=== fetch_unit ===
Fig. 1: fetch_unit, track usage over the die
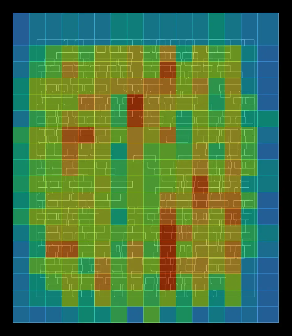

### src/rtl/fetch_unit.sv
// Instruction fetch stage: holds the PC, addresses insnmem, and queues fetched
// words with their PC in a small buffer drained by decode over valid/ready.
module fetch_unit #(
  parameter int AW       = 8,
  parameter int DEPTH    = 2,
  parameter int RESET_PC = 0
) (
  input  logic          clk,
  input  logic          reset,
  output logic [AW-1:0] imem_a,
  input  logic [31:0]   imem_rd,
  input  logic          redirect_valid,
  input  logic [AW-1:0] redirect_pc,
  output logic          out_valid,
  input  logic          out_ready,
  output logic [31:0]   out_insn,
  output logic [AW-1:0] out_pc,
  output logic [AW-1:0] out_pc_plus4,
  output logic          fsm_state
);

  // Handshake: the head entry is transferred to decode on every rising edge
  // where out_valid and out_ready are both high; out_* hold while
  // out_valid & ~out_ready, and out_valid never drops without a pop,
  // a redirect or a reset.

  localparam int PW = (DEPTH > 1) ? $clog2(DEPTH) : 1;
  localparam int CW = PW + 1;
  localparam logic [AW-1:0] ALIGN_MASK = ~AW'(3);
  localparam logic [AW-1:0] PC_STEP    = AW'(4);
  localparam logic [AW-1:0] BOOT_PC    = AW'(RESET_PC) & ALIGN_MASK;
  localparam logic [CW-1:0] FULL_CNT   = CW'(DEPTH);

  typedef enum logic {
    BOOT = 1'b0,
    RUN  = 1'b1
  } state_e;

  state_e          state, state_next;
  logic [AW-1:0]   pc;
  logic [PW-1:0]   rd_ptr, wr_ptr;
  logic [CW-1:0]   count, count_next;
  logic [31:0]     insn_q [DEPTH];
  logic [AW-1:0]   pc_q   [DEPTH];
  logic            run, pop, push;

  assign fsm_state = state;

  always_comb begin
    state_next = state;
    run        = 1'b0;
    case (state)
      BOOT: state_next = RUN;
      RUN:  run        = 1'b1;
      default: state_next = BOOT;
    endcase
  end

  assign out_valid    = (count != '0);
  assign pop          = out_valid & out_ready;
  // A full buffer still accepts a new word when the head leaves this cycle.
  assign push         = run & ~redirect_valid & ((count < FULL_CNT) | pop);
  assign imem_a       = pc;
  assign out_insn     = insn_q[rd_ptr];
  assign out_pc       = pc_q[rd_ptr];
  assign out_pc_plus4 = pc_q[rd_ptr] + PC_STEP;

  always_comb begin
    count_next = count;
    if (push && !pop)
      count_next = count + CW'(1);
    else if (pop && !push)
      count_next = count - CW'(1);
  end

  always_ff @(posedge clk or posedge reset) begin
    if (reset) begin
      state  <= BOOT;
      pc     <= BOOT_PC;
      rd_ptr <= '0;
      wr_ptr <= '0;
      count  <= '0;
      for (int i = 0; i < DEPTH; i++) begin
        insn_q[i] <= '0;
        pc_q[i]   <= '0;
      end
    end else begin
      state <= state_next;
      if (redirect_valid) begin
        // Redirect flushes everything, including a head accepted this cycle.
        pc     <= redirect_pc & ALIGN_MASK;
        rd_ptr <= '0;
        wr_ptr <= '0;
        count  <= '0;
      end else begin
        if (push) begin
          insn_q[wr_ptr] <= imem_rd;
          pc_q[wr_ptr]   <= pc;
          wr_ptr         <= wr_ptr + PW'(1);
          pc             <= pc + PC_STEP;
        end
        if (pop)
          rd_ptr <= rd_ptr + PW'(1);
        count <= count_next;
      end
    end
  end

endmodule

### config.mk
export PLATFORM = sky130hd
export DESIGN_NAME = fetch_unit
export DESIGN_NICKNAME = d
export VERILOG_FILES = /design/src/rtl/fetch_unit.sv
export SDC_FILE = /design/constraint.sdc
export NUM_CORES = 1
export LEC_CHECK = 0
export CAP_MARGIN = 40
export CELL_PAD_IN_SITES_DETAIL_PLACEMENT = 1
export CELL_PAD_IN_SITES_GLOBAL_PLACEMENT = 1
export CORE_ASPECT_RATIO = 1.2
export CORE_MARGIN = 10
export CORE_UTILIZATION = 40
export CTS_CLUSTER_DIAMETER = 120
export DETAILED_ROUTE_END_ITERATION = 6
export PLACE_DENSITY = 0.92
export SETUP_SLACK_MARGIN = 0.15
export SLEW_MARGIN = 20
export SYNTH_ARGS = -nofsm -noshare
export SYNTH_HDL_FRONTEND = slang
export SYNTH_SLANG_ARGS = --single-unit
export TNS_END_PERCENT = 10
### constraint.sdc
create_clock -name clk -period 4 [get_ports clk]
set_input_delay 1.2 -clock clk [delete_from_list [all_inputs] [get_ports clk]]
set_output_delay 1.2 -clock clk [all_outputs]
set_load 0.005 [all_outputs]
=== spi_flash_responder ===
==> config.mk <==
export PLATFORM = sky130hd
export DESIGN_NAME = spi_flash_responder
export DESIGN_NICKNAME = d
export VERILOG_FILES = /design/src/rtl/spi_flash_responder.sv
export SDC_FILE = /design/constraint.sdc
export NUM_CORES = 1
export LEC_CHECK = 0
export ABC_AREA = 1
export CORE_ASPECT_RATIO = 1.2
export CORE_MARGIN = 2
export CORE_UTILIZATION = 30
export DETAILED_ROUTE_END_ITERATION = 16
export PLACE_DENSITY_LB_ADDON = 0.1
export SLEW_MARGIN = 20
export SYNTH_ARGS = -nofsm -noshare
export SYNTH_HDL_FRONTEND = slang
export SYNTH_SLANG_ARGS = --single-unit
==> constraint.sdc <==
create_clock -name clk_i -period 1.71 [get_ports clk_i]
set_input_delay 0.342 -clock clk_i [delete_from_list [all_inputs] [get_ports clk_i]]
set_output_delay 0.342 -clock clk_i [all_outputs]
set_load 0.005 [all_outputs]
==> src/rtl/spi_flash_responder.sv <==
// spi_flash_responder
//   SPI mode-0 flash responder. It serves wake (0xAB), deep power-down (0xB9),
//   JEDEC ID (0x9F), status (0x05) and read (0x03) from a simple byte-read
//   memory port. SPI pins are oversampled by clk_i.
// Ports:
//   clk_i, rstn_i       system clock, synchronous active-low reset
//   sck_i, csn_i, sdi_i SPI clock, chip select (active-low), MOSI (async)
//   sdo_o, sdo_oe_o     MISO and its output enable
//   mem_addr_o          byte read address
//   mem_rd_o            one-cycle read strobe
//   mem_data_i          read data, valid MEM_LAT cycles after the strobe
//   pd_o                deep power-down flag
module spi_flash_responder #(
    parameter int unsigned ADDR_BITS = 20,
    parameter logic [23:0] JEDEC_ID  = 24'h1F8501,
    parameter int unsigned MEM_LAT   = 2
) (
    input  logic                 clk_i,
    input  logic                 rstn_i,
    input  logic                 sck_i,
    input  logic                 csn_i,
    input  logic                 sdi_i,
    output logic                 sdo_o,
    output logic                 sdo_oe_o,
    output logic [ADDR_BITS-1:0] mem_addr_o,
    output logic                 mem_rd_o,
    input  logic [7:0]           mem_data_i,
    output logic                 pd_o
);

    typedef enum logic [2:0] {
        S_IDLE, S_CMD, S_ADDR, S_READ, S_ID, S_STATUS, S_IGNORE
    } state_t;

    state_t r_state, w_next;

    logic r_sck_meta, r_sck_sync, r_sck_prev;
    logic r_csn_meta, r_csn_sync, r_csn_prev;
    logic r_sdi_meta, r_sdi_sync;

    logic [2:0]           r_bitcnt;
    logic [6:0]           r_rx;
    logic [15:0]          r_addr;
    logic [1:0]           r_idx;
    logic [7:0]           r_tx;
    logic                 r_sdo;
    logic                 r_oe;
    logic [ADDR_BITS-1:0] r_mem_addr;
    logic                 r_mem_rd;
    logic [2:0]           r_lat;
    logic                 r_pd;

    logic       w_sck_rise, w_sck_fall, w_csn_fall, w_csn_hi;
    logic       w_byte_done, w_resp;
    logic [7:0] w_byte;

    assign w_sck_rise  = r_sck_sync & ~r_sck_prev;
    assign w_sck_fall  = ~r_sck_sync & r_sck_prev;
    assign w_csn_fall  = ~r_csn_sync & r_csn_prev;
    assign w_csn_hi    = r_csn_sync;
    assign w_byte      = {r_rx, r_sdi_sync};
    assign w_byte_done = w_sck_rise && (r_bitcnt == 3'd7) && (r_state != S_IDLE);
    assign w_resp      = (r_state == S_READ) || (r_state == S_ID) || (r_state == S_STATUS);

    always_ff @(posedge clk_i) begin
        if (!rstn_i) r_state <= S_IDLE;
        else         r_state <= w_next;
    end

    always_comb begin
        w_next = r_state;
        if (w_csn_hi) begin
            w_next = S_IDLE;
        end else begin
            case (r_state)
                S_IDLE: if (w_csn_fall) w_next = S_CMD;
                S_CMD: begin
                    if (w_byte_done) begin
                        if (r_pd) begin
                            w_next = S_IGNORE;
                        end else begin
                            case (w_byte)
                                8'h9F:   w_next = S_ID;
                                8'h05:   w_next = S_STATUS;
                                8'h03:   w_next = S_ADDR;
                                default: w_next = S_IGNORE;
                            endcase
                        end
                    end
                end
                S_ADDR: if (w_byte_done && (r_idx == 2'd2)) w_next = S_READ;
                default: w_next = r_state;
            endcase
        end
    end

    always_ff @(posedge clk_i) begin
        if (!rstn_i) begin
            r_sck_meta <= 1'b0; r_sck_sync <= 1'b0; r_sck_prev <= 1'b0;
            r_csn_meta <= 1'b1; r_csn_sync <= 1'b1; r_csn_prev <= 1'b1;
            r_sdi_meta <= 1'b0; r_sdi_sync <= 1'b0;
            r_bitcnt   <= '0;
            r_rx       <= '0;
            r_addr     <= '0;
            r_idx      <= '0;
            r_tx       <= '1;
            r_sdo      <= 1'b1;
            r_oe       <= 1'b0;
            r_mem_addr <= '0;
            r_mem_rd   <= 1'b0;
            r_lat      <= '0;
            r_pd       <= 1'b0;
        end else begin
            r_sck_meta <= sck_i; r_sck_sync <= r_sck_meta; r_sck_prev <= r_sck_sync;
            r_csn_meta <= csn_i; r_csn_sync <= r_csn_meta; r_csn_prev <= r_csn_sync;
            r_sdi_meta <= sdi_i; r_sdi_sync <= r_sdi_meta;

            r_mem_rd <= 1'b0;
            if (r_lat != 3'd0) r_lat <= r_lat - 3'd1;

            if (w_csn_hi) begin
                r_bitcnt <= '0;
                r_idx    <= '0;
                r_oe     <= 1'b0;
                r_sdo    <= 1'b1;
                r_lat    <= '0;
            end else begin
                if (w_sck_rise && (r_state != S_IDLE)) begin
                    r_bitcnt <= r_bitcnt + 3'd1;
                    r_rx     <= w_byte[6:0];
                end

                if ((r_state == S_CMD) && w_byte_done) begin
                    r_idx <= '0;
                    if (w_byte == 8'hAB) begin
                        r_pd <= 1'b0;
                    end else if (!r_pd) begin
                        if (w_byte == 8'hB9) r_pd <= 1'b1;
                        if (w_byte == 8'h9F) r_tx <= JEDEC_ID[23:16];
                        if (w_byte == 8'h05) r_tx <= 8'h00;
                    end
                end

                if ((r_state == S_ADDR) && w_byte_done) begin
                    r_idx  <= r_idx + 2'd1;
                    r_addr <= {r_addr[7:0], w_byte};
                    if (r_idx == 2'd2) begin
                        // SPI address is 24 bits; only the low ADDR_BITS reach memory
                        r_mem_addr <= ADDR_BITS'({r_addr, w_byte});
                        r_mem_rd   <= 1'b1;
                        r_lat      <= 3'(MEM_LAT + 1);
                    end
                end

                if ((r_state == S_READ) && w_byte_done) begin
                    r_mem_addr <= r_mem_addr + ADDR_BITS'(1);
                    r_mem_rd   <= 1'b1;
                    r_lat      <= 3'(MEM_LAT + 1);
                end

                if ((r_state == S_ID) && w_byte_done) begin
                    case (r_idx)
                        2'd0:    begin r_tx <= JEDEC_ID[15:8]; r_idx <= 2'd1; end
                        2'd1:    begin r_tx <= JEDEC_ID[7:0];  r_idx <= 2'd2; end
                        default: r_tx <= 8'hFF;
                    endcase
                end

                if ((r_state == S_STATUS) && w_byte_done) r_tx <= 8'h00;

                if (w_resp && w_sck_fall) begin
                    r_sdo <= r_tx[7];
                    r_tx  <= {r_tx[6:0], 1'b1};
                    r_oe  <= 1'b1;
                end

                // r_lat == 1 marks the cycle in which mem_data_i is valid;
                // the minimum sck half-period keeps it clear of any shift
                if (r_lat == 3'd1) r_tx <= mem_data_i;
            end
        end
    end

    assign sdo_o      = r_sdo;
    assign sdo_oe_o   = r_oe;
    assign mem_addr_o = r_mem_addr;
    assign mem_rd_o   = r_mem_rd;
    assign pd_o       = r_pd;

endmodule
=== ram_port_ctrl ===
===== src/rtl/ram_pkg.sv =====
`default_nettype none
// ============================================================================
// Module : ram_pkg
// Brief  : Shared geometry constants and request struct for RAM port control.
// Rev    : 1.0  initial release
// ============================================================================
package ram_pkg;

    localparam int c_DATAWIDTH  = 32;
    localparam int c_DEPTH      = 16;
    localparam int c_READ_DELAY = 2;
    localparam int c_ADDRWIDTH  = $clog2(c_DEPTH);

    typedef struct packed {
        logic                   we;
        logic [c_ADDRWIDTH-1:0] addr;
        logic [c_DATAWIDTH-1:0] wdata;
    } ram_req_t;

endpackage
`default_nettype wire


===== src/rtl/sync_fifo.sv =====
`default_nettype none
// ============================================================================
// Module : sync_fifo
// Brief  : Single-clock FIFO with registered occupancy count.
// Rev    : 1.0  initial release
// ============================================================================
module sync_fifo #(
    parameter int WIDTH = 32,
    parameter int DEPTH = 3
) (
    input  logic                       clk,
    input  logic                       rst_n,
    input  logic                       push,
    input  logic [WIDTH-1:0]           push_data,
    input  logic                       pop,
    output logic [WIDTH-1:0]           pop_data,
    output logic [$clog2(DEPTH+1)-1:0] count,
    output logic                       empty
);

    localparam int PW = (DEPTH > 1) ? $clog2(DEPTH) : 1;
    localparam int CW = $clog2(DEPTH+1);

    logic [WIDTH-1:0] r_mem [DEPTH];
    logic [PW-1:0]    r_wr_ptr;
    logic [PW-1:0]    r_rd_ptr;
    logic [CW-1:0]    r_count;
    logic             w_full;
    logic             w_do_push;
    logic             w_do_pop;

    // Pointers wrap explicitly so non-power-of-two depths work.
    function automatic logic [PW-1:0] f_next(input logic [PW-1:0] p);
        return (p == PW'(DEPTH-1)) ? '0 : p + PW'(1);
    endfunction

    assign empty     = (r_count == '0);
    assign w_full    = (r_count == CW'(DEPTH));
    assign w_do_pop  = pop & ~empty;
    assign w_do_push = push & (~w_full | w_do_pop);
    assign pop_data  = r_mem[r_rd_ptr];
    assign count     = r_count;

    always_ff @(posedge clk or negedge rst_n) begin
        if (!rst_n) begin
            r_wr_ptr <= '0;
            r_rd_ptr <= '0;
            r_count  <= '0;
        end else begin
            if (w_do_push) r_wr_ptr <= f_next(r_wr_ptr);
            if (w_do_pop)  r_rd_ptr <= f_next(r_rd_ptr);
            case ({w_do_push, w_do_pop})
                2'b10:   r_count <= r_count + CW'(1);
                2'b01:   r_count <= r_count - CW'(1);
                default: r_count <= r_count;
            endcase
        end
    end

    always_ff @(posedge clk) begin
        if (w_do_push) r_mem[r_wr_ptr] <= push_data;
    end

    a_no_overflow: assert property (@(posedge clk) disable iff (!rst_n)
        !(push && w_full && !pop));

endmodule
`default_nettype wire


===== src/rtl/ram_port_ctrl.sv =====
`default_nettype none
// ============================================================================
// Module : ram_port_ctrl
// Brief  : Valid/ready front end for one RAM port with credit-limited reads
//          and a back-pressurable, in-order response buffer.
// Rev    : 1.0  initial release
// ============================================================================
module ram_port_ctrl
    import ram_pkg::*;
#(
    parameter int DATAWIDTH  = c_DATAWIDTH,
    parameter int DEPTH      = c_DEPTH,
    parameter int READ_DELAY = c_READ_DELAY,
    parameter int RSP_DEPTH  = READ_DELAY + 1
) (
    input  logic                           clk,
    input  logic                           rst_n,
    input  logic                           req_valid,
    output logic                           req_ready,
    input  logic                           req_we,
    input  logic [$clog2(DEPTH)-1:0]       req_addr,
    input  logic [DATAWIDTH-1:0]           req_wdata,
    output logic                           rsp_valid,
    input  logic                           rsp_ready,
    output logic [DATAWIDTH-1:0]           rsp_rdata,
    output logic                           ram_en,
    output logic                           ram_we,
    output logic [$clog2(DEPTH)-1:0]       ram_addr,
    output logic [DATAWIDTH-1:0]           ram_din,
    input  logic [DATAWIDTH-1:0]           ram_dout,
    output logic [$clog2(RSP_DEPTH+1)-1:0] rd_outstanding
);

    localparam int CW = $clog2(RSP_DEPTH+1);
    localparam int KW = $clog2(READ_DELAY + RSP_DEPTH + 1) + 1;

    logic [READ_DELAY-1:0] r_vld;
    logic [KW-1:0]         w_inflight;
    logic [KW-1:0]         w_credits;
    logic [CW-1:0]         w_fifo_count;
    logic                  w_fifo_empty;
    logic                  w_pop;
    logic                  w_push;
    logic                  w_accept;
    logic                  w_rd_acc;

    always_comb begin
        w_inflight = '0;
        for (int i = 0; i < READ_DELAY; i++) begin
            w_inflight = w_inflight + KW'(r_vld[i]);
        end
    end

    // A pop this cycle frees a slot for a read accepted on the same edge.
    assign w_pop     = rsp_valid & rsp_ready;
    assign w_credits = w_inflight + KW'(w_fifo_count) - KW'(w_pop);
    assign req_ready = rst_n & (req_we | (w_credits < KW'(RSP_DEPTH)));
    assign w_accept  = req_valid & req_ready;
    assign w_rd_acc  = w_accept & ~req_we;

    assign ram_en   = w_accept;
    assign ram_we   = rst_n & req_we;
    assign ram_addr = rst_n ? req_addr  : '0;
    assign ram_din  = rst_n ? req_wdata : '0;

    generate
        if (READ_DELAY == 1) begin : g_vld_single
            always_ff @(posedge clk or negedge rst_n) begin
                if (!rst_n) r_vld <= '0;
                else        r_vld <= w_rd_acc;
            end
        end else begin : g_vld_shift
            always_ff @(posedge clk or negedge rst_n) begin
                if (!rst_n) r_vld <= '0;
                else        r_vld <= {r_vld[READ_DELAY-2:0], w_rd_acc};
            end
        end
    endgenerate

    assign w_push = r_vld[READ_DELAY-1];

    sync_fifo #(
        .WIDTH (DATAWIDTH),
        .DEPTH (RSP_DEPTH)
    ) u_rsp_fifo (
        .clk       (clk),
        .rst_n     (rst_n),
        .push      (w_push),
        .push_data (ram_dout),
        .pop       (w_pop),
        .pop_data  (rsp_rdata),
        .count     (w_fifo_count),
        .empty     (w_fifo_empty)
    );

    assign rsp_valid      = ~w_fifo_empty;
    assign rd_outstanding = CW'(w_inflight) + w_fifo_count;

endmodule
`default_nettype wire


===== config.mk =====
export PLATFORM = sky130hd
export DESIGN_NAME = ram_port_ctrl
export DESIGN_NICKNAME = d
export VERILOG_FILES = /design/src/rtl/ram_pkg.sv /design/src/rtl/sync_fifo.sv /design/src/rtl/ram_port_ctrl.sv
export SDC_FILE = /design/constraint.sdc
export NUM_CORES = 1
export LEC_CHECK = 0
export CAP_MARGIN = 40
export CORE_MARGIN = 5
export CORE_UTILIZATION = 50
export CTS_BUF_LIST = sky130_fd_sc_hd__clkbuf_4
export DETAILED_ROUTE_END_ITERATION = 6
export GPL_TIMING_DRIVEN = 0
export PLACE_DENSITY = 0.95
export SYNTH_ARGS = -nofsm -noshare
export SYNTH_HDL_FRONTEND = slang
export SYNTH_SLANG_ARGS = --single-unit
export TNS_END_PERCENT = 10

===== constraint.sdc =====
create_clock -name clk -period 10.7 [get_ports clk]
set_clock_uncertainty 0.15 [all_clocks]
set_input_delay 2.14 -clock clk [delete_from_list [all_inputs] [get_ports clk]]
set_output_delay 2.14 -clock clk [all_outputs]
set_load 0.03 [all_outputs]

=== ysyx_040750_intr_arb ===
[src/rtl/ysyx_040750_csr_pkg.sv]
// Shared CSR addresses, arbiter state encoding and holdoff counter width
// for the machine-mode interrupt path.
package ysyx_040750_csr_pkg;

    localparam logic [11:0] CSR_MSTATUS = 12'h300;
    localparam logic [11:0] CSR_MIE     = 12'h304;

    // Holdoff is limited to 1..15, so four bits always suffice.
    localparam int CNT_W = 4;

    typedef enum logic [1:0] {
        ST_IDLE = 2'd0,
        ST_REQ  = 2'd1,
        ST_BUSY = 2'd2,
        ST_HOLD = 2'd3
    } arb_state_e;

endpackage

[src/rtl/ysyx_040750_intr_kill.sv]
// Speculative interrupt suppression from the in-flight pipeline stages:
// any trap or disabling mstatus/mie write downstream masks requests now.
module ysyx_040750_intr_kill
    import ysyx_040750_csr_pkg::*;
#(
    parameter int NSRC   = 3,
    parameter int NSTAGE = 3
) (
    input  logic [NSTAGE-1:0]          stage_intr,
    input  logic [NSTAGE-1:0]          stage_csr_wen,
    input  logic [12*NSTAGE-1:0]       stage_csr_addr,
    input  logic [(NSRC+1)*NSTAGE-1:0] stage_csr_data,
    output logic [NSRC-1:0]            kill,
    output logic                       kill_all
);

    logic [11:0]   addr_k;
    logic [NSRC:0] data_k;
    logic          wr_mie_k;
    logic          wr_mst_k;

    // Only clearing writes matter; a setting write must wait for commit.
    always_comb begin
        kill     = '0;
        kill_all = |stage_intr;
        addr_k   = '0;
        data_k   = '0;
        wr_mie_k = 1'b0;
        wr_mst_k = 1'b0;
        for (int k = 0; k < NSTAGE; k++) begin
            addr_k   = stage_csr_addr[12*k +: 12];
            data_k   = stage_csr_data[(NSRC+1)*k +: (NSRC+1)];
            wr_mie_k = stage_csr_wen[k] && (addr_k == CSR_MIE);
            wr_mst_k = stage_csr_wen[k] && (addr_k == CSR_MSTATUS);
            if (wr_mst_k && !data_k[0]) begin
                kill_all = 1'b1;
            end
            if (wr_mie_k) begin
                kill = kill | ~data_k[NSRC:1];
            end
        end
    end

endmodule

[src/rtl/ysyx_040750_intr_arb.sv]
// Machine-mode interrupt arbiter: qualifies raw lines, picks the lowest
// index eligible source and hands it to ID under a req/take handshake.
//
// state | meaning
// IDLE  | no request outstanding, arbitrating every cycle
// REQ   | id_q latched, request shown while that source stays eligible
// BUSY  | ID took the interrupt, handler running until mret
// HOLD  | post-mret holdoff, cnt counts down to zero
module ysyx_040750_intr_arb
    import ysyx_040750_csr_pkg::*;
#(
    parameter int NSRC    = 3,
    parameter int NSTAGE  = 3,
    parameter int HOLDOFF = 3,
    parameter int IDW     = (NSRC > 1) ? $clog2(NSRC) : 1
) (
    input  logic                       I_sys_clk,
    input  logic                       I_rst,
    input  logic [NSRC-1:0]            I_irq,
    input  logic [NSRC-1:0]            I_mie,
    input  logic                       I_mstatus_mie,
    input  logic [NSTAGE-1:0]          I_stage_intr,
    input  logic [NSTAGE-1:0]          I_stage_csr_wen,
    input  logic [12*NSTAGE-1:0]       I_stage_csr_addr,
    input  logic [(NSRC+1)*NSTAGE-1:0] I_stage_csr_data,
    input  logic                       I_take,
    input  logic                       I_mret,
    output logic                       O_intr_req,
    output logic [IDW-1:0]             O_intr_id,
    output logic                       O_busy
);

    arb_state_e        state_q;
    arb_state_e        state_d;
    logic [IDW-1:0]    id_q;
    logic [IDW-1:0]    id_d;
    logic [CNT_W-1:0]  cnt_q;
    logic [CNT_W-1:0]  cnt_d;

    logic [NSRC-1:0]   kill;
    logic              kill_all;
    logic [NSRC-1:0]   elig;
    logic [IDW-1:0]    enc_id;
    logic              any_elig;
    logic              cur_elig;

    ysyx_040750_intr_kill #(
        .NSRC   (NSRC),
        .NSTAGE (NSTAGE)
    ) u_kill (
        .stage_intr     (I_stage_intr),
        .stage_csr_wen  (I_stage_csr_wen),
        .stage_csr_addr (I_stage_csr_addr),
        .stage_csr_data (I_stage_csr_data),
        .kill           (kill),
        .kill_all       (kill_all)
    );

    assign elig     = I_irq & I_mie & {NSRC{I_mstatus_mie}} & ~kill & {NSRC{~kill_all}};
    assign any_elig = |elig;
    assign cur_elig = elig[id_q];

    // Scan from the top so the lowest eligible index is the last one written.
    always_comb begin
        enc_id = '0;
        for (int i = NSRC - 1; i >= 0; i--) begin
            if (elig[i]) begin
                enc_id = IDW'(i);
            end
        end
    end

    always_ff @(posedge I_sys_clk or posedge I_rst) begin
        if (I_rst) begin
            state_q <= ST_IDLE;
            id_q    <= '0;
            cnt_q   <= '0;
        end else begin
            state_q <= state_d;
            id_q    <= id_d;
            cnt_q   <= cnt_d;
        end
    end

    always_comb begin
        state_d    = state_q;
        id_d       = id_q;
        cnt_d      = cnt_q;
        O_intr_req = 1'b0;
        unique case (state_q)
            ST_IDLE: begin
                if (any_elig) begin
                    id_d    = enc_id;
                    state_d = ST_REQ;
                end
            end
            ST_REQ: begin
                O_intr_req = cur_elig;
                // A take only counts while the request is actually visible.
                if (I_take && cur_elig) begin
                    state_d = ST_BUSY;
                end else if (!cur_elig) begin
                    state_d = ST_IDLE;
                end
            end
            ST_BUSY: begin
                if (I_mret) begin
                    cnt_d   = CNT_W'(HOLDOFF - 1);
                    state_d = ST_HOLD;
                end
            end
            ST_HOLD: begin
                if (cnt_q == '0) begin
                    state_d = ST_IDLE;
                end else begin
                    cnt_d = cnt_q - 1'b1;
                end
            end
            default: state_d = ST_IDLE;
        endcase
    end

    assign O_intr_id = id_q;
    assign O_busy    = (state_q == ST_BUSY) || (state_q == ST_HOLD);

endmodule

[config.mk]
export PLATFORM = sky130hd
export DESIGN_NAME = ysyx_040750_intr_arb
export DESIGN_NICKNAME = d
export VERILOG_FILES = /design/src/rtl/ysyx_040750_csr_pkg.sv /design/src/rtl/ysyx_040750_intr_kill.sv /design/src/rtl/ysyx_040750_intr_arb.sv
export SDC_FILE = /design/constraint.sdc
export NUM_CORES = 1
export LEC_CHECK = 0
export CELL_PAD_IN_SITES_DETAIL_PLACEMENT = 2
export CELL_PAD_IN_SITES_GLOBAL_PLACEMENT = 2
export CORE_MARGIN = 5
export CORE_UTILIZATION = 16
export CTS_CLUSTER_DIAMETER = 50
export DETAILED_ROUTE_END_ITERATION = 12
export HOLD_SLACK_MARGIN = 0.1
export PLACE_DENSITY_LB_ADDON = 0.1
export SLEW_MARGIN = 5
export SYNTH_ARGS = -nofsm -noshare
export SYNTH_HDL_FRONTEND = slang
export SYNTH_HIERARCHICAL = 1
export SYNTH_SLANG_ARGS = --single-unit
[constraint.sdc]
create_clock -name I_sys_clk -period 2.8 [get_ports I_sys_clk]
set_input_delay 0.7 -clock I_sys_clk [delete_from_list [all_inputs] [get_ports I_sys_clk]]
set_output_delay 0.7 -clock I_sys_clk [all_outputs]
set_load 0.01 [all_outputs]
=== clk_div_multi ===
**src/rtl/clk_div_multi.sv**
```systemverilog
// Multi-channel programmable clock divider: per-channel divide value, square/strobe
// mode and enable, with a global phase restart. All outputs are registered.
module clk_div_multi #(
  parameter int              N_CH        = 4,
  parameter int              CNT_W       = 24,
  parameter logic [CNT_W-1:0] DEFAULT_DIV = CNT_W'(9_999_999),
  parameter int              CH_W        = (N_CH > 1) ? $clog2(N_CH) : 1
) (
  input  logic             clk,
  input  logic             reset,
  input  logic [N_CH-1:0]  en,
  input  logic             sync,
  input  logic             cfg_we,
  input  logic [CH_W-1:0]  cfg_ch,
  input  logic [CNT_W-1:0] cfg_div,
  input  logic             cfg_mode,
  output logic [N_CH-1:0]  clk_out,
  output logic [N_CH-1:0]  tick
);

  logic [CNT_W-1:0] div_q [N_CH];
  logic [CNT_W-1:0] div_d [N_CH];
  logic [CNT_W-1:0] cnt_q [N_CH];
  logic [CNT_W-1:0] cnt_d [N_CH];
  logic [N_CH-1:0]  mode_q, mode_d;
  logic [N_CH-1:0]  clk_q, clk_d;
  logic [N_CH-1:0]  tick_q, tick_d;
  logic [N_CH-1:0]  wr_hit;

  // Out-of-range channel indices match no channel, so such writes are dropped.
  always_comb begin
    wr_hit = '0;
    for (int i = 0; i < N_CH; i++) begin
      wr_hit[i] = cfg_we && (cfg_ch == CH_W'(i));
    end
  end

  always_comb begin
    div_d  = div_q;
    cnt_d  = cnt_q;
    mode_d = mode_q;
    clk_d  = clk_q;
    tick_d = '0;
    for (int i = 0; i < N_CH; i++) begin
      if (wr_hit[i]) begin
        div_d[i]  = cfg_div;
        mode_d[i] = cfg_mode;
      end
      if (wr_hit[i] || sync) begin
        cnt_d[i] = '0;
        clk_d[i] = 1'b0;
      end else if (en[i]) begin
        if (cnt_q[i] == div_q[i]) begin
          cnt_d[i] = '0;
          if (mode_q[i]) begin
            clk_d[i]  = 1'b1;
            tick_d[i] = 1'b1;
          end else begin
            clk_d[i]  = ~clk_q[i];
            tick_d[i] = ~clk_q[i];
          end
        end else begin
          cnt_d[i] = cnt_q[i] + CNT_W'(1);
          if (mode_q[i]) clk_d[i] = 1'b0;
        end
      end
    end
  end

  always_ff @(posedge clk) begin
    if (!reset) begin
      for (int i = 0; i < N_CH; i++) begin
        div_q[i] <= DEFAULT_DIV;
        cnt_q[i] <= '0;
      end
      mode_q <= '0;
      clk_q  <= '0;
      tick_q <= '0;
    end else begin
      div_q  <= div_d;
      cnt_q  <= cnt_d;
      mode_q <= mode_d;
      clk_q  <= clk_d;
      tick_q <= tick_d;
    end
  end

  assign clk_out = clk_q;
  assign tick    = tick_q;

endmodule

```
**config.mk**
```make
export PLATFORM = sky130hd
export DESIGN_NAME = clk_div_multi
export DESIGN_NICKNAME = d
export VERILOG_FILES = /design/src/rtl/clk_div_multi.sv
export SDC_FILE = /design/constraint.sdc
export NUM_CORES = 1
export LEC_CHECK = 0
export CORE_MARGIN = 1.5
export CORE_UTILIZATION = 49
export CTS_BUF_LIST = sky130_fd_sc_hd__clkbuf_4 sky130_fd_sc_hd__clkbuf_8
export CTS_CLUSTER_SIZE = 30
export DETAILED_ROUTE_END_ITERATION = 10
export PLACE_DENSITY = 0.69
export SLEW_MARGIN = 20
export SYNTH_ARGS = -nofsm -noshare
export SYNTH_HDL_FRONTEND = slang
export SYNTH_SLANG_ARGS = --single-unit
export TNS_END_PERCENT = 1
```
**constraint.sdc**
```tcl
create_clock -name clk -period 2.5 [get_ports clk]
set_input_delay 0.25 -clock clk [delete_from_list [all_inputs] [get_ports clk]]
set_output_delay 0.25 -clock clk [all_outputs]
set_load 0.05 [all_outputs]
```
Fig. 2: ysyx_040750_intr_arb, power grid
The bar under the picture is 20 um long. Pins as bars on the die edge.
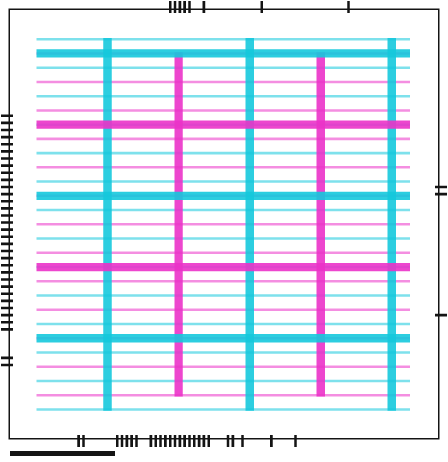
- VDD: magenta
- VSS: cyan
- met4 straps: 5
- met1 rails: 27
- met5 straps: 5
- signal pins: 69

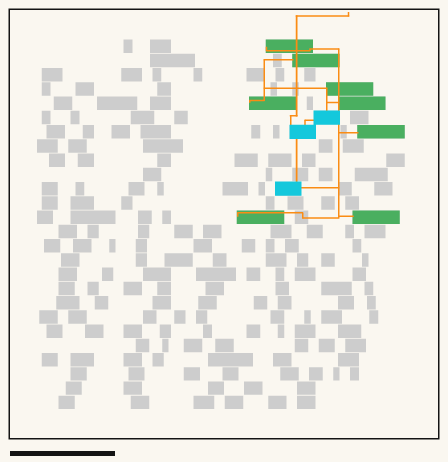
Fig. 3. Clock distribution (ysyx_040750_intr_arb).
The bar under the picture is 20 um long.
- flip-flops: green (count 8)
- clock-net drivers: cyan (count 3)
- clock wires: orange (length 174 um)
- routed clock nets: 4

==> impl_metrics.ini, ysyx_040750_intr_arb <==
; synthesis and place-and-route metrics
[outcome]
outcome = complete, but fails checks
violations = setup timing

[final_timing]
setup_viol = 1
fin_ws_ps = -175.8

[min_path]
hp-class = flop to flop

[synthesis]
synthesis.area_um2 = 823.3
synthAdderAreaFrac = 0.03040
synth_stat.cells = 92

[clock_tree]
cts.sink_count = 8
setup_bufs_post_cts = 13

[cells_and_area]
final_cell_mix = sky130_fd_sc_hd__clkdlybuf4s50_1 (25), sky130_fd_sc_hd__dlygate4sd2_1 (17), sky130_fd_sc_hd__buf_4 (16), sky130_fd_sc_hd__clkdlybuf4s15_1 (11), sky130_fd_sc_hd__buf_6 (9)

[pwr]
cellLeakagePower_uw = 0.0007441
p_clk_frac = 0.228
seq_power_share = 0.295
power.internal_uw = 413.7

[global_routing]
met1_usage = 0.1335
globalRoute.busiestLayer = met2
## ysyx_040750_intr_arb: layout make-up
class | count | share of cell area
inverter | 6 | 0.01229
multi-input combinational | 75 | 0.3727
timing repair buffer | 89 | 0.4355
tap | 70 | 0.04778
clock buffer | 3 | 0.02253
sequential | 8 | 0.1092
## ysyx_040750_intr_arb: metal layers
layer	wire length, um	up-vias
met2	2228	44
met4	81	0
met1	1503	553
li1	-	542
met3	308	8
met5	0	-
## ysyx_040750_intr_arb: worst max-delay path by stage
stage / endpoint / slack [ps] / cells past startpoint / from
2_1_floorplan: O_intr_req / 30 / 7 / I_stage_intr[1]
3_3_place_gp: O_intr_req / -910 / 9 / I_stage_csr_addr[16]
3_5_place_dp: O_intr_req / -950 / 9 / I_stage_csr_addr[16]
4_1_cts: O_intr_req / -180 / 9 / I_stage_csr_addr[17]
5_1_grt: O_intr_req / -300 / 10 / I_stage_intr[0]
6_report: O_intr_req / -180 / 10 / I_stage_intr[0]
## ysyx_040750_intr_arb: per-stage QoR
stage / cells / setup TNS, ps
2_1_floorplan: 92 / 0
3_3_place_gp: 235 / -910.4
3_5_place_dp: 235 / -996.0
4_1_cts: 251 / -311.4
5_1_grt: 251 / -396.7
6_report: 251 / -175.8
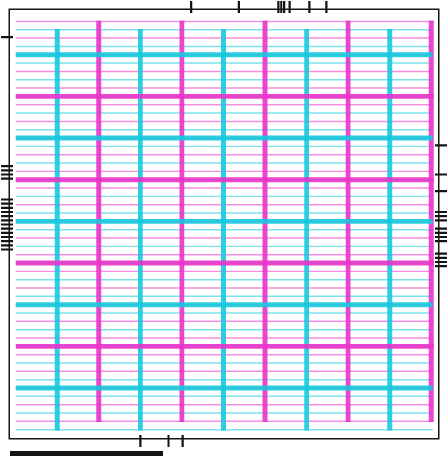
Fig. 4. Power grid (clk_div_multi).
The bar under the picture is 50 um long. Pins as bars on the die edge.
- VDD: magenta
- VSS: cyan
- met5 straps: 9
- met4 straps: 10
- met1 rails: 50
- rows: 49

==> impl_metrics.ini, clk_div_multi <==
; synthesis and place-and-route metrics
[outcome]
outcome = complete, but fails checks
violations = DRC

[cells_and_area]
post_route_cells_drive_above_1_share = 0.08631
buffers = 59
nFlopsAndLatches = 204

[clock_tree]
ctsLongestPathBuffers = 3

[detailed_routing]
drt_drc_violations_left = 3
dr_total_vias = 7215

[critical_path]
path_cells = xnor2_1 -> nand4_1 -> nor4_2 -> a31o_2 -> nor2_1
ff2ff_path_depth = 5

[pwr]
power_combinational_uw = 414

[synthesis]
fp_nets = 1116

[placed_design]
place_inst = 1315
finalWeightedCongestion = 0.8082

[job]
drv_cap = 0
==> clk_div_multi: cells in the mapped netlist (3+ instances only) <==
cell type / number
sky130_fd_sc_hd__a21boi_0: 44
sky130_fd_sc_hd__and3_1: 10
sky130_fd_sc_hd__and4_1: 5
sky130_fd_sc_hd__buf_2: 4
sky130_fd_sc_hd__buf_4: 6
sky130_fd_sc_hd__buf_6: 4
sky130_fd_sc_hd__clkbuf_1: 34
sky130_fd_sc_hd__dfxtp_1: 204
sky130_fd_sc_hd__ha_1: 4
sky130_fd_sc_hd__inv_1: 8
sky130_fd_sc_hd__nand2_1: 244
sky130_fd_sc_hd__nand2b_1: 3
sky130_fd_sc_hd__nand3_1: 81
sky130_fd_sc_hd__nand4_1: 55
sky130_fd_sc_hd__nor2_1: 119
sky130_fd_sc_hd__nor2b_1: 5
sky130_fd_sc_hd__nor3_1: 9
sky130_fd_sc_hd__nor4_1: 6
sky130_fd_sc_hd__nor4_4: 3
sky130_fd_sc_hd__xnor2_1: 100
sky130_fd_sc_hd__xor2_1: 88
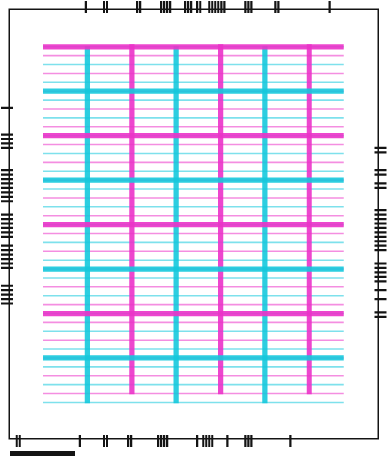
Fig. 5. Power grid (fetch_unit).
The bar under the picture is 20 um long. Pins as bars on the die edge.
- VDD: magenta
- VSS: cyan
- met5 straps: 8
- met4 straps: 6

Notes on Fig. 1 above:
share of the core filled with cells in the final layout: 0.5403
layer carrying the most global-route usage: met2
WL per Instance: 19.70 um

==> impl_metrics.ini, fetch_unit <==
; synthesis and place-and-route metrics
[synthesis]
postSynthCellCount = 285

[cells_and_area]
fillCellCount = 1025
nNetsFinal = 424
comb_share = 0.3260
syn2layout_area_growth_pct = 31.85
nFlopsAndLatches = 87

[clock_tree]
ctsLongestPathBuffers = 2
clkTransAtPathRegs_ps = 60

[final_timing]
fin_ws_ps = 377.9
final.min_clock_period_ps = 3622
setup_viol = 0

[global_routing]
global_route.usage.total = 0.1360
met2_usage = 0.2477

[critical_path]
path_max_fanout = 20

[pwr]
power_switching_uw = 745.9
max-vdd-ir-drop_mv = 0.2533

[die]
rows = 40

[outcome]
outcome = finished, final reports clean

[job]
warning_count = 28

[detailed_routing]
drt_wl_total_um = 10030
## fetch_unit: how the worst max path moves through the flow
| stage | from | end | slack, ps | cells past startpoint |
|---|---|---|---|---|
| 2_1_floorplan | reset | count[0] | 550 | 1 |
| 3_3_place_gp | rd_ptr | out_pc_plus4[6] | 770 | 5 |
| 3_5_place_dp | rd_ptr | out_pc_plus4[7] | 670 | 5 |
| 4_1_cts | rd_ptr | out_pc_plus4[7] | 300 | 5 |
| 5_1_grt | rd_ptr | out_pc_plus4[7] | 200 | 5 |
| 6_report | rd_ptr | out_pc_plus4[7] | 380 | 5 |
## fetch_unit: logic make-up (layout without fill, tap and decap cells)
kind of cell	count (synthesis)	after routing	synth area share
fa+ha+maj	2	2	0.006100
buf+inv	27	120	0.04393
compound gates	19	19	0.03295
flops	87	87	0.5308
mux	114	114	0.3276
simple gates	28	28	0.04393
other cells	2	7	0.001831
xor+xnor	6	6	0.01281
## fetch_unit: worst reg2reg max path: cells and delay by family, from the launching register on
family | cells | cell delay [ps]
buffers and inverters | 1 | 280
muxes | 1 | 390
and+or+nand+nor | 2 | 350
DFF | 1 | 580
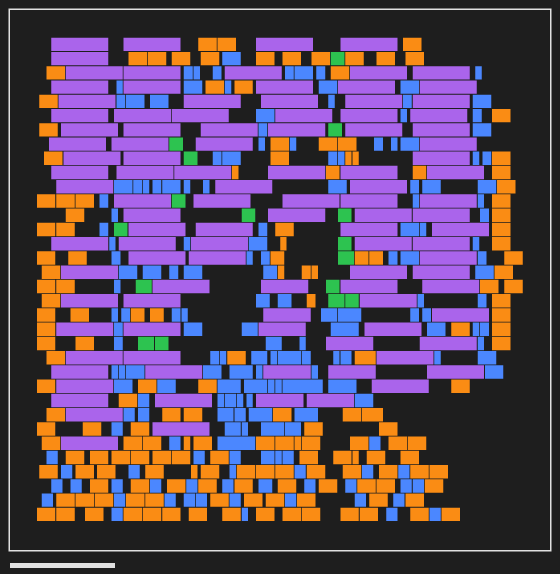
Fig. 6. Cells colored by class (ram_port_ctrl).
The bar under the picture is 20 um long.
- sequential cells: purple (cells 104; share of their area 52%)
- clock drivers and dummy loads: green (cells 16; share of their area 2.1%)
- remaining buffers and delay cells: orange (cells 167; share of their area 26%)
- remaining logic cells: blue (cells 177; share of their area 20%)

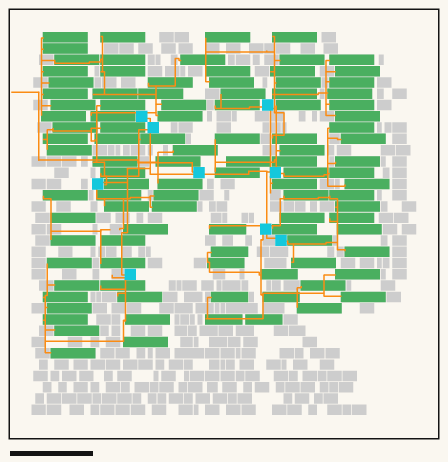
Fig. 7. Clock distribution (ram_port_ctrl).
The bar under the picture is 20 um long.
- clock wires: orange (length 905 um)
- flip-flops: green (count 104)
- clock-net drivers: cyan (count 9)
- routed clock nets: 10

==> impl_metrics.ini, ram_port_ctrl <==
; synthesis and place-and-route metrics
[cells_and_area]
non_clock_inverter_count = 9
fillCellCount = 591
largest_cell_class = registers
post_route_cells_drive_above_1_share = 0.07328
largest_register_ffs = 96
final-instance-count-excl-fill = 572
ff_latch_area_mm2 = 0.003083
buffer_area_frac = 0.2588

[synthesis]
top_cells_by_area = sky130_fd_sc_hd__edfxtp_1 (66%), sky130_fd_sc_hd__mux2i_1 (7.4%), sky130_fd_sc_hd__and2_1 (5.2%)
fp_nets = 377
flop_cell = sky130_fd_sc_hd__edfxtp_1
synth.largest_area_cell = sky130_fd_sc_hd__edfxtp_1

[pwr]
power_combinational_uw = 599
switch_share = 0.3838

[global_routing]
grt_pass1_wl_um = 15160

[critical_path]
rr_startpoint = u_rsp_fifo.count[0]
regToRegEndpoint = r_vld[0]
ff2ff_path_depth = 10

[outcome]
outcome = finished, final reports clean

[final_timing]
finalHoldViolCount = 0

[die]
die-height_um = 103.1
==> ram_port_ctrl: through the flow <==
step | hold slack [ps] | util
finish | 249.1 | 0.7123
global route | 272.3 | 0.7123
CTS | 250.6 | 0.7123
detailed placement | 225.6 | 0.6977
global placement | 213.8 | 0.6904
floorplan | 209.7 | -
==> ram_port_ctrl: critical path: stages <==
cell and delay, ps:
sky130_fd_sc_hd__clkdlybuf4s50_1 460, sky130_fd_sc_hd__o21ai_0 250, sky130_fd_sc_hd__inv_1 140, sky130_fd_sc_hd__ha_1 310
sky130_fd_sc_hd__inv_1 60, sky130_fd_sc_hd__ha_1 160, sky130_fd_sc_hd__inv_1 50, sky130_fd_sc_hd__fa_1 470
sky130_fd_sc_hd__nand2b_1 100, sky130_fd_sc_hd__o2111ai_1 160, sky130_fd_sc_hd__a21boi_0 210, sky130_fd_sc_hd__clkdlybuf4s50_1 700
==> ram_port_ctrl: logic make-up (layout without fill, tap and decap cells) <==
group                    count (synthesis)  count (layout)
XOR/XNOR                                 5               5
AND/OR/NAND/NOR                         83              83
multiplexers                            34              34
flip-flops                             104             104
AND-OR/OR-AND                           38              38
buffers and inverters                   24             192
adder cells (fa/ha/maj)                  8               8
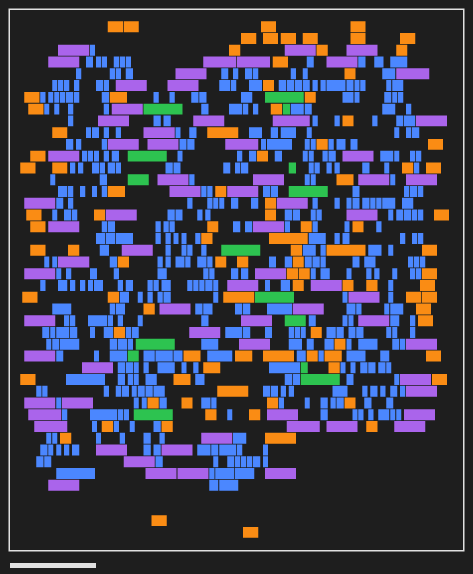
Fig. 8. Cells colored by class (spi_flash_responder).
The bar under the picture is 20 um long.
- sequential cells: purple (cells 70; share of their area 28%)
- remaining buffers and delay cells: orange (cells 98; share of their area 19%)
- clock drivers and dummy loads: green (cells 15; share of their area 5.5%)
- remaining logic cells: blue (cells 466; share of their area 47%)

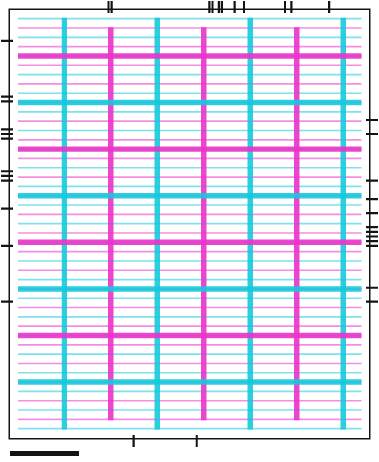
Fig. 9. Power grid (spi_flash_responder).
The bar under the picture is 20 um long. Pins as bars on the die edge.
- VSS: cyan
- VDD: magenta
- met5 straps: 8
- met1 rails: 45
- rows: 44
- signal pins: 37
- met4 straps: 7

==> impl_metrics.ini, spi_flash_responder <==
; synthesis and place-and-route metrics
[pwr]
pg_clk_uw = 1740
max-vdd-ir-drop_mv = 0.4286

[clock_tree]
setup_bufs_post_cts = 0
cts_inserted_buffers = 9
htreeDepth = 3

[critical_path]
critical_path.endpoint_type = flop
path_cells = ha_4 -> ha_4 -> nand3_4 -> clkinv_2 -> nand2_1 -> nor2_1 -> nand3_1 -> nand2_2 -> nand2_4 -> buf_6 -> a21oi_1 -> nand2_1
regToRegEndpoint = r_tx[4]
criticalPathCategory = flop to flop
ff2ff_path_depth = 12
required_ps = 1930

[detailed_routing]
wl_met2_um = 6070
drt-initial-drc-count = 143
dr_total_vias = 3897
wire_length_on_met3_um = 414

[placed_design]
finalWeightedCongestion = 0.8713

[cells_and_area]
antenna_cells_inserted = 0
syn2layout_area_growth_pct = 42.47

[final_timing]
report.final.slew_viol_count = 0
finalCritPeriodShare = 0.9983
tightestPinTransition_ps = 434.6

[synthesis]
synth_sequential_area_ratio = 0.3833
flop_cell = sky130_fd_sc_hd__dfxtp_1
synth_cell_types = 34
synth.cells.most_frequent = sky130_fd_sc_hd__nand2_1 (148), sky130_fd_sc_hd__dfxtp_1 (70), sky130_fd_sc_hd__nor2_1 (69), sky130_fd_sc_hd__a21oi_1 (51), sky130_fd_sc_hd__inv_1 (48)
top_cells_by_area = sky130_fd_sc_hd__dfxtp_1 (38%), sky130_fd_sc_hd__nand2_1 (15%), sky130_fd_sc_hd__nor2_1 (7.1%)

[global_routing]
grt_pass1_wl_um = 18200
globalRoute.busiestLayer = met2
met2_usage = 0.3155

[outcome]
outcome = finished, final reports clean
[spi_flash_responder: how the worst max path moves through the flow]
stage / endpoint / startpoint / slack, ps
after detailed placement: r_tx[1] / r_bitcnt[0] / -110
after floorplan: r_tx[1] / r_bitcnt[0] / 30
after CTS: mem_addr_o[1] / r_bitcnt[1] / 4
after global placement: r_tx[1] / r_bitcnt[0] / -80
final: r_tx[4] / r_bitcnt[1] / 3
after global routing: r_tx[3] / r_bitcnt[1] / -110
[spi_flash_responder: per-stage QoR]
step | instance area [um^2] | total power [uW] | instances | util
after floorplan | 3656 | 1717 | 552 | -
after global placement | 4576 | 1782 | 785 | 0.3813
after detailed placement | 4576 | 1782 | 785 | 0.3813
after CTS | 4898 | 3523 | 799 | 0.4082
after global routing | 5209 | 3599 | 810 | 0.4340
final | 5209 | 3488 | 810 | 0.4340
[spi_flash_responder: layout make-up]
| type | count | area share |
|---|---|---|
| clock inverter | 4 | 0.004324 |
| tap | 161 | 0.03867 |
| clock buffer | 11 | 0.04852 |
| timing repair buffer | 98 | 0.1830 |
| inverter | 57 | 0.04324 |
| multi-input combinational | 409 | 0.4108 |
| sequential | 70 | 0.2714 |

=== seq_radix4_multiplier_flat ===
Fig. 10: seq_radix4_multiplier_flat, track usage over the die
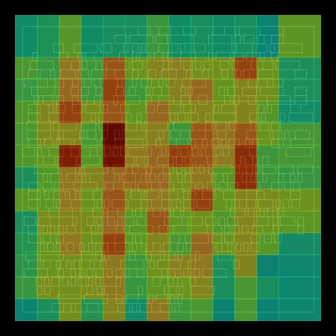

`src/rtl/seq_radix4_multiplier_if.sv`:
```
// Operand/product handshake bundle for seq_radix4_multiplier.
// The master drives operands and out_ready. The slave (the multiplier) drives in_ready, the product and busy.
interface seq_radix4_multiplier_if #(
  parameter int WIDTH = 8
);
  logic               in_valid;
  logic               in_ready;
  logic [WIDTH-1:0]   A;
  logic [WIDTH-1:0]   B;
  logic               out_valid;
  logic               out_ready;
  logic [2*WIDTH-1:0] O;
  logic               busy;

  modport master (
    output in_valid, A, B, out_ready,
    input  in_ready, out_valid, O, busy
  );

  modport slave (
    input  in_valid, A, B, out_ready,
    output in_ready, out_valid, O, busy
  );
endinterface

```
`src/rtl/seq_radix4_multiplier.sv`:
```
// Iterative unsigned multiplier that retires one 2-bit digit of B per clock.
// Handshake: a pair transfers on in_valid && in_ready, and a product transfers on out_valid && out_ready.
module seq_radix4_multiplier #(
  parameter int WIDTH = 8
) (
  input  logic                   clk,
  input  logic                   rst,
  seq_radix4_multiplier_if.slave bus
);

  localparam int CW = (WIDTH / 2 > 1) ? $clog2(WIDTH / 2) : 1;

  if ((WIDTH < 2) || (WIDTH % 2 != 0)) begin : g_bad_width
    $error("seq_radix4_multiplier: WIDTH must be even and >= 2");
  end

  typedef enum logic [1:0] {
    IDLE = 2'd0,
    BUSY = 2'd1,
    DONE = 2'd2
  } state_t;

  state_t             state;
  state_t             state_nxt;
  logic [2*WIDTH-1:0] a_sh;
  logic [WIDTH-1:0]   b_sh;
  logic [2*WIDTH-1:0] p;
  logic [CW-1:0]      cnt;
  logic [2*WIDTH-1:0] pp;
  logic               last_digit;

  assign last_digit = (cnt == CW'(WIDTH / 2 - 1));

  // A_sh times one radix-4 digit. A_sh is already scaled to the digit's weight, so no truncation occurs.
  always_comb begin
    pp = '0;
    unique case (b_sh[1:0])
      2'd0: pp = '0;
      2'd1: pp = a_sh;
      2'd2: pp = a_sh << 1;
      2'd3: pp = a_sh + (a_sh << 1);
    endcase
  end

  always_ff @(posedge clk) begin
    if (rst) state <= IDLE;
    else     state <= state_nxt;
  end

  always_comb begin
    state_nxt = state;
    unique case (state)
      IDLE:    if (bus.in_valid)  state_nxt = BUSY;
      BUSY:    if (last_digit)    state_nxt = DONE;
      DONE:    if (bus.out_ready) state_nxt = IDLE;
      default: state_nxt = IDLE;
    endcase
  end

  always_ff @(posedge clk) begin
    if (rst) begin
      a_sh <= '0;
      b_sh <= '0;
      p    <= '0;
      cnt  <= '0;
    end else begin
      unique case (state)
        IDLE: begin
          if (bus.in_valid) begin
            a_sh <= {{WIDTH{1'b0}}, bus.A};
            b_sh <= bus.B;
            p    <= '0;
            cnt  <= '0;
          end
        end
        BUSY: begin
          p    <= p + pp;
          a_sh <= a_sh << 2;
          b_sh <= b_sh >> 2;
          cnt  <= cnt + 1'b1;
        end
        default: ;
      endcase
    end
  end

  // P is left intact after DONE, so O keeps showing the last product while the block is idle.
  assign bus.in_ready  = (state == IDLE);
  assign bus.busy      = (state == BUSY);
  assign bus.out_valid = (state == DONE);
  assign bus.O         = p;

endmodule

```
`src/flat_wrapper.sv`:
```
// flat-port wrapper written by rule: the top's interface ports become plain ports
module seq_radix4_multiplier_flat 
#(
  parameter int WIDTH = 8
)
  (clk, rst, bus_in_valid, bus_A, bus_B, bus_out_ready, bus_in_ready, bus_out_valid, bus_O, bus_busy);
  seq_radix4_multiplier_if #(.WIDTH(WIDTH)) bus_i ();
  input  logic clk;
  input  logic rst;
  input wire logic [$bits(bus_i.in_valid)-1:0] bus_in_valid;
  input wire logic [$bits(bus_i.A)-1:0] bus_A;
  input wire logic [$bits(bus_i.B)-1:0] bus_B;
  input wire logic [$bits(bus_i.out_ready)-1:0] bus_out_ready;
  output wire logic [$bits(bus_i.in_ready)-1:0] bus_in_ready;
  output wire logic [$bits(bus_i.out_valid)-1:0] bus_out_valid;
  output wire logic [$bits(bus_i.O)-1:0] bus_O;
  output wire logic [$bits(bus_i.busy)-1:0] bus_busy;
  assign bus_i.in_valid = bus_in_valid;
  assign bus_i.A = bus_A;
  assign bus_i.B = bus_B;
  assign bus_i.out_ready = bus_out_ready;
  assign bus_in_ready = bus_i.in_ready;
  assign bus_out_valid = bus_i.out_valid;
  assign bus_O = bus_i.O;
  assign bus_busy = bus_i.busy;
  seq_radix4_multiplier #(.WIDTH(WIDTH)) u_core (.clk(clk), .rst(rst), .bus(bus_i));
endmodule
```
`config.mk`:
```
export PLATFORM = sky130hd
export DESIGN_NAME = seq_radix4_multiplier_flat
export DESIGN_NICKNAME = d
export VERILOG_FILES = /design/src/rtl/seq_radix4_multiplier_if.sv /design/src/rtl/seq_radix4_multiplier.sv /design/src/flat_wrapper.sv
export SDC_FILE = /design/constraint.sdc
export NUM_CORES = 1
export LEC_CHECK = 0
export CELL_PAD_IN_SITES_DETAIL_PLACEMENT = 1
export CELL_PAD_IN_SITES_GLOBAL_PLACEMENT = 1
export CORE_MARGIN = 2
export CORE_UTILIZATION = 39
export DETAILED_ROUTE_END_ITERATION = 10
export GPL_TIMING_DRIVEN = 0
export PLACE_DENSITY = 0.77
export SLEW_MARGIN = 10
export SYNTH_ARGS = -nofsm -noshare
export SYNTH_HDL_FRONTEND = slang
export SYNTH_SLANG_ARGS = --single-unit
```
`constraint.sdc`:
```
create_clock -name clk -period 5.1 [get_ports clk]
set_input_delay 0.51 -clock clk [delete_from_list [all_inputs] [get_ports clk]]
set_output_delay 0.51 -clock clk [all_outputs]
set_load 0.03 [all_outputs]
```
=== f_ifu ===
--- src/rtl/f_ifu_pkg.sv ---
// Shared definitions for the fetch stage: reset PC, instruction-memory window,
// the bubble instruction, the F/D payload layout and the fetch-fault test.
package f_ifu_pkg;

  localparam logic [31:0] DEF_PC_RESET = 32'h0000_3000;
  localparam logic [31:0] DEF_IM_BASE  = 32'h0000_3000;
  localparam int unsigned DEF_IM_WORDS = 4096;
  // sll $0,$0,0 -- the canonical MIPS nop used for bubbles
  localparam logic [31:0] INSTR_NOP    = 32'h0000_0000;

  // Contents of the F/D pipeline register
  typedef struct packed {
    logic [31:0] pc;
    logic [31:0] instr;
    logic        adel;
  } fd_t;

  localparam fd_t FD_BUBBLE = '{pc: 32'h0, instr: INSTR_NOP, adel: 1'b0};

  // A fetch faults when misaligned or outside [base, base + 4*words).
  // The compare is done on 33 bits so the upper bound cannot wrap.
  function automatic logic fetch_fault(input logic [31:0] pc,
                                       input logic [31:0] base,
                                       input int unsigned words);
    logic [32:0] addr;
    logic [32:0] lo;
    logic [32:0] hi;
    addr = {1'b0, pc};
    lo   = {1'b0, base};
    hi   = lo + (33'(words) << 2);
    return (pc[1:0] != 2'b00) || (addr < lo) || (addr >= hi);
  endfunction

endpackage

--- src/rtl/f_ifu_d_reg.sv ---
// Generic pipeline register with priority reset > clear > stall > load.
// Used for F/D here and intended for the later D/E, E/M and M/W registers.
module f_ifu_d_reg #(
  parameter int unsigned   W       = 32,
  parameter logic [W-1:0]  CLR_VAL = '0
) (
  input  logic         clk,
  input  logic         reset,
  input  logic         clr_i,
  input  logic         stall_i,
  input  logic [W-1:0] data_i,
  output logic [W-1:0] data_o
);

  logic [W-1:0] data_q;
  logic [W-1:0] data_d;

  // Next value: a clear beats a stall so a bubble can be injected while frozen
  always_comb begin
    data_d = data_q;
    if (clr_i) begin
      data_d = CLR_VAL;
    end else if (!stall_i) begin
      data_d = data_i;
    end
  end

  // State register; reset overrides clear and stall
  always_ff @(posedge clk) begin
    if (reset) begin
      data_q <= CLR_VAL;
    end else begin
      data_q <= data_d;
    end
  end

  assign data_o = data_q;

endmodule

--- src/rtl/f_ifu.sv ---
// Fetch stage: holds the fetch PC, flags faulting fetch addresses and feeds
// the fetched word (or a nop on a fault) into the F/D register.
module f_ifu
  import f_ifu_pkg::*;
#(
  parameter logic [31:0] PC_RESET = DEF_PC_RESET,
  parameter logic [31:0] IM_BASE  = DEF_IM_BASE,
  parameter int unsigned IM_WORDS = DEF_IM_WORDS
) (
  input  logic        clk,
  input  logic        reset,
  input  logic        stall,
  input  logic        D_clr,
  input  logic [31:0] NPC,
  input  logic [31:0] i_inst_rdata,
  output logic [31:0] i_inst_addr,
  output logic [31:0] F_PC,
  output logic [31:0] D_PC,
  output logic [31:0] D_instr,
  output logic        D_adel
);

  logic [31:0] pc_q;
  logic [31:0] pc_d;
  logic        f_adel;
  logic [31:0] f_instr;
  fd_t         fd_in;
  fd_t         fd_out;

  // Next PC: NPC is taken verbatim (no alignment fix), frozen by stall only;
  // D_clr affects the F/D register, never the PC
  always_comb begin
    pc_d = pc_q;
    if (!stall) begin
      pc_d = NPC;
    end
  end

  // Fetch PC register
  always_ff @(posedge clk) begin
    if (reset) begin
      pc_q <= PC_RESET;
    end else begin
      pc_q <= pc_d;
    end
  end

  // Fault detect and squash: a faulting fetch must never reach D as a real opcode
  always_comb begin
    f_adel  = fetch_fault(pc_q, IM_BASE, IM_WORDS);
    f_instr = f_adel ? INSTR_NOP : i_inst_rdata;
    fd_in   = '{pc: pc_q, instr: f_instr, adel: f_adel};
  end

  f_ifu_d_reg #(
    .W       ($bits(fd_t)),
    .CLR_VAL (FD_BUBBLE)
  ) u_fd_reg (
    .clk     (clk),
    .reset   (reset),
    .clr_i   (D_clr),
    .stall_i (stall),
    .data_i  (fd_in),
    .data_o  (fd_out)
  );

  assign i_inst_addr = pc_q;
  assign F_PC        = pc_q;
  assign D_PC        = fd_out.pc;
  assign D_instr     = fd_out.instr;
  assign D_adel      = fd_out.adel;

endmodule

--- config.mk ---
export PLATFORM = sky130hd
export DESIGN_NAME = f_ifu
export DESIGN_NICKNAME = d
export VERILOG_FILES = /design/src/rtl/f_ifu_pkg.sv /design/src/rtl/f_ifu_d_reg.sv /design/src/rtl/f_ifu.sv
export SDC_FILE = /design/constraint.sdc
export NUM_CORES = 1
export LEC_CHECK = 0
export CAP_MARGIN = 10
export CORE_MARGIN = 8
export CORE_UTILIZATION = 42
export DETAILED_ROUTE_END_ITERATION = 12
export GPL_ROUTABILITY_DRIVEN = 1
export GPL_TIMING_DRIVEN = 0
export PLACE_DENSITY = 0.81
export SLEW_MARGIN = 40
export SYNTH_ARGS = -nofsm -noshare
export SYNTH_HDL_FRONTEND = slang
export SYNTH_HIERARCHICAL = 1
export SYNTH_SLANG_ARGS = --single-unit
--- constraint.sdc ---
create_clock -name clk -period 2.1 [get_ports clk]
set_input_delay 0.315 -clock clk [delete_from_list [all_inputs] [get_ports clk]]
set_output_delay 0.315 -clock clk [all_outputs]
set_load 0.05 [all_outputs]
=== axi_write_arbiter ===
### src/rtl/axi_write_arbiter.sv
// Two-master to one-slave AXI3 write arbiter, round-robin, one whole transaction at a time.
// Latency: one cycle of arbitration in IDLE, then AW/W/B pass combinationally through the grant mux.
// Backpressure: READYs follow the slave for the granted master only; all else sees READY=0.
module axi_write_arbiter #(
  parameter int buswidth = 32
) (
  input  logic                                ACLK,
  input  logic                                ARESETn,
  input  logic [53:0]                         M0_AWINFO,
  input  logic                                M0_AWVALID,
  output logic                                M0_AWREADY,
  input  logic [4+buswidth+buswidth/8+1-1:0]  M0_W,
  input  logic                                M0_WVALID,
  output logic                                M0_WREADY,
  output logic [3:0]                          M0_BID,
  output logic [1:0]                          M0_BRESP,
  output logic                                M0_BVALID,
  input  logic                                M0_BREADY,
  input  logic [53:0]                         M1_AWINFO,
  input  logic                                M1_AWVALID,
  output logic                                M1_AWREADY,
  input  logic [4+buswidth+buswidth/8+1-1:0]  M1_W,
  input  logic                                M1_WVALID,
  output logic                                M1_WREADY,
  output logic [3:0]                          M1_BID,
  output logic [1:0]                          M1_BRESP,
  output logic                                M1_BVALID,
  input  logic                                M1_BREADY,
  output logic [53:0]                         S_AWINFO,
  output logic                                S_AWVALID,
  input  logic                                S_AWREADY,
  output logic [4+buswidth+buswidth/8+1-1:0]  S_W,
  output logic                                S_WVALID,
  input  logic                                S_WREADY,
  input  logic [3:0]                          S_BID,
  input  logic [1:0]                          S_BRESP,
  input  logic                                S_BVALID,
  output logic                                S_BREADY,
  output logic                                grant,
  output logic                                busy,
  output logic [1:0]                          err
);

  typedef enum logic [1:0] {IDLE, ADDR, DATA, RESP} state_t;

  state_t     state, state_nxt;
  logic       ptr;
  logic [3:0] cnt;
  logic [3:0] len;
  logic [3:0] id;
  logic       aw_hs, w_hs, b_hs, w_last, any_req;

  assign any_req = M0_AWVALID || M1_AWVALID;
  assign aw_hs   = S_AWVALID && S_AWREADY;
  assign w_hs    = S_WVALID && S_WREADY;
  assign b_hs    = S_BVALID && S_BREADY;
  assign w_last  = S_W[0];

  // state register
  always_ff @(posedge ACLK) begin
    if (!ARESETn) state <= IDLE;
    else          state <= state_nxt;
  end

  // next-state: one transaction walks IDLE -> ADDR -> DATA -> RESP -> IDLE
  always_comb begin
    state_nxt = state;
    case (state)
      IDLE: if (any_req)         state_nxt = ADDR;
      ADDR: if (aw_hs)           state_nxt = DATA;
      DATA: if (w_hs && w_last)  state_nxt = RESP;
      RESP: if (b_hs)            state_nxt = IDLE;
      default:                   state_nxt = IDLE;
    endcase
  end

  // grant, round-robin pointer, latched AW fields, beat counter and sticky errors
  always_ff @(posedge ACLK) begin
    if (!ARESETn) begin
      grant <= 1'b0;
      ptr   <= 1'b0;
      cnt   <= 4'd0;
      len   <= 4'd0;
      id    <= 4'd0;
      err   <= 2'b00;
    end else begin
      case (state)
        IDLE: if (any_req) grant <= (M0_AWVALID && M1_AWVALID) ? ptr : M1_AWVALID;
        ADDR: if (aw_hs) begin
          len <= S_AWINFO[17:14];
          id  <= S_AWINFO[53:50];
          cnt <= 4'd0;
        end
        DATA: if (w_hs) begin
          // cnt is the index of the beat being accepted; the last one must equal AWLEN
          if (cnt != 4'hF) cnt <= cnt + 4'd1;
          if (w_last ? (cnt != len) : (cnt == len)) err[0] <= 1'b1;
        end
        RESP: if (b_hs) begin
          if (S_BID != id) err[1] <= 1'b1;
          ptr <= ~grant;
        end
        default: ;
      endcase
    end
  end

  // channel muxes: only the channel owned by the current state is connected to the winner
  always_comb begin
    M0_AWREADY = 1'b0;
    M1_AWREADY = 1'b0;
    M0_WREADY  = 1'b0;
    M1_WREADY  = 1'b0;
    M0_BID     = 4'd0;
    M0_BRESP   = 2'd0;
    M0_BVALID  = 1'b0;
    M1_BID     = 4'd0;
    M1_BRESP   = 2'd0;
    M1_BVALID  = 1'b0;
    S_AWINFO   = '0;
    S_AWVALID  = 1'b0;
    S_W        = '0;
    S_WVALID   = 1'b0;
    S_BREADY   = 1'b0;
    busy       = (state != IDLE);
    case (state)
      ADDR: begin
        S_AWINFO  = grant ? M1_AWINFO  : M0_AWINFO;
        S_AWVALID = grant ? M1_AWVALID : M0_AWVALID;
        if (grant) M1_AWREADY = S_AWREADY;
        else       M0_AWREADY = S_AWREADY;
      end
      DATA: begin
        S_W      = grant ? M1_W      : M0_W;
        S_WVALID = grant ? M1_WVALID : M0_WVALID;
        if (grant) M1_WREADY = S_WREADY;
        else       M0_WREADY = S_WREADY;
      end
      RESP: begin
        S_BREADY = grant ? M1_BREADY : M0_BREADY;
        if (grant) begin
          M1_BVALID = S_BVALID;
          M1_BID    = S_BID;
          M1_BRESP  = S_BRESP;
        end else begin
          M0_BVALID = S_BVALID;
          M0_BID    = S_BID;
          M0_BRESP  = S_BRESP;
        end
      end
      default: ;
    endcase
  end

endmodule

### config.mk
export PLATFORM = sky130hd
export DESIGN_NAME = axi_write_arbiter
export DESIGN_NICKNAME = d
export VERILOG_FILES = /design/src/rtl/axi_write_arbiter.sv
export SDC_FILE = /design/constraint.sdc
export NUM_CORES = 1
export LEC_CHECK = 0
export CORE_AREA = 2 2 126 128
export CTS_CLUSTER_SIZE = 10
export DETAILED_ROUTE_END_ITERATION = 10
export DIE_AREA = 0 0 128 130
export PLACE_DENSITY = 0.73
export SYNTH_ARGS = -nofsm -noshare
export SYNTH_HDL_FRONTEND = slang
export SYNTH_SLANG_ARGS = --single-unit
### constraint.sdc
create_clock -name ACLK -period 1.5 [get_ports ACLK]
set_input_delay 0.15 -clock ACLK [delete_from_list [all_inputs] [get_ports ACLK]]
set_output_delay 0.15 -clock ACLK [all_outputs]
set_load 0.01 [all_outputs]
=== muldiv_unit ===
### config.mk
export PLATFORM = sky130hd
export DESIGN_NAME = muldiv_unit
export DESIGN_NICKNAME = d
export VERILOG_FILES = /design/src/rtl/muldiv_unit.sv
export SDC_FILE = /design/constraint.sdc
export NUM_CORES = 1
export LEC_CHECK = 0
export CAP_MARGIN = 30
export CELL_PAD_IN_SITES_DETAIL_PLACEMENT = 0
export CELL_PAD_IN_SITES_GLOBAL_PLACEMENT = 1
export CORE_MARGIN = 8
export CORE_UTILIZATION = 35
export CTS_CLUSTER_DIAMETER = 60
export CTS_CLUSTER_SIZE = 40
export DETAILED_ROUTE_END_ITERATION = 16
export GPL_TIMING_DRIVEN = 1
export PLACE_DENSITY = 0.68
export SLEW_MARGIN = 20
export SYNTH_ARGS = -nofsm -noshare
export SYNTH_HDL_FRONTEND = slang
export SYNTH_SLANG_ARGS = --single-unit
### constraint.sdc
create_clock -name clk -period 7.5 [get_ports clk]
set_input_delay 1.5 -clock clk [delete_from_list [all_inputs] [get_ports clk]]
set_output_delay 1.5 -clock clk [all_outputs]
set_load 0.005 [all_outputs]
### src/rtl/muldiv_unit.sv
// Iterative MULT/MULTU/DIV/DIVU engine with architectural HI/LO.
// Shift-add multiply and restoring divide share one datapath.
module muldiv_unit #(
   parameter int N = 32
) (
   input  logic         clk,
   input  logic         rst,
   input  logic         start,
   input  logic [1:0]   op,
   input  logic [N-1:0] x,
   input  logic [N-1:0] y,
   input  logic         wr_hi,
   input  logic         wr_lo,
   input  logic [N-1:0] wdata,
   output logic         busy,
   output logic         done,
   output logic [N-1:0] hi,
   output logic [N-1:0] lo
);

   localparam int CW = $clog2(N) + 1;

   typedef enum logic [1:0] {
      IDLE = 2'd0,
      RUN  = 2'd1,
      FIX  = 2'd2
   } state_t;

   state_t state;
   state_t state_nx;

   logic [N-1:0]   acc;
   logic [N-1:0]   shreg;
   logic [N-1:0]   opnd;
   logic [CW-1:0]  cnt;
   logic [1:0]     sgn;
   logic           is_div;

   logic           sop;
   logic           xneg;
   logic           yneg;
   logic           yzero;
   logic [N-1:0]   xmag;
   logic [N-1:0]   ymag;

   logic [N:0]     madd;
   logic [N:0]     rem;
   logic [N-1:0]   dsub;
   logic           ge;

   logic [2*N-1:0] prod;
   logic [N-1:0]   quo;
   logic [N-1:0]   rmd;
   logic           last;

   // Magnitudes on entry; op[0]=0 selects the signed flavours
   assign sop   = ~op[0];
   assign xneg  = sop & x[N-1];
   assign yneg  = sop & y[N-1];
   assign yzero = (y == '0);
   assign xmag  = xneg ? ('0 - x) : x;
   assign ymag  = yneg ? ('0 - y) : y;

   // Shift-add step: N+1 bit sum keeps the carry
   assign madd = shreg[0] ? ({1'b0, acc} + {1'b0, opnd})
                          : {1'b0, acc};

   // Restoring step: shift in next dividend bit, try subtract.
   // When ge holds the true difference is below opnd, so the low
   // N bits of the modular subtraction are exact.
   assign rem  = {acc, shreg[N-1]};
   assign ge   = (rem >= {1'b0, opnd});
   assign dsub = rem[N-1:0] - opnd;

   // Sign fix-up of the finished magnitudes
   assign prod = sgn[1] ? ('0 - {acc, shreg}) : {acc, shreg};
   assign quo  = sgn[1] ? ('0 - shreg) : shreg;
   assign rmd  = sgn[0] ? ('0 - acc) : acc;

   assign last = (cnt == CW'(N - 1));

   // Next-state logic
   always_comb begin
      state_nx = state;
      unique case (state)
         IDLE: if (start) state_nx = RUN;
         RUN:  if (last) state_nx = FIX;
         FIX:  state_nx = IDLE;
         default: state_nx = IDLE;
      endcase
   end

   // State register and registered busy flag
   always_ff @(posedge clk or posedge rst) begin
      if (rst) begin
         state <= IDLE;
         busy  <= 1'b0;
      end else begin
         state <= state_nx;
         busy  <= (state_nx != IDLE);
      end
   end

   // Datapath, HI/LO and done pulse
   always_ff @(posedge clk or posedge rst) begin
      if (rst) begin
         acc    <= '0;
         shreg  <= '0;
         opnd   <= '0;
         cnt    <= '0;
         sgn    <= '0;
         is_div <= 1'b0;
         hi     <= '0;
         lo     <= '0;
         done   <= 1'b0;
      end else begin
         done <= 1'b0;
         unique case (state)
            IDLE: begin
               if (wr_hi) hi <= wdata;
               if (wr_lo) lo <= wdata;
               if (start) begin
                  is_div <= op[1];
                  acc    <= '0;
                  cnt    <= '0;
                  // Divide by zero keeps an all-ones quotient
                  sgn[1] <= (xneg ^ yneg) & ~(op[1] & yzero);
                  sgn[0] <= op[1] & xneg;
                  if (op[1]) begin
                     shreg <= xmag;
                     opnd  <= ymag;
                  end else begin
                     shreg <= ymag;
                     opnd  <= xmag;
                  end
               end
            end
            RUN: begin
               if (!last) cnt <= cnt + 1'b1;
               if (is_div) begin
                  acc   <= ge ? dsub : rem[N-1:0];
                  shreg <= {shreg[N-2:0], ge};
               end else begin
                  acc   <= madd[N:1];
                  shreg <= {madd[0], shreg[N-1:1]};
               end
            end
            FIX: begin
               done <= 1'b1;
               if (is_div) begin
                  lo <= quo;
                  hi <= rmd;
               end else begin
                  hi <= prod[2*N-1:N];
                  lo <= prod[N-1:0];
               end
            end
            default: ;
         endcase
      end
   end

endmodule

=== fcmp_stage ===
[config.mk]
export PLATFORM = sky130hd
export DESIGN_NAME = fcmp_stage
export DESIGN_NICKNAME = d
export VERILOG_FILES = /design/src/rtl/fcmp_stage.sv
export SDC_FILE = /design/constraint.sdc
export NUM_CORES = 1
export LEC_CHECK = 0
export ABC_AREA = 1
export CORE_MARGIN = 4
export CORE_UTILIZATION = 33
export CTS_CLUSTER_SIZE = 20
export DETAILED_ROUTE_END_ITERATION = 12
export GPL_TIMING_DRIVEN = 0
export PLACE_DENSITY = 0.73
export SLEW_MARGIN = 15
export SYNTH_ARGS = -nofsm -noshare
export SYNTH_HDL_FRONTEND = slang
export SYNTH_SLANG_ARGS = --single-unit
[constraint.sdc]
create_clock -name clk -period 1.9 [get_ports clk]
set_input_delay 0.19 -clock clk [delete_from_list [all_inputs] [get_ports clk]]
set_output_delay 0.19 -clock clk [all_outputs]
set_load 0.02 [all_outputs]
[src/rtl/fcmp_stage.sv]
// fcmp_stage: two-stage pipelined FP compare (feq.s / flt.s / fle.s) with a
// valid/ready handshake on both sides and full backpressure.
// Optional feature macro: FCMP_IEEE_NAN_EN (IEEE NaN and signed-zero handling).
// With the macro undefined, operands compare by raw sign/magnitude.
module fcmp_stage #(
    parameter int unsigned TAG_W = 5
) (
    input  logic             clk,
    input  logic             rst,
    input  logic             in_valid,
    output logic             in_ready,
    input  logic [1:0]       in_op,
    input  logic [31:0]      in_x1,
    input  logic [31:0]      in_x2,
    input  logic [TAG_W-1:0] in_tag,
    output logic             out_valid,
    input  logic             out_ready,
    output logic [31:0]      out_data,
    output logic [TAG_W-1:0] out_tag
);

    localparam logic [1:0] OP_FEQ = 2'b00;
    localparam logic [1:0] OP_FLT = 2'b01;
    localparam logic [1:0] OP_FLE = 2'b10;

    // S1 payload registers
    logic             s1_v;
    logic [1:0]       s1_op;
    logic [TAG_W-1:0] s1_tag;
    logic             s1_sx1;
    logic             s1_sx2;
    logic             s1_mag_lt;
    logic             s1_mag_gt;
    logic             s1_bit_eq;
`ifdef FCMP_IEEE_NAN_EN
    logic             s1_nan;
    logic             s1_zero;
    logic             x1_nan_c;
    logic             x2_nan_c;
`endif

    // Handshake: a stage advances when the stage after it is empty or draining
    logic s2_adv_c;
    logic s1_adv_c;
    logic lt_c;
    logic eq_c;
    logic cmp_c;

    assign s2_adv_c = ~out_valid | out_ready;
    assign s1_adv_c = ~s1_v | s2_adv_c;
    assign in_ready = s1_adv_c;

`ifdef FCMP_IEEE_NAN_EN
    assign x1_nan_c = (in_x1[30:23] == 8'hFF) && (in_x1[22:0] != 23'd0);
    assign x2_nan_c = (in_x2[30:23] == 8'hFF) && (in_x2[22:0] != 23'd0);
`endif

    // Stage valid bits; reset discards anything in flight
    always_ff @(posedge clk) begin
        if (rst) begin
            s1_v      <= 1'b0;
            out_valid <= 1'b0;
        end else begin
            if (s1_adv_c) begin
                s1_v <= in_valid;
            end
            if (s2_adv_c) begin
                out_valid <= s1_v;
            end
        end
    end

    // S1 capture: sign pair, magnitude orderings and bitwise equality
    always_ff @(posedge clk) begin
        if (s1_adv_c && in_valid) begin
            s1_op     <= in_op;
            s1_tag    <= in_tag;
            s1_sx1    <= in_x1[31];
            s1_sx2    <= in_x2[31];
            s1_mag_lt <= (in_x1[30:0] < in_x2[30:0]);
            s1_mag_gt <= (in_x2[30:0] < in_x1[30:0]);
            s1_bit_eq <= (in_x1 == in_x2);
`ifdef FCMP_IEEE_NAN_EN
            s1_nan    <= x1_nan_c | x2_nan_c;
            s1_zero   <= ((in_x1[30:0] | in_x2[30:0]) == 31'd0);
`endif
        end
    end

    // S2 compare: sign/magnitude less-than, equality, op select
    always_comb begin
        lt_c  = 1'b0;
        eq_c  = s1_bit_eq;
        cmp_c = 1'b0;
        case ({s1_sx1, s1_sx2})
            2'b10:   lt_c = 1'b1;
            2'b01:   lt_c = 1'b0;
            2'b00:   lt_c = s1_mag_lt;
            2'b11:   lt_c = s1_mag_gt;
            default: lt_c = 1'b0;
        endcase
`ifdef FCMP_IEEE_NAN_EN
        // +0 and -0 are equal and neither is less than the other
        if (s1_zero) begin
            eq_c = 1'b1;
            lt_c = 1'b0;
        end
`endif
        case (s1_op)
            OP_FEQ:  cmp_c = eq_c;
            OP_FLT:  cmp_c = lt_c;
            OP_FLE:  cmp_c = lt_c | eq_c;
            default: cmp_c = 1'b0;
        endcase
`ifdef FCMP_IEEE_NAN_EN
        // Any NaN operand makes every compare false
        if (s1_nan) begin
            cmp_c = 1'b0;
        end
`endif
    end

    // S2 output registers; payload zeroed when the stage loads a bubble
    always_ff @(posedge clk) begin
        if (rst) begin
            out_data <= 32'd0;
            out_tag  <= '0;
        end else if (s2_adv_c) begin
            out_data <= {31'd0, s1_v & cmp_c};
            out_tag  <= s1_v ? s1_tag : '0;
        end
    end

endmodule


==> gallery <==
Track usage over the die.
Plate I
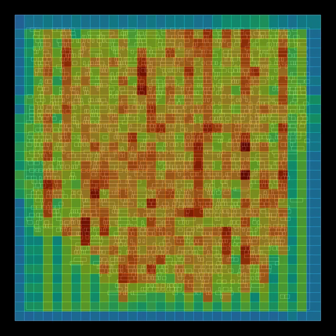
Plate II
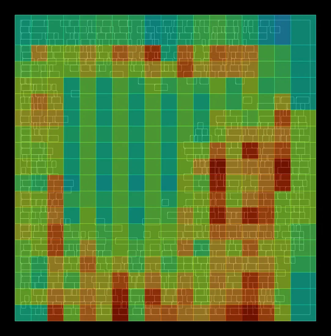
Plate III
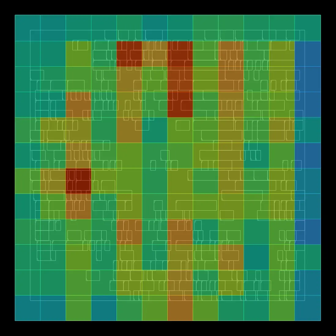
Plate IV
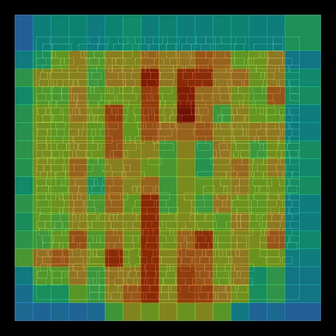
| from | picture |
|---|---|
| axi_write_arbiter | Plate II |
| f_ifu | Plate IV |
| muldiv_unit | Plate I |
| fcmp_stage | Plate III |
- most wire per cell: Plate I

Fig. 11: f_ifu, cells colored by class
The bar under the picture is 20 um long.
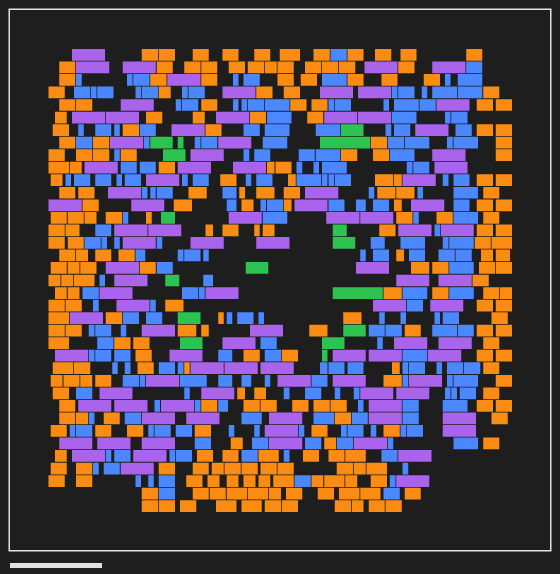
- sequential cells: purple (cells 97; share of their area 30%)
- remaining logic cells: blue (cells 237; share of their area 29%)
- clock drivers and dummy loads: green (cells 16; share of their area 3.3%)
- remaining buffers and delay cells: orange (cells 257; share of their area 38%)

==> impl_metrics.ini, f_ifu <==
; synthesis and place-and-route metrics
[outcome]
outcome = finished, final reports clean

[die]
ioPinCount = 197
chipArea_mm2 = 0.01373
initial_utilization = 0.4240

[cells_and_area]
post_route_cells_drive_above_1_share = 0.1730
antenna_cells_inserted = 0

[critical_path]
rr_startpoint = F_PC[30]
path_cells = buf_4 -> clkdlybuf4s50_1

[synthesis]
postSynthCellCount = 396
synth.yosys.warnings = 6

[clock_tree]
ctsLongestPathBuffers = 2
cts_hold_buffers = 0
clkTransAtPathRegs_ps = 90

[pwr]
powerDensity_mw_per_mm2 = 649.5
seq_power_share = 0.449

[global_routing]
grt_max_degree = 17
first_global_vias = 3813

[detailed_routing]
detail_route.wl_per_cell_um = 17.22

[final_timing]
finalCritPeriodShare = 0.9693
## f_ifu: how the worst max path moves through the flow
stage | slack [ps] | startpoint | endpoint
2_1_floorplan | 360 | F_PC[13] | u_fd_reg/data_o[10]
3_3_place_gp | 210 | F_PC[13] | u_fd_reg/data_o[11]
3_5_place_dp | 110 | F_PC[13] | u_fd_reg/data_o[7]
4_1_cts | 8 | F_PC[27] | i_inst_addr[27]
5_1_grt | 10 | F_PC[31] | i_inst_addr[31]
6_report | 60 | F_PC[12] | i_inst_addr[12]
## f_ifu: power by group through the flow
stage / logic [uW] / registers, uW / clock network [uW]
6_report: 1050 / 1950 / 1340
3_5_place_dp: 1060 / 2000 / 0
3_3_place_gp: 1040 / 1990 / 0
5_1_grt: 1110 / 1960 / 1460
2_1_floorplan: 516 / 2150 / 0
4_1_cts: 1060 / 1950 / 1360
## f_ifu: stage by stage
stage	instances	area [um^2]	util	hold WS, ps	power, uW
after floorplan	396	4299	-	413.6	2668
after global placement	727	6421	0.6333	473.3	3036
after detailed placement	727	6421	0.6333	486.5	3057
after CTS	743	6636	0.6546	368.7	4380
after global routing	743	6689	0.6598	394.6	4529
final	743	6689	0.6598	385.2	4344
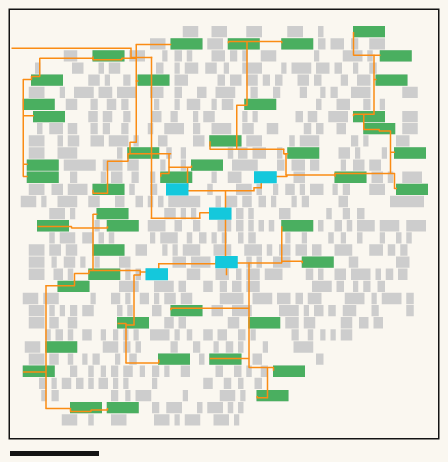
Fig. 12. Clock distribution (seq_radix4_multiplier_flat).
The bar under the picture is 20 um long.
- clock-net drivers: cyan (count 5)
- clock wires: orange (length 666 um)
- flip-flops: green (count 44)
- flops lie: spread over the die
- routed clock nets: 6

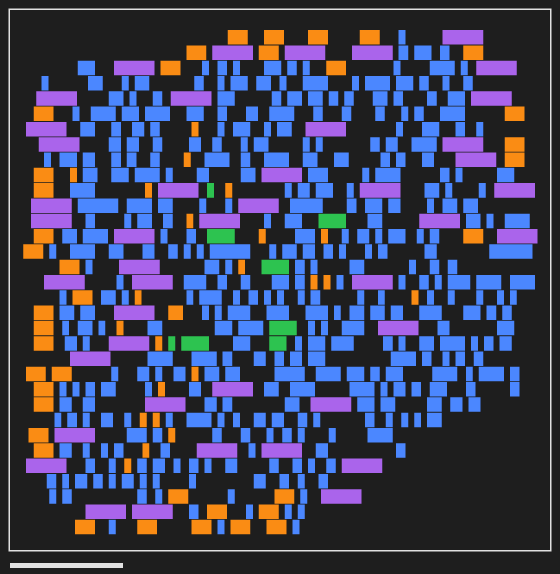
Fig. 13. Cells colored by class (seq_radix4_multiplier_flat).
The bar under the picture is 20 um long.
- clock drivers and dummy loads: green (cells 8; share of their area 2.3%)
- remaining logic cells: blue (cells 369; share of their area 62%)
- sequential cells: purple (cells 44; share of their area 23%)
- remaining buffers and delay cells: orange (cells 61; share of their area 12%)

## Picture notes: Fig. 10
share of the core filled with cells in the final layout: 0.4742
WL per Instance: 15.74 um
routing usage on met2: 0.3779

==> impl_metrics.ini, seq_radix4_multiplier_flat <==
; synthesis and place-and-route metrics
[cells_and_area]
ff_latch_area_um2 = 880.8

[clock_tree]
ctsLongestPathBuffers = 2
insertion_delay_ps = 300

[synthesis]
numSynthFlops = 44
netlist.area_leader.share = 0.2670
synth_cell_types = 43
synth_sequential_area_ratio = 0.2670
synth.largest_area_cell = sky130_fd_sc_hd__dfxtp_1

[final_timing]
fin_ws_ps = 670.7

[critical_path]
criticalPathCategory = flop to flop

[pwr]
pg_clk_uw = 225
power_switching_uw = 261.3

[global_routing]
grt_max_degree = 14

[die]
rows = 33

[outcome]
outcome = finished, final reports clean
-- seq_radix4_multiplier_flat: cell type report --
class	count	share of cell area
plain buffers	23	0.02312
clock buffers	7	0.01959
clock inverters	1	0.002248
inverters	6	0.005780
multi-input cells	363	0.5918
flip-flops and latches	44	0.2261
well taps	105	0.03372
repair buffers	38	0.09762
-- seq_radix4_multiplier_flat: routing by layer --
layer  part of all wire  track usage
met5                  0            0
met4              0.012      0.04167
met3              0.035      0.03446
met2               0.49       0.3779
met1               0.46       0.2702
-- seq_radix4_multiplier_flat: worst max-delay path by stage --
stage / start / slack (ps) / cells after the start / endpoint
floorplan: u_core.a_sh[2] / 1250 / 20 / u_core.bus.O[15]
global placement: u_core.a_sh[2] / 800 / 20 / u_core.bus.O[15]
detailed placement: u_core.a_sh[1] / 700 / 20 / u_core.bus.O[15]
CTS: u_core.a_sh[1] / 660 / 20 / u_core.bus.O[15]
global route: u_core.a_sh[1] / 330 / 20 / u_core.bus.O[15]
finish: u_core.a_sh[1] / 670 / 20 / u_core.bus.O[15]
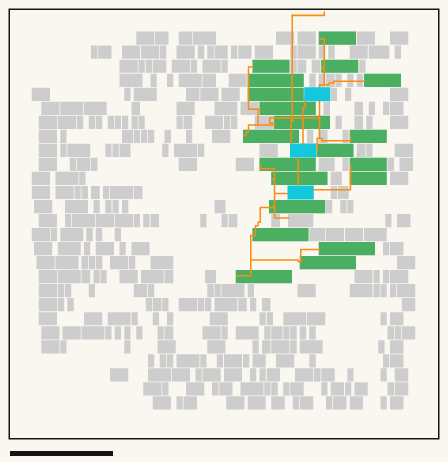
Fig. 14. Clock distribution (fcmp_stage).
The bar under the picture is 20 um long.
- clock-net drivers: cyan (count 3)
- clock wires: orange (length 204 um)
- flip-flops: green (count 20)
- routed clock nets: 4

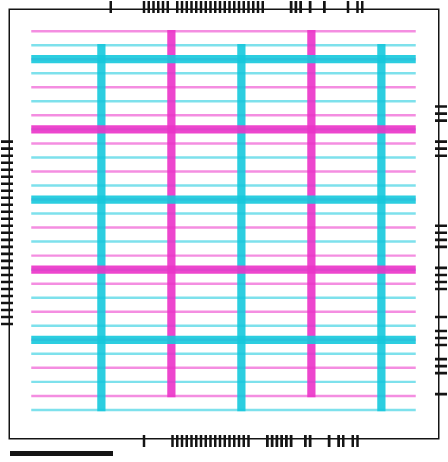
Fig. 15. Power grid (fcmp_stage).
The bar under the picture is 20 um long. Pins as bars on the die edge.
- VSS: cyan
- VDD: magenta
- signal pins: 114
- met4 straps: 5
- rows: 27
- met1 rails: 28
- met5 straps: 5

==> impl_metrics.ini, fcmp_stage <==
; synthesis and place-and-route metrics
[critical_path]
critical_path.endpoint_type = output port

[cells_and_area]
finalInstanceArea_mm2 = 0.002924
final_layout_top_logic_cell = sky130_fd_sc_hd__clkdlybuf4s50_1

[pwr]
power_switching_uw = 346.7
powerDensity_mw_per_mm2 = 437.7
seq_power_share = 0.386

[global_routing]
met1_usage = 0.1122
grt_max_degree = 13
met2_usage = 0.2223

[clock_tree]
clock-root-buffer = sky130_fd_sc_hd__clkbuf_8
cts.sink_count = 20

[detailed_routing]
dr_total_vias = 1682

[placed_design]
numPortBuffers = 81

[outcome]
outcome = finished, final reports clean

[synthesis]
top_cells_by_area = sky130_fd_sc_hd__ha_1 (21%), sky130_fd_sc_hd__edfxtp_1 (19%), sky130_fd_sc_hd__buf_4 (13%)
==> fcmp_stage: layout make-up <==
| cell class | count | area (um^2) | share of cell area |
|---|---|---|---|
| plain buffers | 32 | 236.5 | 0.08087 |
| clock buffers | 4 | 55.05 | 0.01883 |
| inverters | 54 | 202.7 | 0.06932 |
| multi-input cells | 172 | 1008 | 0.3449 |
| flip-flops and latches | 20 | 520.5 | 0.1780 |
| well taps | 72 | 90.09 | 0.03081 |
| repair buffers | 81 | 810.8 | 0.2773 |
==> fcmp_stage: worst max-delay path, cell delays in order <==
cell and delay [ps]:
sky130_fd_sc_hd__clkdlybuf4s50_1 440, sky130_fd_sc_hd__nor2_4 220, sky130_fd_sc_hd__nand2_1 130, sky130_fd_sc_hd__clkdlybuf4s50_1 550
==> fcmp_stage: per-stage QoR <==
| stage | hold WS, ps | setup TNS [ps] | utilization |
|---|---|---|---|
| 5_1_grt | 297.6 | 0 | 0.5343 |
| 3_3_place_gp | 450.8 | -81.53 | 0.5242 |
| 2_1_floorplan | 288.9 | 0 | - |
| 3_5_place_dp | 455.9 | -125.0 | 0.5242 |
| 4_1_cts | 258.5 | 0 | 0.5343 |
| 6_report | 263.4 | 0 | 0.5343 |
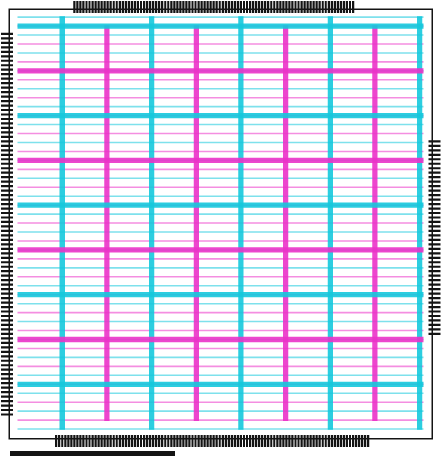
Fig. 16. Power grid (axi_write_arbiter).
The bar under the picture is 50 um long. Pins as bars on the die edge.
- VSS: cyan
- VDD: magenta
- rows: 46
- signal pins: 327
- met4 straps: 9

==> impl_metrics.ini, axi_write_arbiter <==
; synthesis and place-and-route metrics
[synthesis]
synthesis.area_mm2 = 0.002785
top_cells_by_area = sky130_fd_sc_hd__mux2i_1 (35%), sky130_fd_sc_hd__dfxtp_1 (13%), sky130_fd_sc_hd__nor2b_1 (13%)
fp_nets = 571

[cells_and_area]
buffer_area_frac = 0.5464
fillCellCount = 1402
clock_buffer_count = 4

[final_timing]
sum_of_negative_setup_slack_ps = -11580
setup_viol = 121
finalCritPeriodShare = 1.164
unrepaired_setup_endpoints_after_global_routing = true
max_clk_rate_ghz = 0.5726
fin_ws_ps = -246.4

[critical_path]
path_max_fanout = 7
criticalPathCategory = flop to flop
regToRegSetupSlack_ps = -250
setup.worst_path.start_class = flop
ff2ff_path_depth = 7
cpPeakStageDelay_ps = 370

[pwr]
finalPower_uw = 8276
pwr-share-comb = 0.857
power_combinational_uw = 7090
max-vdd-ir-drop_mv = 0.5845
cellLeakagePower_uw = 0.003384
switch_share = 0.3682

[min_path]
hp-start = err[1]
endpoint_of_the_worst_hold_path = err[1]

[outcome]
violations = setup timing
outcome = complete, but fails checks

[global_routing]
grt_pass1_wl_um = 22070
==> axi_write_arbiter: sequential cells by signal (all words and copies together), names as in the netlist <==
signal / count
cnt: 4
err: 2
grant: 1
id: 4
len: 4
ptr: 1
state: 2
==> axi_write_arbiter: layer usage <==
metal / wire [um] / global-route usage
met5: 0 / 0
met4: 224 / 0.03297
met3: 805 / 0.02460
met2: 8317 / 0.3158
met1: 6163 / 0.1998
==> axi_write_arbiter: critical path, delay by kind of cell, from the launching register on <==
kind,cells,cell delay [ps]
flip-flops,1,370
AND-OR/OR-AND,1,320
adder cells (fa/ha/maj),1,190
buffers and inverters,3,310
AND/OR/NAND/NOR,1,140
multiplexers,1,310
==> axi_write_arbiter: cell families (layout without fill, tap and decap cells) <==
family                   after synthesis  in the layout  share of synthesized area
AND/OR/NAND/NOR                      154            154                     0.2929
multiplexers                         100            100                     0.3634
AND-OR/OR-AND                         36             36                    0.09659
buffers and inverters                 35            465                    0.06244
flip-flops                            18             18                     0.1294
XOR/XNOR                               9              9                    0.02830
adder cells (fa/ha/maj)                6              6                    0.02695
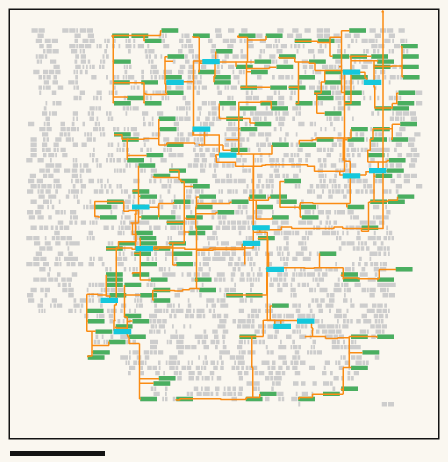
Fig. 17. Clock distribution (muldiv_unit).
The bar under the picture is 50 um long.
- clock wires: orange (length 2,880 um)
- flip-flops: green (count 173)
- clock-net drivers: cyan (count 17)
- routed clock nets: 18
- flops lie: spread over the die

==> impl_metrics.ini, muldiv_unit <==
; synthesis and place-and-route metrics
[outcome]
outcome = finished, final reports clean

[die]
die-width_um = 224.3
floorplan.core_area_mm2 = 0.04298

[cells_and_area]
comb_share = 0.5604
post_route_cells_drive_above_1_share = 0.04066
antenna_cells_inserted = 2
nNetsFinal = 2227
final_cell_mix = sky130_fd_sc_hd__nand2_1 (240), sky130_fd_sc_hd__a21oi_1 (195), sky130_fd_sc_hd__nor2_1 (190), sky130_fd_sc_hd__o21ai_0 (187), sky130_fd_sc_hd__dfrtp_1 (172)
buffers = 194

[clock_tree]
tritoncts = built
clock-root-buffer = sky130_fd_sc_hd__clkbuf_16
cts_inserted_buffers = 17

[global_routing]
global_route.usage.total = 0.2344
first_global_vias = 14380
grt_max_degree = 82

[synthesis]
netlist.area_leader.share = 0.2851
mean_post_synth_cell_area_um2 = 7.656
synth.yosys.warnings = 0

[final_timing]
setup_viol = 0
tightestPinTransition_ps = 950.2

[min_path]
hp-start = cnt[5]
hp-class = flop to flop

[placed_design]
finalWeightedCongestion = 0.9003

[critical_path]
cpPeakStageDelay_ps = 720
[muldiv_unit: power by group]
group / internal (uW) / switching (uW) / total [uW]
clock: 543 / 447 / 990
combinational: 2710 / 3600 / 6320
sequential: 1410 / 774 / 2180
total: 4660 / 4820 / 9490
[muldiv_unit: per-layer routing]
layer  global-route usage  vias to the layer above  part of all wire
li1                     -                     7260                 -
met1               0.3261                     7369              0.47
met2               0.3813                      401              0.47
met3              0.03178                       45             0.043
met4              0.05634                        0             0.016
met5                    0                        -                 0
[muldiv_unit: logic make-up (layout without fill, tap and decap cells)]
family | after synthesis | count (layout)
AOI/OAI and AO/OA | 673 | 673
xor gates and xnor gates | 168 | 168
adders and majority gates | 71 | 71
buffers and inverters | 214 | 297
DFF | 173 | 173
muxes | 57 | 57
other | 0 | 2
and+or+nand+nor | 627 | 627
[muldiv_unit: worst paths after layout]
kind | to | depth (start not counted) | slack [ps]
worst max-delay path | acc[15] | 11 | 3090
worst min-delay path | state[1] | 1 | 480
worst max register to register | acc[15] | 11 | 3090
worst min register to register | state[1] | 1 | 480
max in group asynchronous | opnd[11] | 3 | 5340
min in group asynchronous | acc[18] | 2 | 1380

=== decode_issue ===
Fig. 18: decode_issue, power grid
The bar under the picture is 100 um long. Pins as bars on the die edge.
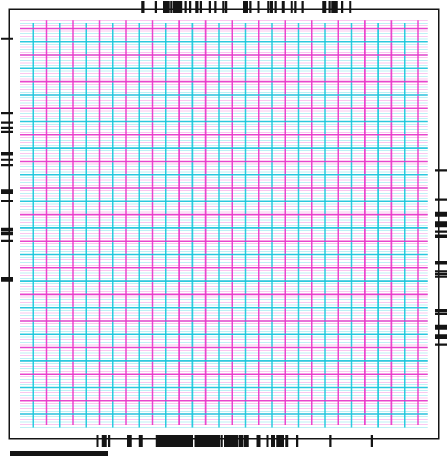

## src/rtl/rv_pkg.sv

```systemverilog
// Shared RV32I/M decode definitions: opcodes, field constants, decoded-instruction
// struct and the decode helper used by the issue stage.
package rv_pkg;
  localparam int NREGS  = 32;
  localparam int REG_AW = $clog2(NREGS);
  localparam int PC_W   = 8;
  localparam int XLEN   = 32;

  localparam logic [6:0] OP_R     = 7'b0110011;
  localparam logic [6:0] OP_I     = 7'b0010011;
  localparam logic [6:0] OP_LUI   = 7'b0110111;
  localparam logic [6:0] OP_AUIPC = 7'b0010111;

  localparam logic [2:0] F3_SLL  = 3'b001;
  localparam logic [2:0] F3_SRX  = 3'b101;
  localparam logic [2:0] F3_ZERO = 3'b000;
  localparam logic [6:0] F7_ZERO = 7'b0000000;

  typedef struct packed {
    logic [6:0]        opcode;
    logic [6:0]        funct7;
    logic [2:0]        funct3;
    logic [11:0]       imm;
    logic [REG_AW-1:0] rs1;
    logic [REG_AW-1:0] rs2;
    logic [REG_AW-1:0] rd;
    logic [PC_W-1:0]   pc;
  } decoded_t;

  function automatic logic is_legal(input logic [6:0] op);
    return (op == OP_R) || (op == OP_I) || (op == OP_LUI) || (op == OP_AUIPC);
  endfunction

  // Illegal opcodes decode to an all-zero ALU view so the ALU produces 0.
  function automatic decoded_t decode(input logic [31:0] instr, input logic [PC_W-1:0] pc);
    decoded_t d;
    d.opcode = instr[6:0];
    d.rd     = instr[11:7];
    d.funct3 = instr[14:12];
    d.rs1    = instr[19:15];
    d.rs2    = instr[24:20];
    d.funct7 = instr[31:25];
    d.imm    = '0;
    d.pc     = pc;
    case (instr[6:0])
      OP_R: d.imm = '0;
      OP_I: begin
        if (d.funct3 == F3_SLL || d.funct3 == F3_SRX) begin
          d.imm = {7'b0, instr[24:20]};
        end else begin
          d.imm    = instr[31:20];
          d.funct7 = F7_ZERO;
        end
      end
      OP_LUI, OP_AUIPC: begin
        d.imm    = instr[23:12];
        d.funct3 = F3_ZERO;
        d.funct7 = F7_ZERO;
      end
      default: begin
        d.opcode = '0;
        d.funct7 = '0;
        d.funct3 = '0;
        d.imm    = '0;
      end
    endcase
    return d;
  endfunction
endpackage

```

## src/rtl/regfile.sv

```systemverilog
// Integer register file: three combinational read ports, one synchronous write
// port, asynchronous clear, x0 hardwired to zero.
module regfile
  import rv_pkg::*;
#(
  parameter int N = NREGS
) (
  input  logic                 clk,
  input  logic                 rst,
  input  logic                 we,
  input  logic [$clog2(N)-1:0] waddr,
  input  logic [XLEN-1:0]      wdata,
  input  logic [$clog2(N)-1:0] rs1_addr,
  output logic [XLEN-1:0]      rs1_data,
  input  logic [$clog2(N)-1:0] rs2_addr,
  output logic [XLEN-1:0]      rs2_data,
  input  logic [$clog2(N)-1:0] dbg_addr,
  output logic [XLEN-1:0]      dbg_data
);
  logic [XLEN-1:0] regs [N];

  always_ff @(posedge clk or posedge rst) begin
    if (rst) begin
      for (int i = 0; i < N; i++) regs[i] <= '0;
    end else if (we && waddr != '0) begin
      regs[waddr] <= wdata;
    end
  end

  assign rs1_data = (rs1_addr == '0) ? '0 : regs[rs1_addr];
  assign rs2_data = (rs2_addr == '0) ? '0 : regs[rs2_addr];
  assign dbg_data = (dbg_addr == '0) ? '0 : regs[dbg_addr];
endmodule

```

## src/rtl/decode_issue.sv

```systemverilog
// ALU front end: decodes RV32I/M words into a registered E stage with operand
// forwarding, and retires the ALU result through a W stage into the register file.
module decode_issue
  import rv_pkg::*;
(
  input  logic              clk,
  input  logic              rst,
  input  logic              in_valid,
  output logic              in_ready,
  input  logic [31:0]       in_instr,
  input  logic [PC_W-1:0]   in_pc,
  input  logic              stall,
  output logic [6:0]        alu_opcode,
  output logic [6:0]        alu_funct7,
  output logic [2:0]        alu_funct3,
  output logic [11:0]       alu_imm,
  output logic [PC_W-1:0]   alu_pc,
  output logic [XLEN-1:0]   alu_rs1_val,
  output logic [XLEN-1:0]   alu_rs2_val,
  input  logic [XLEN-1:0]   alu_rd_val,
  output logic              illegal,
  input  logic [REG_AW-1:0] dbg_addr,
  output logic [XLEN-1:0]   dbg_data
);
  decoded_t          dec;
  logic              dec_legal;
  logic              accept;
  logic [XLEN-1:0]   rf_rs1, rf_rs2, fwd_rs1, fwd_rs2;
  logic              e_valid, e_legal, e_wr;
  logic [REG_AW-1:0] e_rd;
  logic              w_wr, rf_we;
  logic [REG_AW-1:0] w_rd;
  logic [XLEN-1:0]   w_data;

  // Handshake: in_ready depends only on stall; an instruction transfers on any
  // rising edge where in_valid && in_ready, and is then visible in E.
  assign in_ready  = !stall;
  assign accept    = in_valid && in_ready;
  assign dec       = decode(in_instr, in_pc);
  assign dec_legal = is_legal(in_instr[6:0]);
  assign e_wr      = e_valid && e_legal && (e_rd != '0);
  assign rf_we     = w_wr && !stall;

  function automatic logic [XLEN-1:0] fwd(
    input logic [REG_AW-1:0] rs,
    input logic              e_hit_en,
    input logic [REG_AW-1:0] e_rd_i,
    input logic [XLEN-1:0]   e_val,
    input logic              w_hit_en,
    input logic [REG_AW-1:0] w_rd_i,
    input logic [XLEN-1:0]   w_val,
    input logic [XLEN-1:0]   rf_val
  );
    if (rs == '0) return '0;
    else if (e_hit_en && e_rd_i == rs) return e_val;
    else if (w_hit_en && w_rd_i == rs) return w_val;
    else return rf_val;
  endfunction

  assign fwd_rs1 = fwd(dec.rs1, e_wr, e_rd, alu_rd_val, w_wr, w_rd, w_data, rf_rs1);
  assign fwd_rs2 = fwd(dec.rs2, e_wr, e_rd, alu_rd_val, w_wr, w_rd, w_data, rf_rs2);

  regfile #(.N(NREGS)) u_regfile (
    .clk      (clk),
    .rst      (rst),
    .we       (rf_we),
    .waddr    (w_rd),
    .wdata    (w_data),
    .rs1_addr (dec.rs1),
    .rs1_data (rf_rs1),
    .rs2_addr (dec.rs2),
    .rs2_data (rf_rs2),
    .dbg_addr (dbg_addr),
    .dbg_data (dbg_data)
  );

  always_ff @(posedge clk or posedge rst) begin
    if (rst) begin
      e_valid     <= 1'b0;
      e_legal     <= 1'b0;
      e_rd        <= '0;
      alu_opcode  <= '0;
      alu_funct7  <= '0;
      alu_funct3  <= '0;
      alu_imm     <= '0;
      alu_pc      <= '0;
      alu_rs1_val <= '0;
      alu_rs2_val <= '0;
      illegal     <= 1'b0;
      w_wr        <= 1'b0;
      w_rd        <= '0;
      w_data      <= '0;
    end else if (stall) begin
      illegal <= 1'b0;
    end else begin
      illegal <= accept && !dec_legal;
      w_wr    <= e_wr;
      w_rd    <= e_rd;
      w_data  <= alu_rd_val;
      if (accept) begin
        e_valid     <= 1'b1;
        e_legal     <= dec_legal;
        e_rd        <= dec.rd;
        alu_opcode  <= dec.opcode;
        alu_funct7  <= dec.funct7;
        alu_funct3  <= dec.funct3;
        alu_imm     <= dec.imm;
        alu_pc      <= dec.pc;
        alu_rs1_val <= fwd_rs1;
        alu_rs2_val <= fwd_rs2;
      end else begin
        e_valid     <= 1'b0;
        e_legal     <= 1'b0;
        e_rd        <= '0;
        alu_opcode  <= '0;
        alu_funct7  <= '0;
        alu_funct3  <= '0;
        alu_imm     <= '0;
        alu_pc      <= '0;
        alu_rs1_val <= '0;
        alu_rs2_val <= '0;
      end
    end
  end
endmodule

```

## config.mk

```make
export PLATFORM = sky130hd
export DESIGN_NAME = decode_issue
export DESIGN_NICKNAME = d
export VERILOG_FILES = /design/src/rtl/rv_pkg.sv /design/src/rtl/regfile.sv /design/src/rtl/decode_issue.sv
export SDC_FILE = /design/constraint.sdc
export NUM_CORES = 2
export LEC_CHECK = 0
export ABC_CLOCK_PERIOD_IN_PS = 34500
export CAP_MARGIN = 20
export CORE_MARGIN = 10
export CORE_UTILIZATION = 39
export DETAILED_ROUTE_END_ITERATION = 12
export GPL_ROUTABILITY_DRIVEN = 0
export PLACE_DENSITY = 0.55
export SLEW_MARGIN = 0
export SYNTH_ARGS = -nofsm -noshare
export SYNTH_HDL_FRONTEND = slang
export SYNTH_SLANG_ARGS = --single-unit
```

## constraint.sdc

```tcl
create_clock -name clk -period 34.5 [get_ports clk]
set_input_delay 3.45 -clock clk [delete_from_list [all_inputs] [get_ports clk]]
set_output_delay 3.45 -clock clk [all_outputs]
set_load 0.03 [all_outputs]
```

=== stream_decipher_rx ===
### src/rtl/stream_decipher_rx.sv
// stream_decipher_rx
//   Decrypts a byte stream by XOR with an 8-bit Fibonacci LFSR keystream.
//   The keystream is seeded by seed_load. There is one registered output
//   slot with a valid/ready handshake on both the input and output sides.
//
// Ports
//   clk        rising-edge clock
//   rst        synchronous active-high reset
//   seed_load  loads seed into the keystream (seed 0 becomes 1); discards pending output
//   seed[7:0]  keystream seed
//   in_valid   ciphertext byte offered
//   in_data    ciphertext byte
//   in_ready   byte accepted this cycle when in_valid is also high
//   out_valid  out_data holds a decrypted byte
//   out_data   plaintext byte (registered)
//   out_ready  consumer takes out_data when out_valid is also high
//   byte_count bytes accepted since the last seed load or reset (wraps at 256)
//   keyed      a seed has been loaded since reset
module stream_decipher_rx (
  input  logic       clk,
  input  logic       rst,
  input  logic       seed_load,
  input  logic [7:0] seed,
  input  logic       in_valid,
  input  logic [7:0] in_data,
  output logic       in_ready,
  output logic       out_valid,
  output logic [7:0] out_data,
  input  logic       out_ready,
  output logic [7:0] byte_count,
  output logic       keyed
);

  typedef enum logic [1:0] {
    IDLE = 2'd0,
    RUN  = 2'd1,
    HOLD = 2'd2
  } state_t;

  state_t     state, state_nxt;
  logic [7:0] ks;
  logic       accept;
  logic       take;

  function automatic logic [7:0] lfsr_next(input logic [7:0] v);
    return {v[6:0], v[7] ^ v[5] ^ v[4] ^ v[3]};
  endfunction

  // The output slot is full exactly when the FSM is in HOLD.
  always_comb begin
    out_valid = (state == HOLD);
    keyed     = (state != IDLE);
    in_ready  = (state != IDLE) && !seed_load && (!out_valid || out_ready);
    accept    = in_valid && in_ready;
    take      = out_valid && out_ready;

    state_nxt = state;
    if (seed_load) begin
      state_nxt = RUN;
    end else begin
      unique case (state)
        IDLE:    state_nxt = IDLE;
        RUN:     if (accept) state_nxt = HOLD;
        HOLD:    if (take && !accept) state_nxt = RUN;
        default: state_nxt = IDLE;
      endcase
    end
  end

  always_ff @(posedge clk) begin
    if (rst) begin
      state      <= IDLE;
      ks         <= 8'h01;
      out_data   <= '0;
      byte_count <= '0;
    end else begin
      state <= state_nxt;
      if (seed_load) begin
        ks         <= (seed == 8'h00) ? 8'h01 : seed;
        byte_count <= '0;
      end else if (accept) begin
        out_data   <= in_data ^ ks;
        ks         <= lfsr_next(ks);
        byte_count <= byte_count + 8'd1;
      end
    end
  end

endmodule

### config.mk
export PLATFORM = sky130hd
export DESIGN_NAME = stream_decipher_rx
export DESIGN_NICKNAME = d
export VERILOG_FILES = /design/src/rtl/stream_decipher_rx.sv
export SDC_FILE = /design/constraint.sdc
export NUM_CORES = 1
export LEC_CHECK = 0
export ABC_AREA = 1
export CAP_MARGIN = 20
export CORE_ASPECT_RATIO = 1.75
export CORE_MARGIN = 5
export CORE_UTILIZATION = 45
export CTS_BUF_LIST = sky130_fd_sc_hd__clkbuf_4
export DETAILED_ROUTE_END_ITERATION = 6
export DONT_BUFFER_PORTS = 1
export HOLD_SLACK_MARGIN = 0.08
export PLACE_DENSITY = 0.67
export SLEW_MARGIN = 10
export SYNTH_ARGS = -nofsm -noshare
export SYNTH_HDL_FRONTEND = slang
export SYNTH_SLANG_ARGS = --single-unit
export TNS_END_PERCENT = 20
### constraint.sdc
create_clock -name clk -period 1.5 [get_ports clk]
set_input_delay 0.225 -clock clk [delete_from_list [all_inputs] [get_ports clk]]
set_output_delay 0.225 -clock clk [all_outputs]
set_load 0.005 [all_outputs]
=== hazard_stall_unit ===
`src/rtl/hazard_stall_unit_pkg.sv`:
```
// hazard_stall_unit_pkg: hazard FSM states, timeout default, opcode constants and source-usage decode.
package hazard_stall_unit_pkg;
    typedef enum logic {RUN, MEM_WAIT} hazard_state_e;
    localparam int HAZ_MEM_TIMEOUT_DEFAULT = 255;
    localparam logic [6:0] OPCODE_LOAD   = 7'b0000011;
    localparam logic [6:0] OPCODE_OPIMM  = 7'b0010011;
    localparam logic [6:0] OPCODE_STORE  = 7'b0100011;
    localparam logic [6:0] OPCODE_OP     = 7'b0110011;
    localparam logic [6:0] OPCODE_LUI    = 7'b0110111;
    localparam logic [6:0] OPCODE_BRANCH = 7'b1100011;
    localparam logic [6:0] OPCODE_JALR   = 7'b1100111;

    function automatic logic uses_rs1(input logic [6:0] op);
        return op inside {OPCODE_OP, OPCODE_OPIMM, OPCODE_LOAD, OPCODE_STORE, OPCODE_BRANCH, OPCODE_JALR};
    endfunction

    function automatic logic uses_rs2(input logic [6:0] op);
        return op inside {OPCODE_OP, OPCODE_STORE, OPCODE_BRANCH};
    endfunction
endpackage

```
`src/rtl/hazard_stall_unit_src_match.sv`:
```
// hazard_src_match: load-use hit from the ID instruction's real source operands against a load in EX.
module hazard_src_match
    import hazard_stall_unit_pkg::*;
(
    input  logic [6:0] opcode,
    input  logic [4:0] rs1,
    input  logic [4:0] rs2,
    input  logic       ex_is_load,
    input  logic [4:0] ex_dest,
    output logic       lu_hit
);
    assign lu_hit = ex_is_load && ex_dest != 5'd0 &&
                    ((uses_rs1(opcode) && rs1 == ex_dest) || (uses_rs2(opcode) && rs2 == ex_dest));
endmodule

```
`src/rtl/hazard_stall_unit.sv`:
```
// hazard_stall_unit: load-use stall, taken-branch flush and data-memory wait/timeout interlock.
// Optional saturating perf counters are built only when HAZARD_PERF_CNT_EN is defined.
module hazard_stall_unit
    import hazard_stall_unit_pkg::*;
#(
    parameter int MEM_TIMEOUT = HAZ_MEM_TIMEOUT_DEFAULT,
    parameter int CNT_W       = 32
)(
    input  logic             clk,
    input  logic             reset,
    input  logic [6:0]       id_instr_opcode_ip,
    input  logic [4:0]       ID_rs1_ip,
    input  logic [4:0]       ID_rs2_ip,
    input  logic             ID_EX_is_load_ip,
    input  logic [4:0]       ID_EX_dest_ip,
    input  logic             ex_branch_taken_ip,
    input  logic             dmem_req_ip,
    input  logic             dmem_rvalid_ip,
    output logic             pc_stall_op,
    output logic             if_id_stall_op,
    output logic             if_id_flush_op,
    output logic             id_ex_bubble_op,
    output logic             ex_mem_stall_op,
    output logic             mem_timeout_op,
    output logic [CNT_W-1:0] stall_cycles_op,
    output logic [CNT_W-1:0] flush_count_op
);
    hazard_state_e state;
    logic [15:0]   wait_cnt;
    logic          lu_hit, mem_miss, wait_exp, run, hold, flush, lu_stall;

    hazard_src_match u_match (
        .opcode     (id_instr_opcode_ip),
        .rs1        (ID_rs1_ip),
        .rs2        (ID_rs2_ip),
        .ex_is_load (ID_EX_is_load_ip),
        .ex_dest    (ID_EX_dest_ip),
        .lu_hit     (lu_hit)
    );

    // Outputs are gated by reset so they read 0 the instant reset asserts.
    always_comb begin
        mem_miss = dmem_req_ip && !dmem_rvalid_ip;
        wait_exp = wait_cnt == 16'(MEM_TIMEOUT);
        run      = reset && state == RUN;
        hold     = reset && (state == MEM_WAIT ? !dmem_rvalid_ip && !wait_exp : mem_miss);
        flush    = run && !mem_miss && ex_branch_taken_ip;
        lu_stall = run && !mem_miss && !ex_branch_taken_ip && lu_hit;
    end

    assign pc_stall_op     = hold || lu_stall;
    assign if_id_stall_op  = hold || lu_stall;
    assign if_id_flush_op  = flush;
    assign id_ex_bubble_op = flush || lu_stall;
    assign ex_mem_stall_op = hold;

    always_ff @(posedge clk or negedge reset) begin
        if (!reset) begin
            state          <= RUN;
            wait_cnt       <= '0;
            mem_timeout_op <= 1'b0;
        end else if (state == RUN) begin
            if (mem_miss) begin
                state    <= MEM_WAIT;
                wait_cnt <= 16'd1;
            end
        end else if (dmem_rvalid_ip) begin
            state <= RUN;
        end else if (wait_exp) begin
            state          <= RUN;
            mem_timeout_op <= 1'b1;
        end else begin
            wait_cnt <= wait_cnt + 16'd1;
        end
    end

`ifdef HAZARD_PERF_CNT_EN
    always_ff @(posedge clk or negedge reset) begin
        if (!reset) begin
            stall_cycles_op <= '0;
            flush_count_op  <= '0;
        end else begin
            if (pc_stall_op && !(&stall_cycles_op))
                stall_cycles_op <= stall_cycles_op + CNT_W'(1);
            if (if_id_flush_op && !(&flush_count_op))
                flush_count_op <= flush_count_op + CNT_W'(1);
        end
    end
`else
    assign stall_cycles_op = '0;
    assign flush_count_op  = '0;
`endif
endmodule

```
`config.mk`:
```
export PLATFORM = sky130hd
export DESIGN_NAME = hazard_stall_unit
export DESIGN_NICKNAME = d
export VERILOG_FILES = /design/src/rtl/hazard_stall_unit_pkg.sv /design/src/rtl/hazard_stall_unit_src_match.sv /design/src/rtl/hazard_stall_unit.sv
export SDC_FILE = /design/constraint.sdc
export NUM_CORES = 1
export LEC_CHECK = 0
export CAP_MARGIN = 20
export CORE_ASPECT_RATIO = 1.2
export CORE_MARGIN = 2
export CORE_UTILIZATION = 42
export CTS_CLUSTER_DIAMETER = 80
export DETAILED_ROUTE_END_ITERATION = 16
export HOLD_SLACK_MARGIN = 0.03
export PLACE_DENSITY = 0.95
export SLEW_MARGIN = 10
export SYNTH_ARGS = -nofsm -noshare
export SYNTH_HDL_FRONTEND = slang
export SYNTH_HIERARCHICAL = 1
export SYNTH_SLANG_ARGS = --single-unit
```
`constraint.sdc`:
```
create_clock -name clk -period 5.9 [get_ports clk]
set_input_delay 1.18 -clock clk [delete_from_list [all_inputs] [get_ports clk]]
set_output_delay 1.18 -clock clk [all_outputs]
set_load 0.02 [all_outputs]
```

==> screenshots <==
Track usage over the die.
panel A
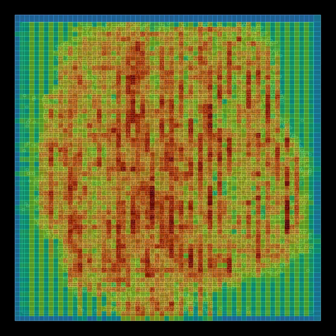
panel B
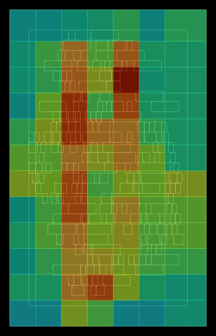
panel C
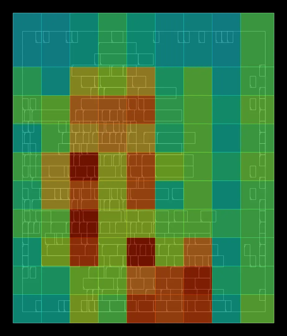
stream_decipher_rx -> panel B
decode_issue -> panel A
hazard_stall_unit -> panel C
Of these, most wire per cell: panel A

Fig. 19: hazard_stall_unit, power grid
The bar under the picture is 20 um long. Pins as bars on the die edge.
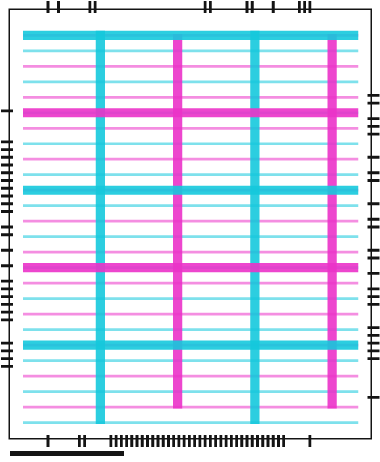
- VSS: cyan
- VDD: magenta
- signal pins: 98
- rows: 25

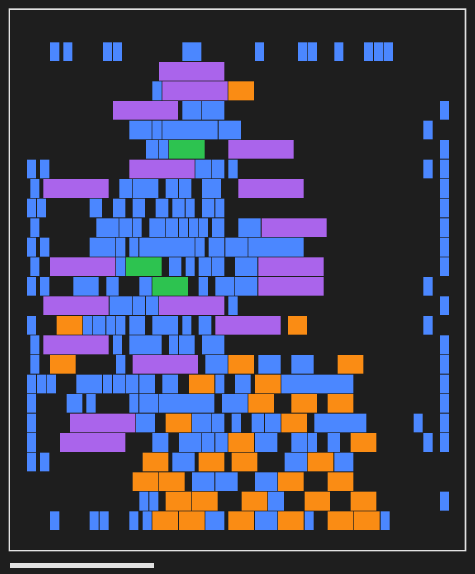
Fig. 20. Cells colored by class (hazard_stall_unit).
The bar under the picture is 20 um long.
- sequential cells: purple (cells 18; share of their area 24%)
- remaining buffers and delay cells: orange (cells 34; share of their area 18%)
- remaining logic cells: blue (cells 180; share of their area 56%)
- clock-net drivers: green (cells 3; share of their area 2.2%)

==> impl_metrics.ini, hazard_stall_unit <==
; synthesis and place-and-route metrics
[outcome]
outcome = finished, final reports clean

[synthesis]
yosysMostFrequentCell = sky130_fd_sc_hd__buf_4
synth_cell_types = 45
synth_sequential_area_ratio = 0.2541
synthAdderAreaFrac = 0.007057

[cells_and_area]
antenna_cells_inserted = 0
nMultiInputCombCells = 174
syn2layout_area_growth_pct = 9.316
nFlopsAndLatches = 18
ff_latch_area_um2 = 450.4
buffer_area_frac = 0.1743
layout.core_utilization = 0.4841
post_route_cells_drive_above_1_share = 0.04681

[final_timing]
clock_skew_ps = 2.011
slew_headroom = 0.5723

[clock_tree]
cts_inserted_buffers = 3
clock-root-buffer = sky130_fd_sc_hd__clkbuf_8
cts.sink_count = 18
ctsLongestPathBuffers = 2

[pwr]
power_switching_uw = 126.9

[die]
rows = 25
ioPinCount = 98
initial_utilization = 0.4428

[detailed_routing]
drt-initial-drc-count = 39

[min_path]
hp-class = flop to flop
## hazard_stall_unit: per-stage QoR
step,setup slack (ps),hold WS [ps],cell area [um^2],power [uW],instances
floorplan,2012,463.7,2009,257.8,268
global placement,1341,461.9,1897,256.9,286
detailed placement,1253,461.8,1897,261.3,286
CTS,1251,479.9,1938,345.1,289
global route,1092,510.6,1938,364.6,289
finish,1251,480.9,1938,345.7,289
## hazard_stall_unit: sequential cells by signal, indices dropped and copies added (netlist names)
register / cells
mem_timeout_op: 1
wait_cnt: 16
state: 1
## hazard_stall_unit: routing by layer
metal	track usage	wire (um)
met1	0.1564	1237
met2	0.2683	1845
met3	0.01794	193
met4	0.08937	89
met5	0	0
## hazard_stall_unit: worst max path at each step
stage | from | end | slack [ps] | cells after the start
CTS | ID_EX_dest_ip[3] | pc_stall_op | 1250 | 9
global route | ID_EX_dest_ip[3] | id_ex_bubble_op | 1090 | 8
global placement | id_instr_opcode_ip[0] | if_id_stall_op | 1340 | 9
detailed placement | ID_EX_dest_ip[3] | pc_stall_op | 1250 | 9
finish | ID_EX_dest_ip[3] | pc_stall_op | 1250 | 9
floorplan | id_instr_opcode_ip[3] | id_ex_bubble_op | 2010 | 6
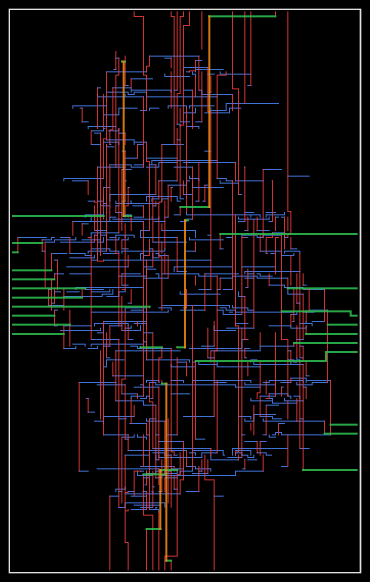
Fig. 21. Signal wires by layer (stream_decipher_rx).
- M3: green (wire length 230 um)
- M2: red (wire length 1,610 um)
- M4: orange (wire length 106 um)
- M1: blue (wire length 1,210 um)

==> impl_metrics.ini, stream_decipher_rx <==
; synthesis and place-and-route metrics
[outcome]
outcome = finished, final reports clean

[cells_and_area]
ff_latch_area_um2 = 520.5
largest_cell_class = combinational gates
nFlopsAndLatches = 26
logic_area_um2 = 773.2

[detailed_routing]
wl_met2_um = 1606
firstDrtPassIters = 4
drt_drc_violations_left = 0

[synthesis]
post_synth_mux_area_share = 0
compound_area_frac = 0.1465
flop_cell = sky130_fd_sc_hd__dfxtp_1

[job]
drv_cap = 0

[clock_tree]
post_cts_resize_count = 0
clkTransAtPathRegs_ps = 130

[pwr]
finalPower_uw = 1156

[final_timing]
fin_ws_ps = 195.8

[placed_design]
hpwl_after_detailed_placement_um = 2422
numPortBuffers = 0
place_inst = 243

[critical_path]
path_max_fanout = 10

[die]
ioPinCount = 40
stream_decipher_rx: where the power goes:
part / internal, uW / switching, uW
logic: 50.0 / 86.7
clock network: 94.0 / 195
registers: 711 / 19.4
stream_decipher_rx: cells in the final DEF (no fill, tap or decap), types with 3 or more instances in the layout:
| master | netlist | routed |
|---|---|---|
| sky130_fd_sc_hd__buf_4 | 2 | 3 |
| sky130_fd_sc_hd__inv_1 | 17 | 17 |
| sky130_fd_sc_hd__nand2_2 | 7 | 7 |
| sky130_fd_sc_hd__nand3_1 | 15 | 15 |
| sky130_fd_sc_hd__a21oi_2 | 9 | 9 |
| sky130_fd_sc_hd__xor2_1 | 10 | 10 |
| sky130_fd_sc_hd__dfxtp_1 | 26 | 26 |
| sky130_fd_sc_hd__nand2_1 | 66 | 66 |
| sky130_fd_sc_hd__clkbuf_4 | 0 | 3 |
| sky130_fd_sc_hd__nor2_1 | 16 | 16 |
| sky130_fd_sc_hd__a21oi_1 | 16 | 16 |
| sky130_fd_sc_hd__o21ai_0 | 8 | 8 |
stream_decipher_rx: state kept, by name (all words and copies together), names as in the netlist:
name	cells
state	2
out_data	8
byte_count	8
ks	8
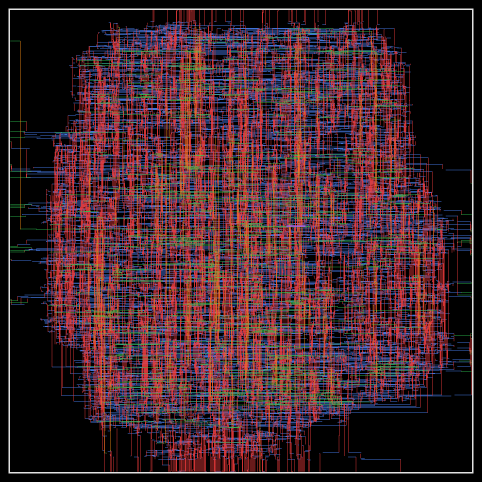
Fig. 22. Signal wires by layer (decode_issue).
- M3: green (wire length 17,100 um)
- M5: purple (wire length 16.6 um)
- M4: orange (wire length 9,480 um)
- M1: blue (wire length 100 mm)
- M2: red (wire length 116 mm)

About Fig. 18:
- VSS: cyan
- VDD: magenta
- met1 rails: 154
- met4 straps: 30

==> impl_metrics.ini, decode_issue <==
; synthesis and place-and-route metrics
[global_routing]
global_route.usage.total = 0.2492
grt_pass1_wl_um = 346700
met1_usage = 0.3401

[detailed_routing]
postRouteAntennaNets = 0
firstDrtPassIters = 5

[min_path]
hp-start = u_regfile.regs[1003]

[pwr]
cellLeakagePower_uw = 0.03393
power_top_consumer = the clock network
power_combinational_uw = 255

[cells_and_area]
clock_area_frac = 0.05694
comb_share = 0.4821

[final_timing]
unrepaired_setup_endpoints_after_global_routing = false
fin_ws_ps = 22330

[clock_tree]
clkTransAtPathRegs_ps = 50
htreeDepth = 4
post_cts_resize_count = 0
cts_hold_buffers = 0

[critical_path]
critical_path.endpoint_type = output port

[synthesis]
synth_cell_types = 51
numSynthFlops = 1171

[outcome]
outcome = finished, final reports clean

[die]
die-height_um = 437.8

[job]
warning_count = 42
[decode_issue: through the flow]
step | utilization | cell area, um^2
after CTS | 0.4413 | 76630
after global routing | 0.4417 | 76680
after global placement | 0.4159 | 72220
after detailed placement | 0.4162 | 72260
after floorplan | - | 68060
final | 0.4417 | 76690
[decode_issue: cells in the mapped netlist (all sizes together), types with 17 or more instances]
library cell	count	share of area
dfrtp	1171	0.43
mux2	1075	0.18
mux4	901	0.30
clkbuf	310	0.017
buf	204	0.013
nand2	85	0.0047
o22ai	66	0.0061
nor2	60	0.0033
o21ai	58	0.0043
a22o	48	0.0062
mux2i	46	0.0068
a221o	31	0.0046
a21oi	26	0.0019
nor3	26	0.0019
o211ai	22	0.0024
a22oi	20	0.0022
or4	18	0.0020
or3	17	0.0016
[decode_issue: logic make-up (layout without fill, tap and decap cells)]
kind of cell | after synthesis | after routing | share of synthesized area
simple gates | 276 | 276 | 0.02004
mux | 2022 | 2022 | 0.4828
compound gates | 318 | 318 | 0.03338
other cells | 0 | 4 | 0
xor+xnor | 20 | 20 | 0.002574
flops | 1171 | 1171 | 0.4305
buf+inv | 518 | 561 | 0.03068


==> layout pictures side by side <==
Cells colored by class.
image #1
The bar under the picture is 20 um long.
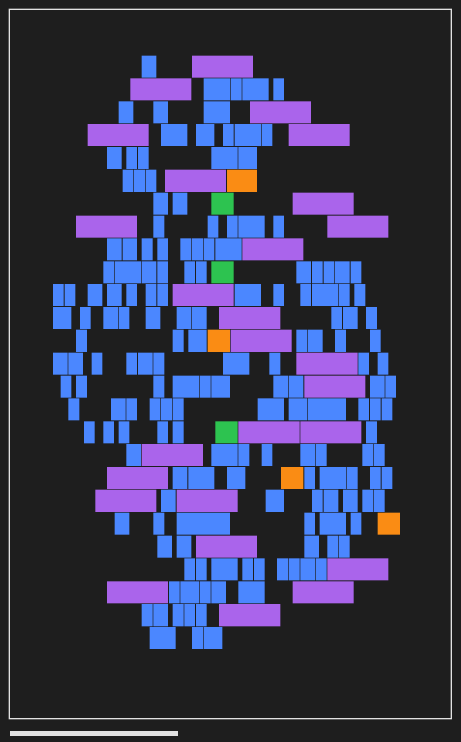
image #2
The bar under the picture is 50 um long.
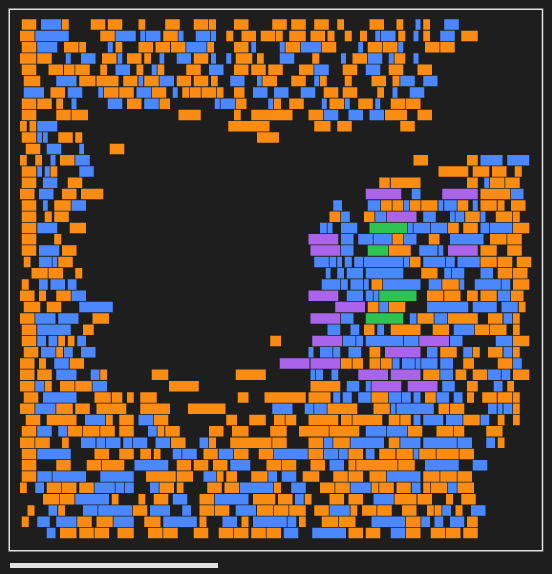
image #3
The bar under the picture is 20 um long.
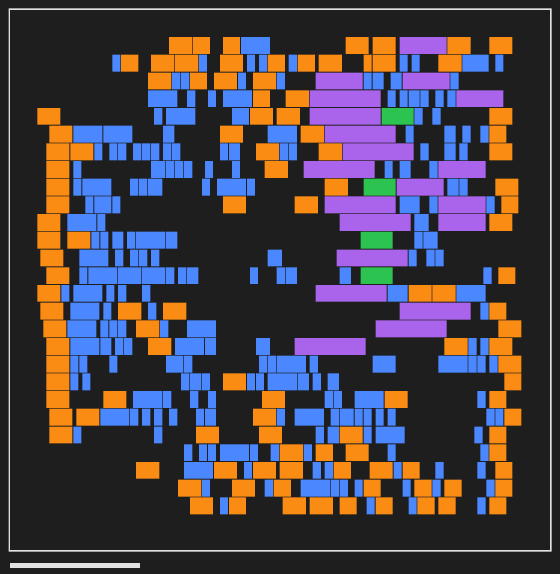
image #4
The bar under the picture is 100 um long.
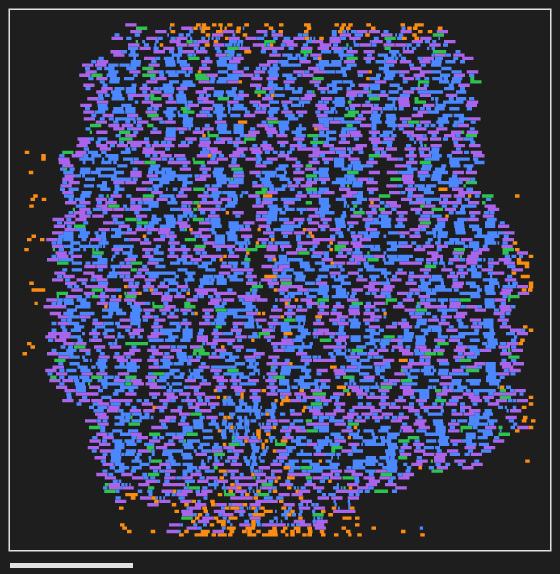
image #5
The bar under the picture is 20 um long.
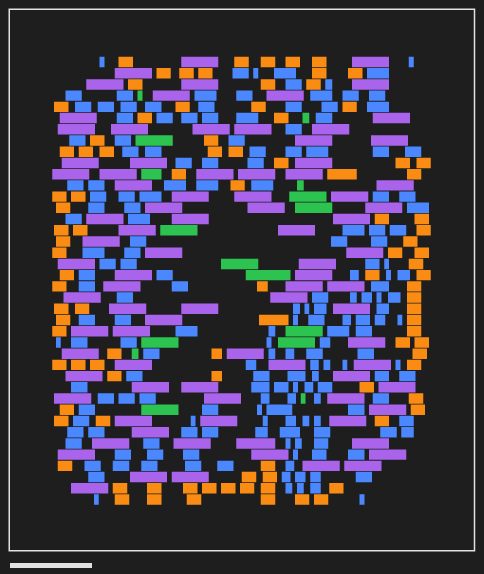
image #6
The bar under the picture is 50 um long.
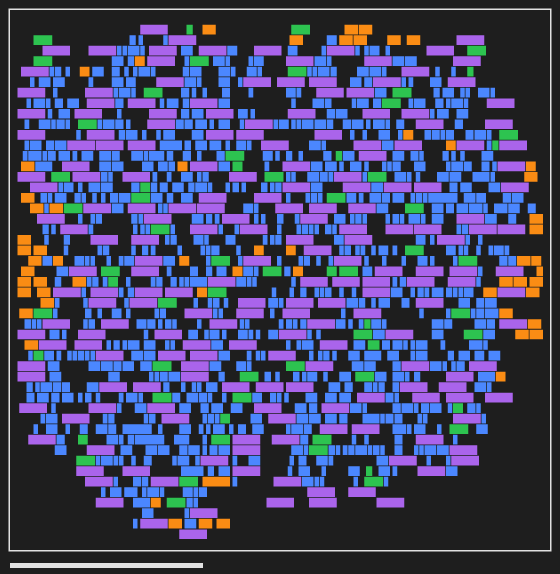
- fcmp_stage = image #3
- fetch_unit = image #5
- axi_write_arbiter = image #2
- decode_issue = image #4
- clk_div_multi = image #6
- stream_decipher_rx = image #1
Of these, largest die: image #4
Of these, fewest cells: image #1

Key to image #3:
- clock drivers and dummy loads: green (cells 4; share of their area 1.9%)
- sequential cells: purple (cells 20; share of their area 18%)
- remaining logic cells: blue (cells 226; share of their area 43%)
- remaining buffers and delay cells: orange (cells 113; share of their area 37%)


==> notes/layouts.md <==
Pictures saved along the way, in no particular order.

Power grid.
picture 1
The bar under the picture is 50 um long. Pins as bars on the die edge.
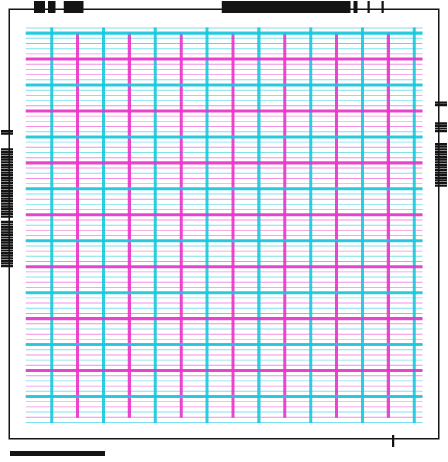
picture 2
The bar under the picture is 20 um long. Pins as bars on the die edge.
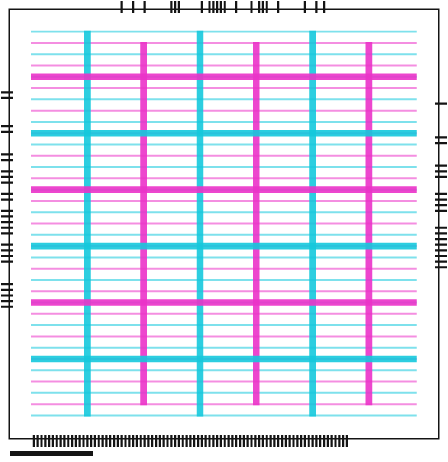
picture 3
The bar under the picture is 20 um long. Pins as bars on the die edge.
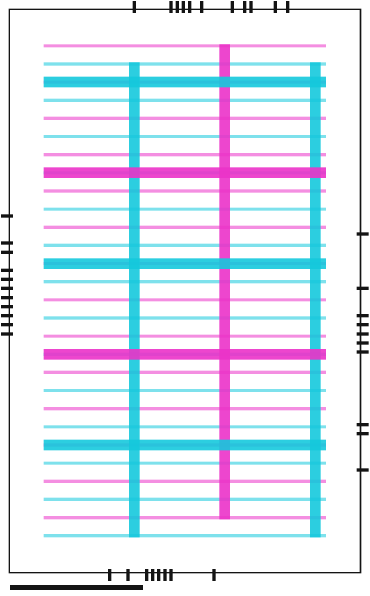
picture 4
The bar under the picture is 20 um long. Pins as bars on the die edge.
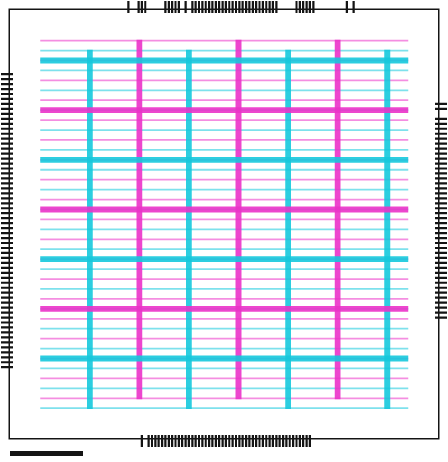
picture 5
The bar under the picture is 20 um long. Pins as bars on the die edge.
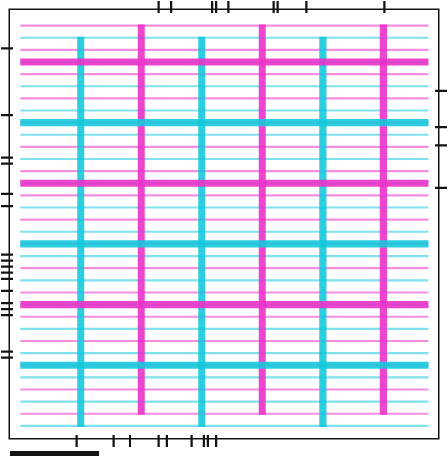
- picture 3 = stream_decipher_rx
- picture 2 = ram_port_ctrl
- picture 5 = seq_radix4_multiplier_flat
- picture 4 = f_ifu
- picture 1 = muldiv_unit
Of these, most pins: picture 4

Power and IR drop assume default switching activity.
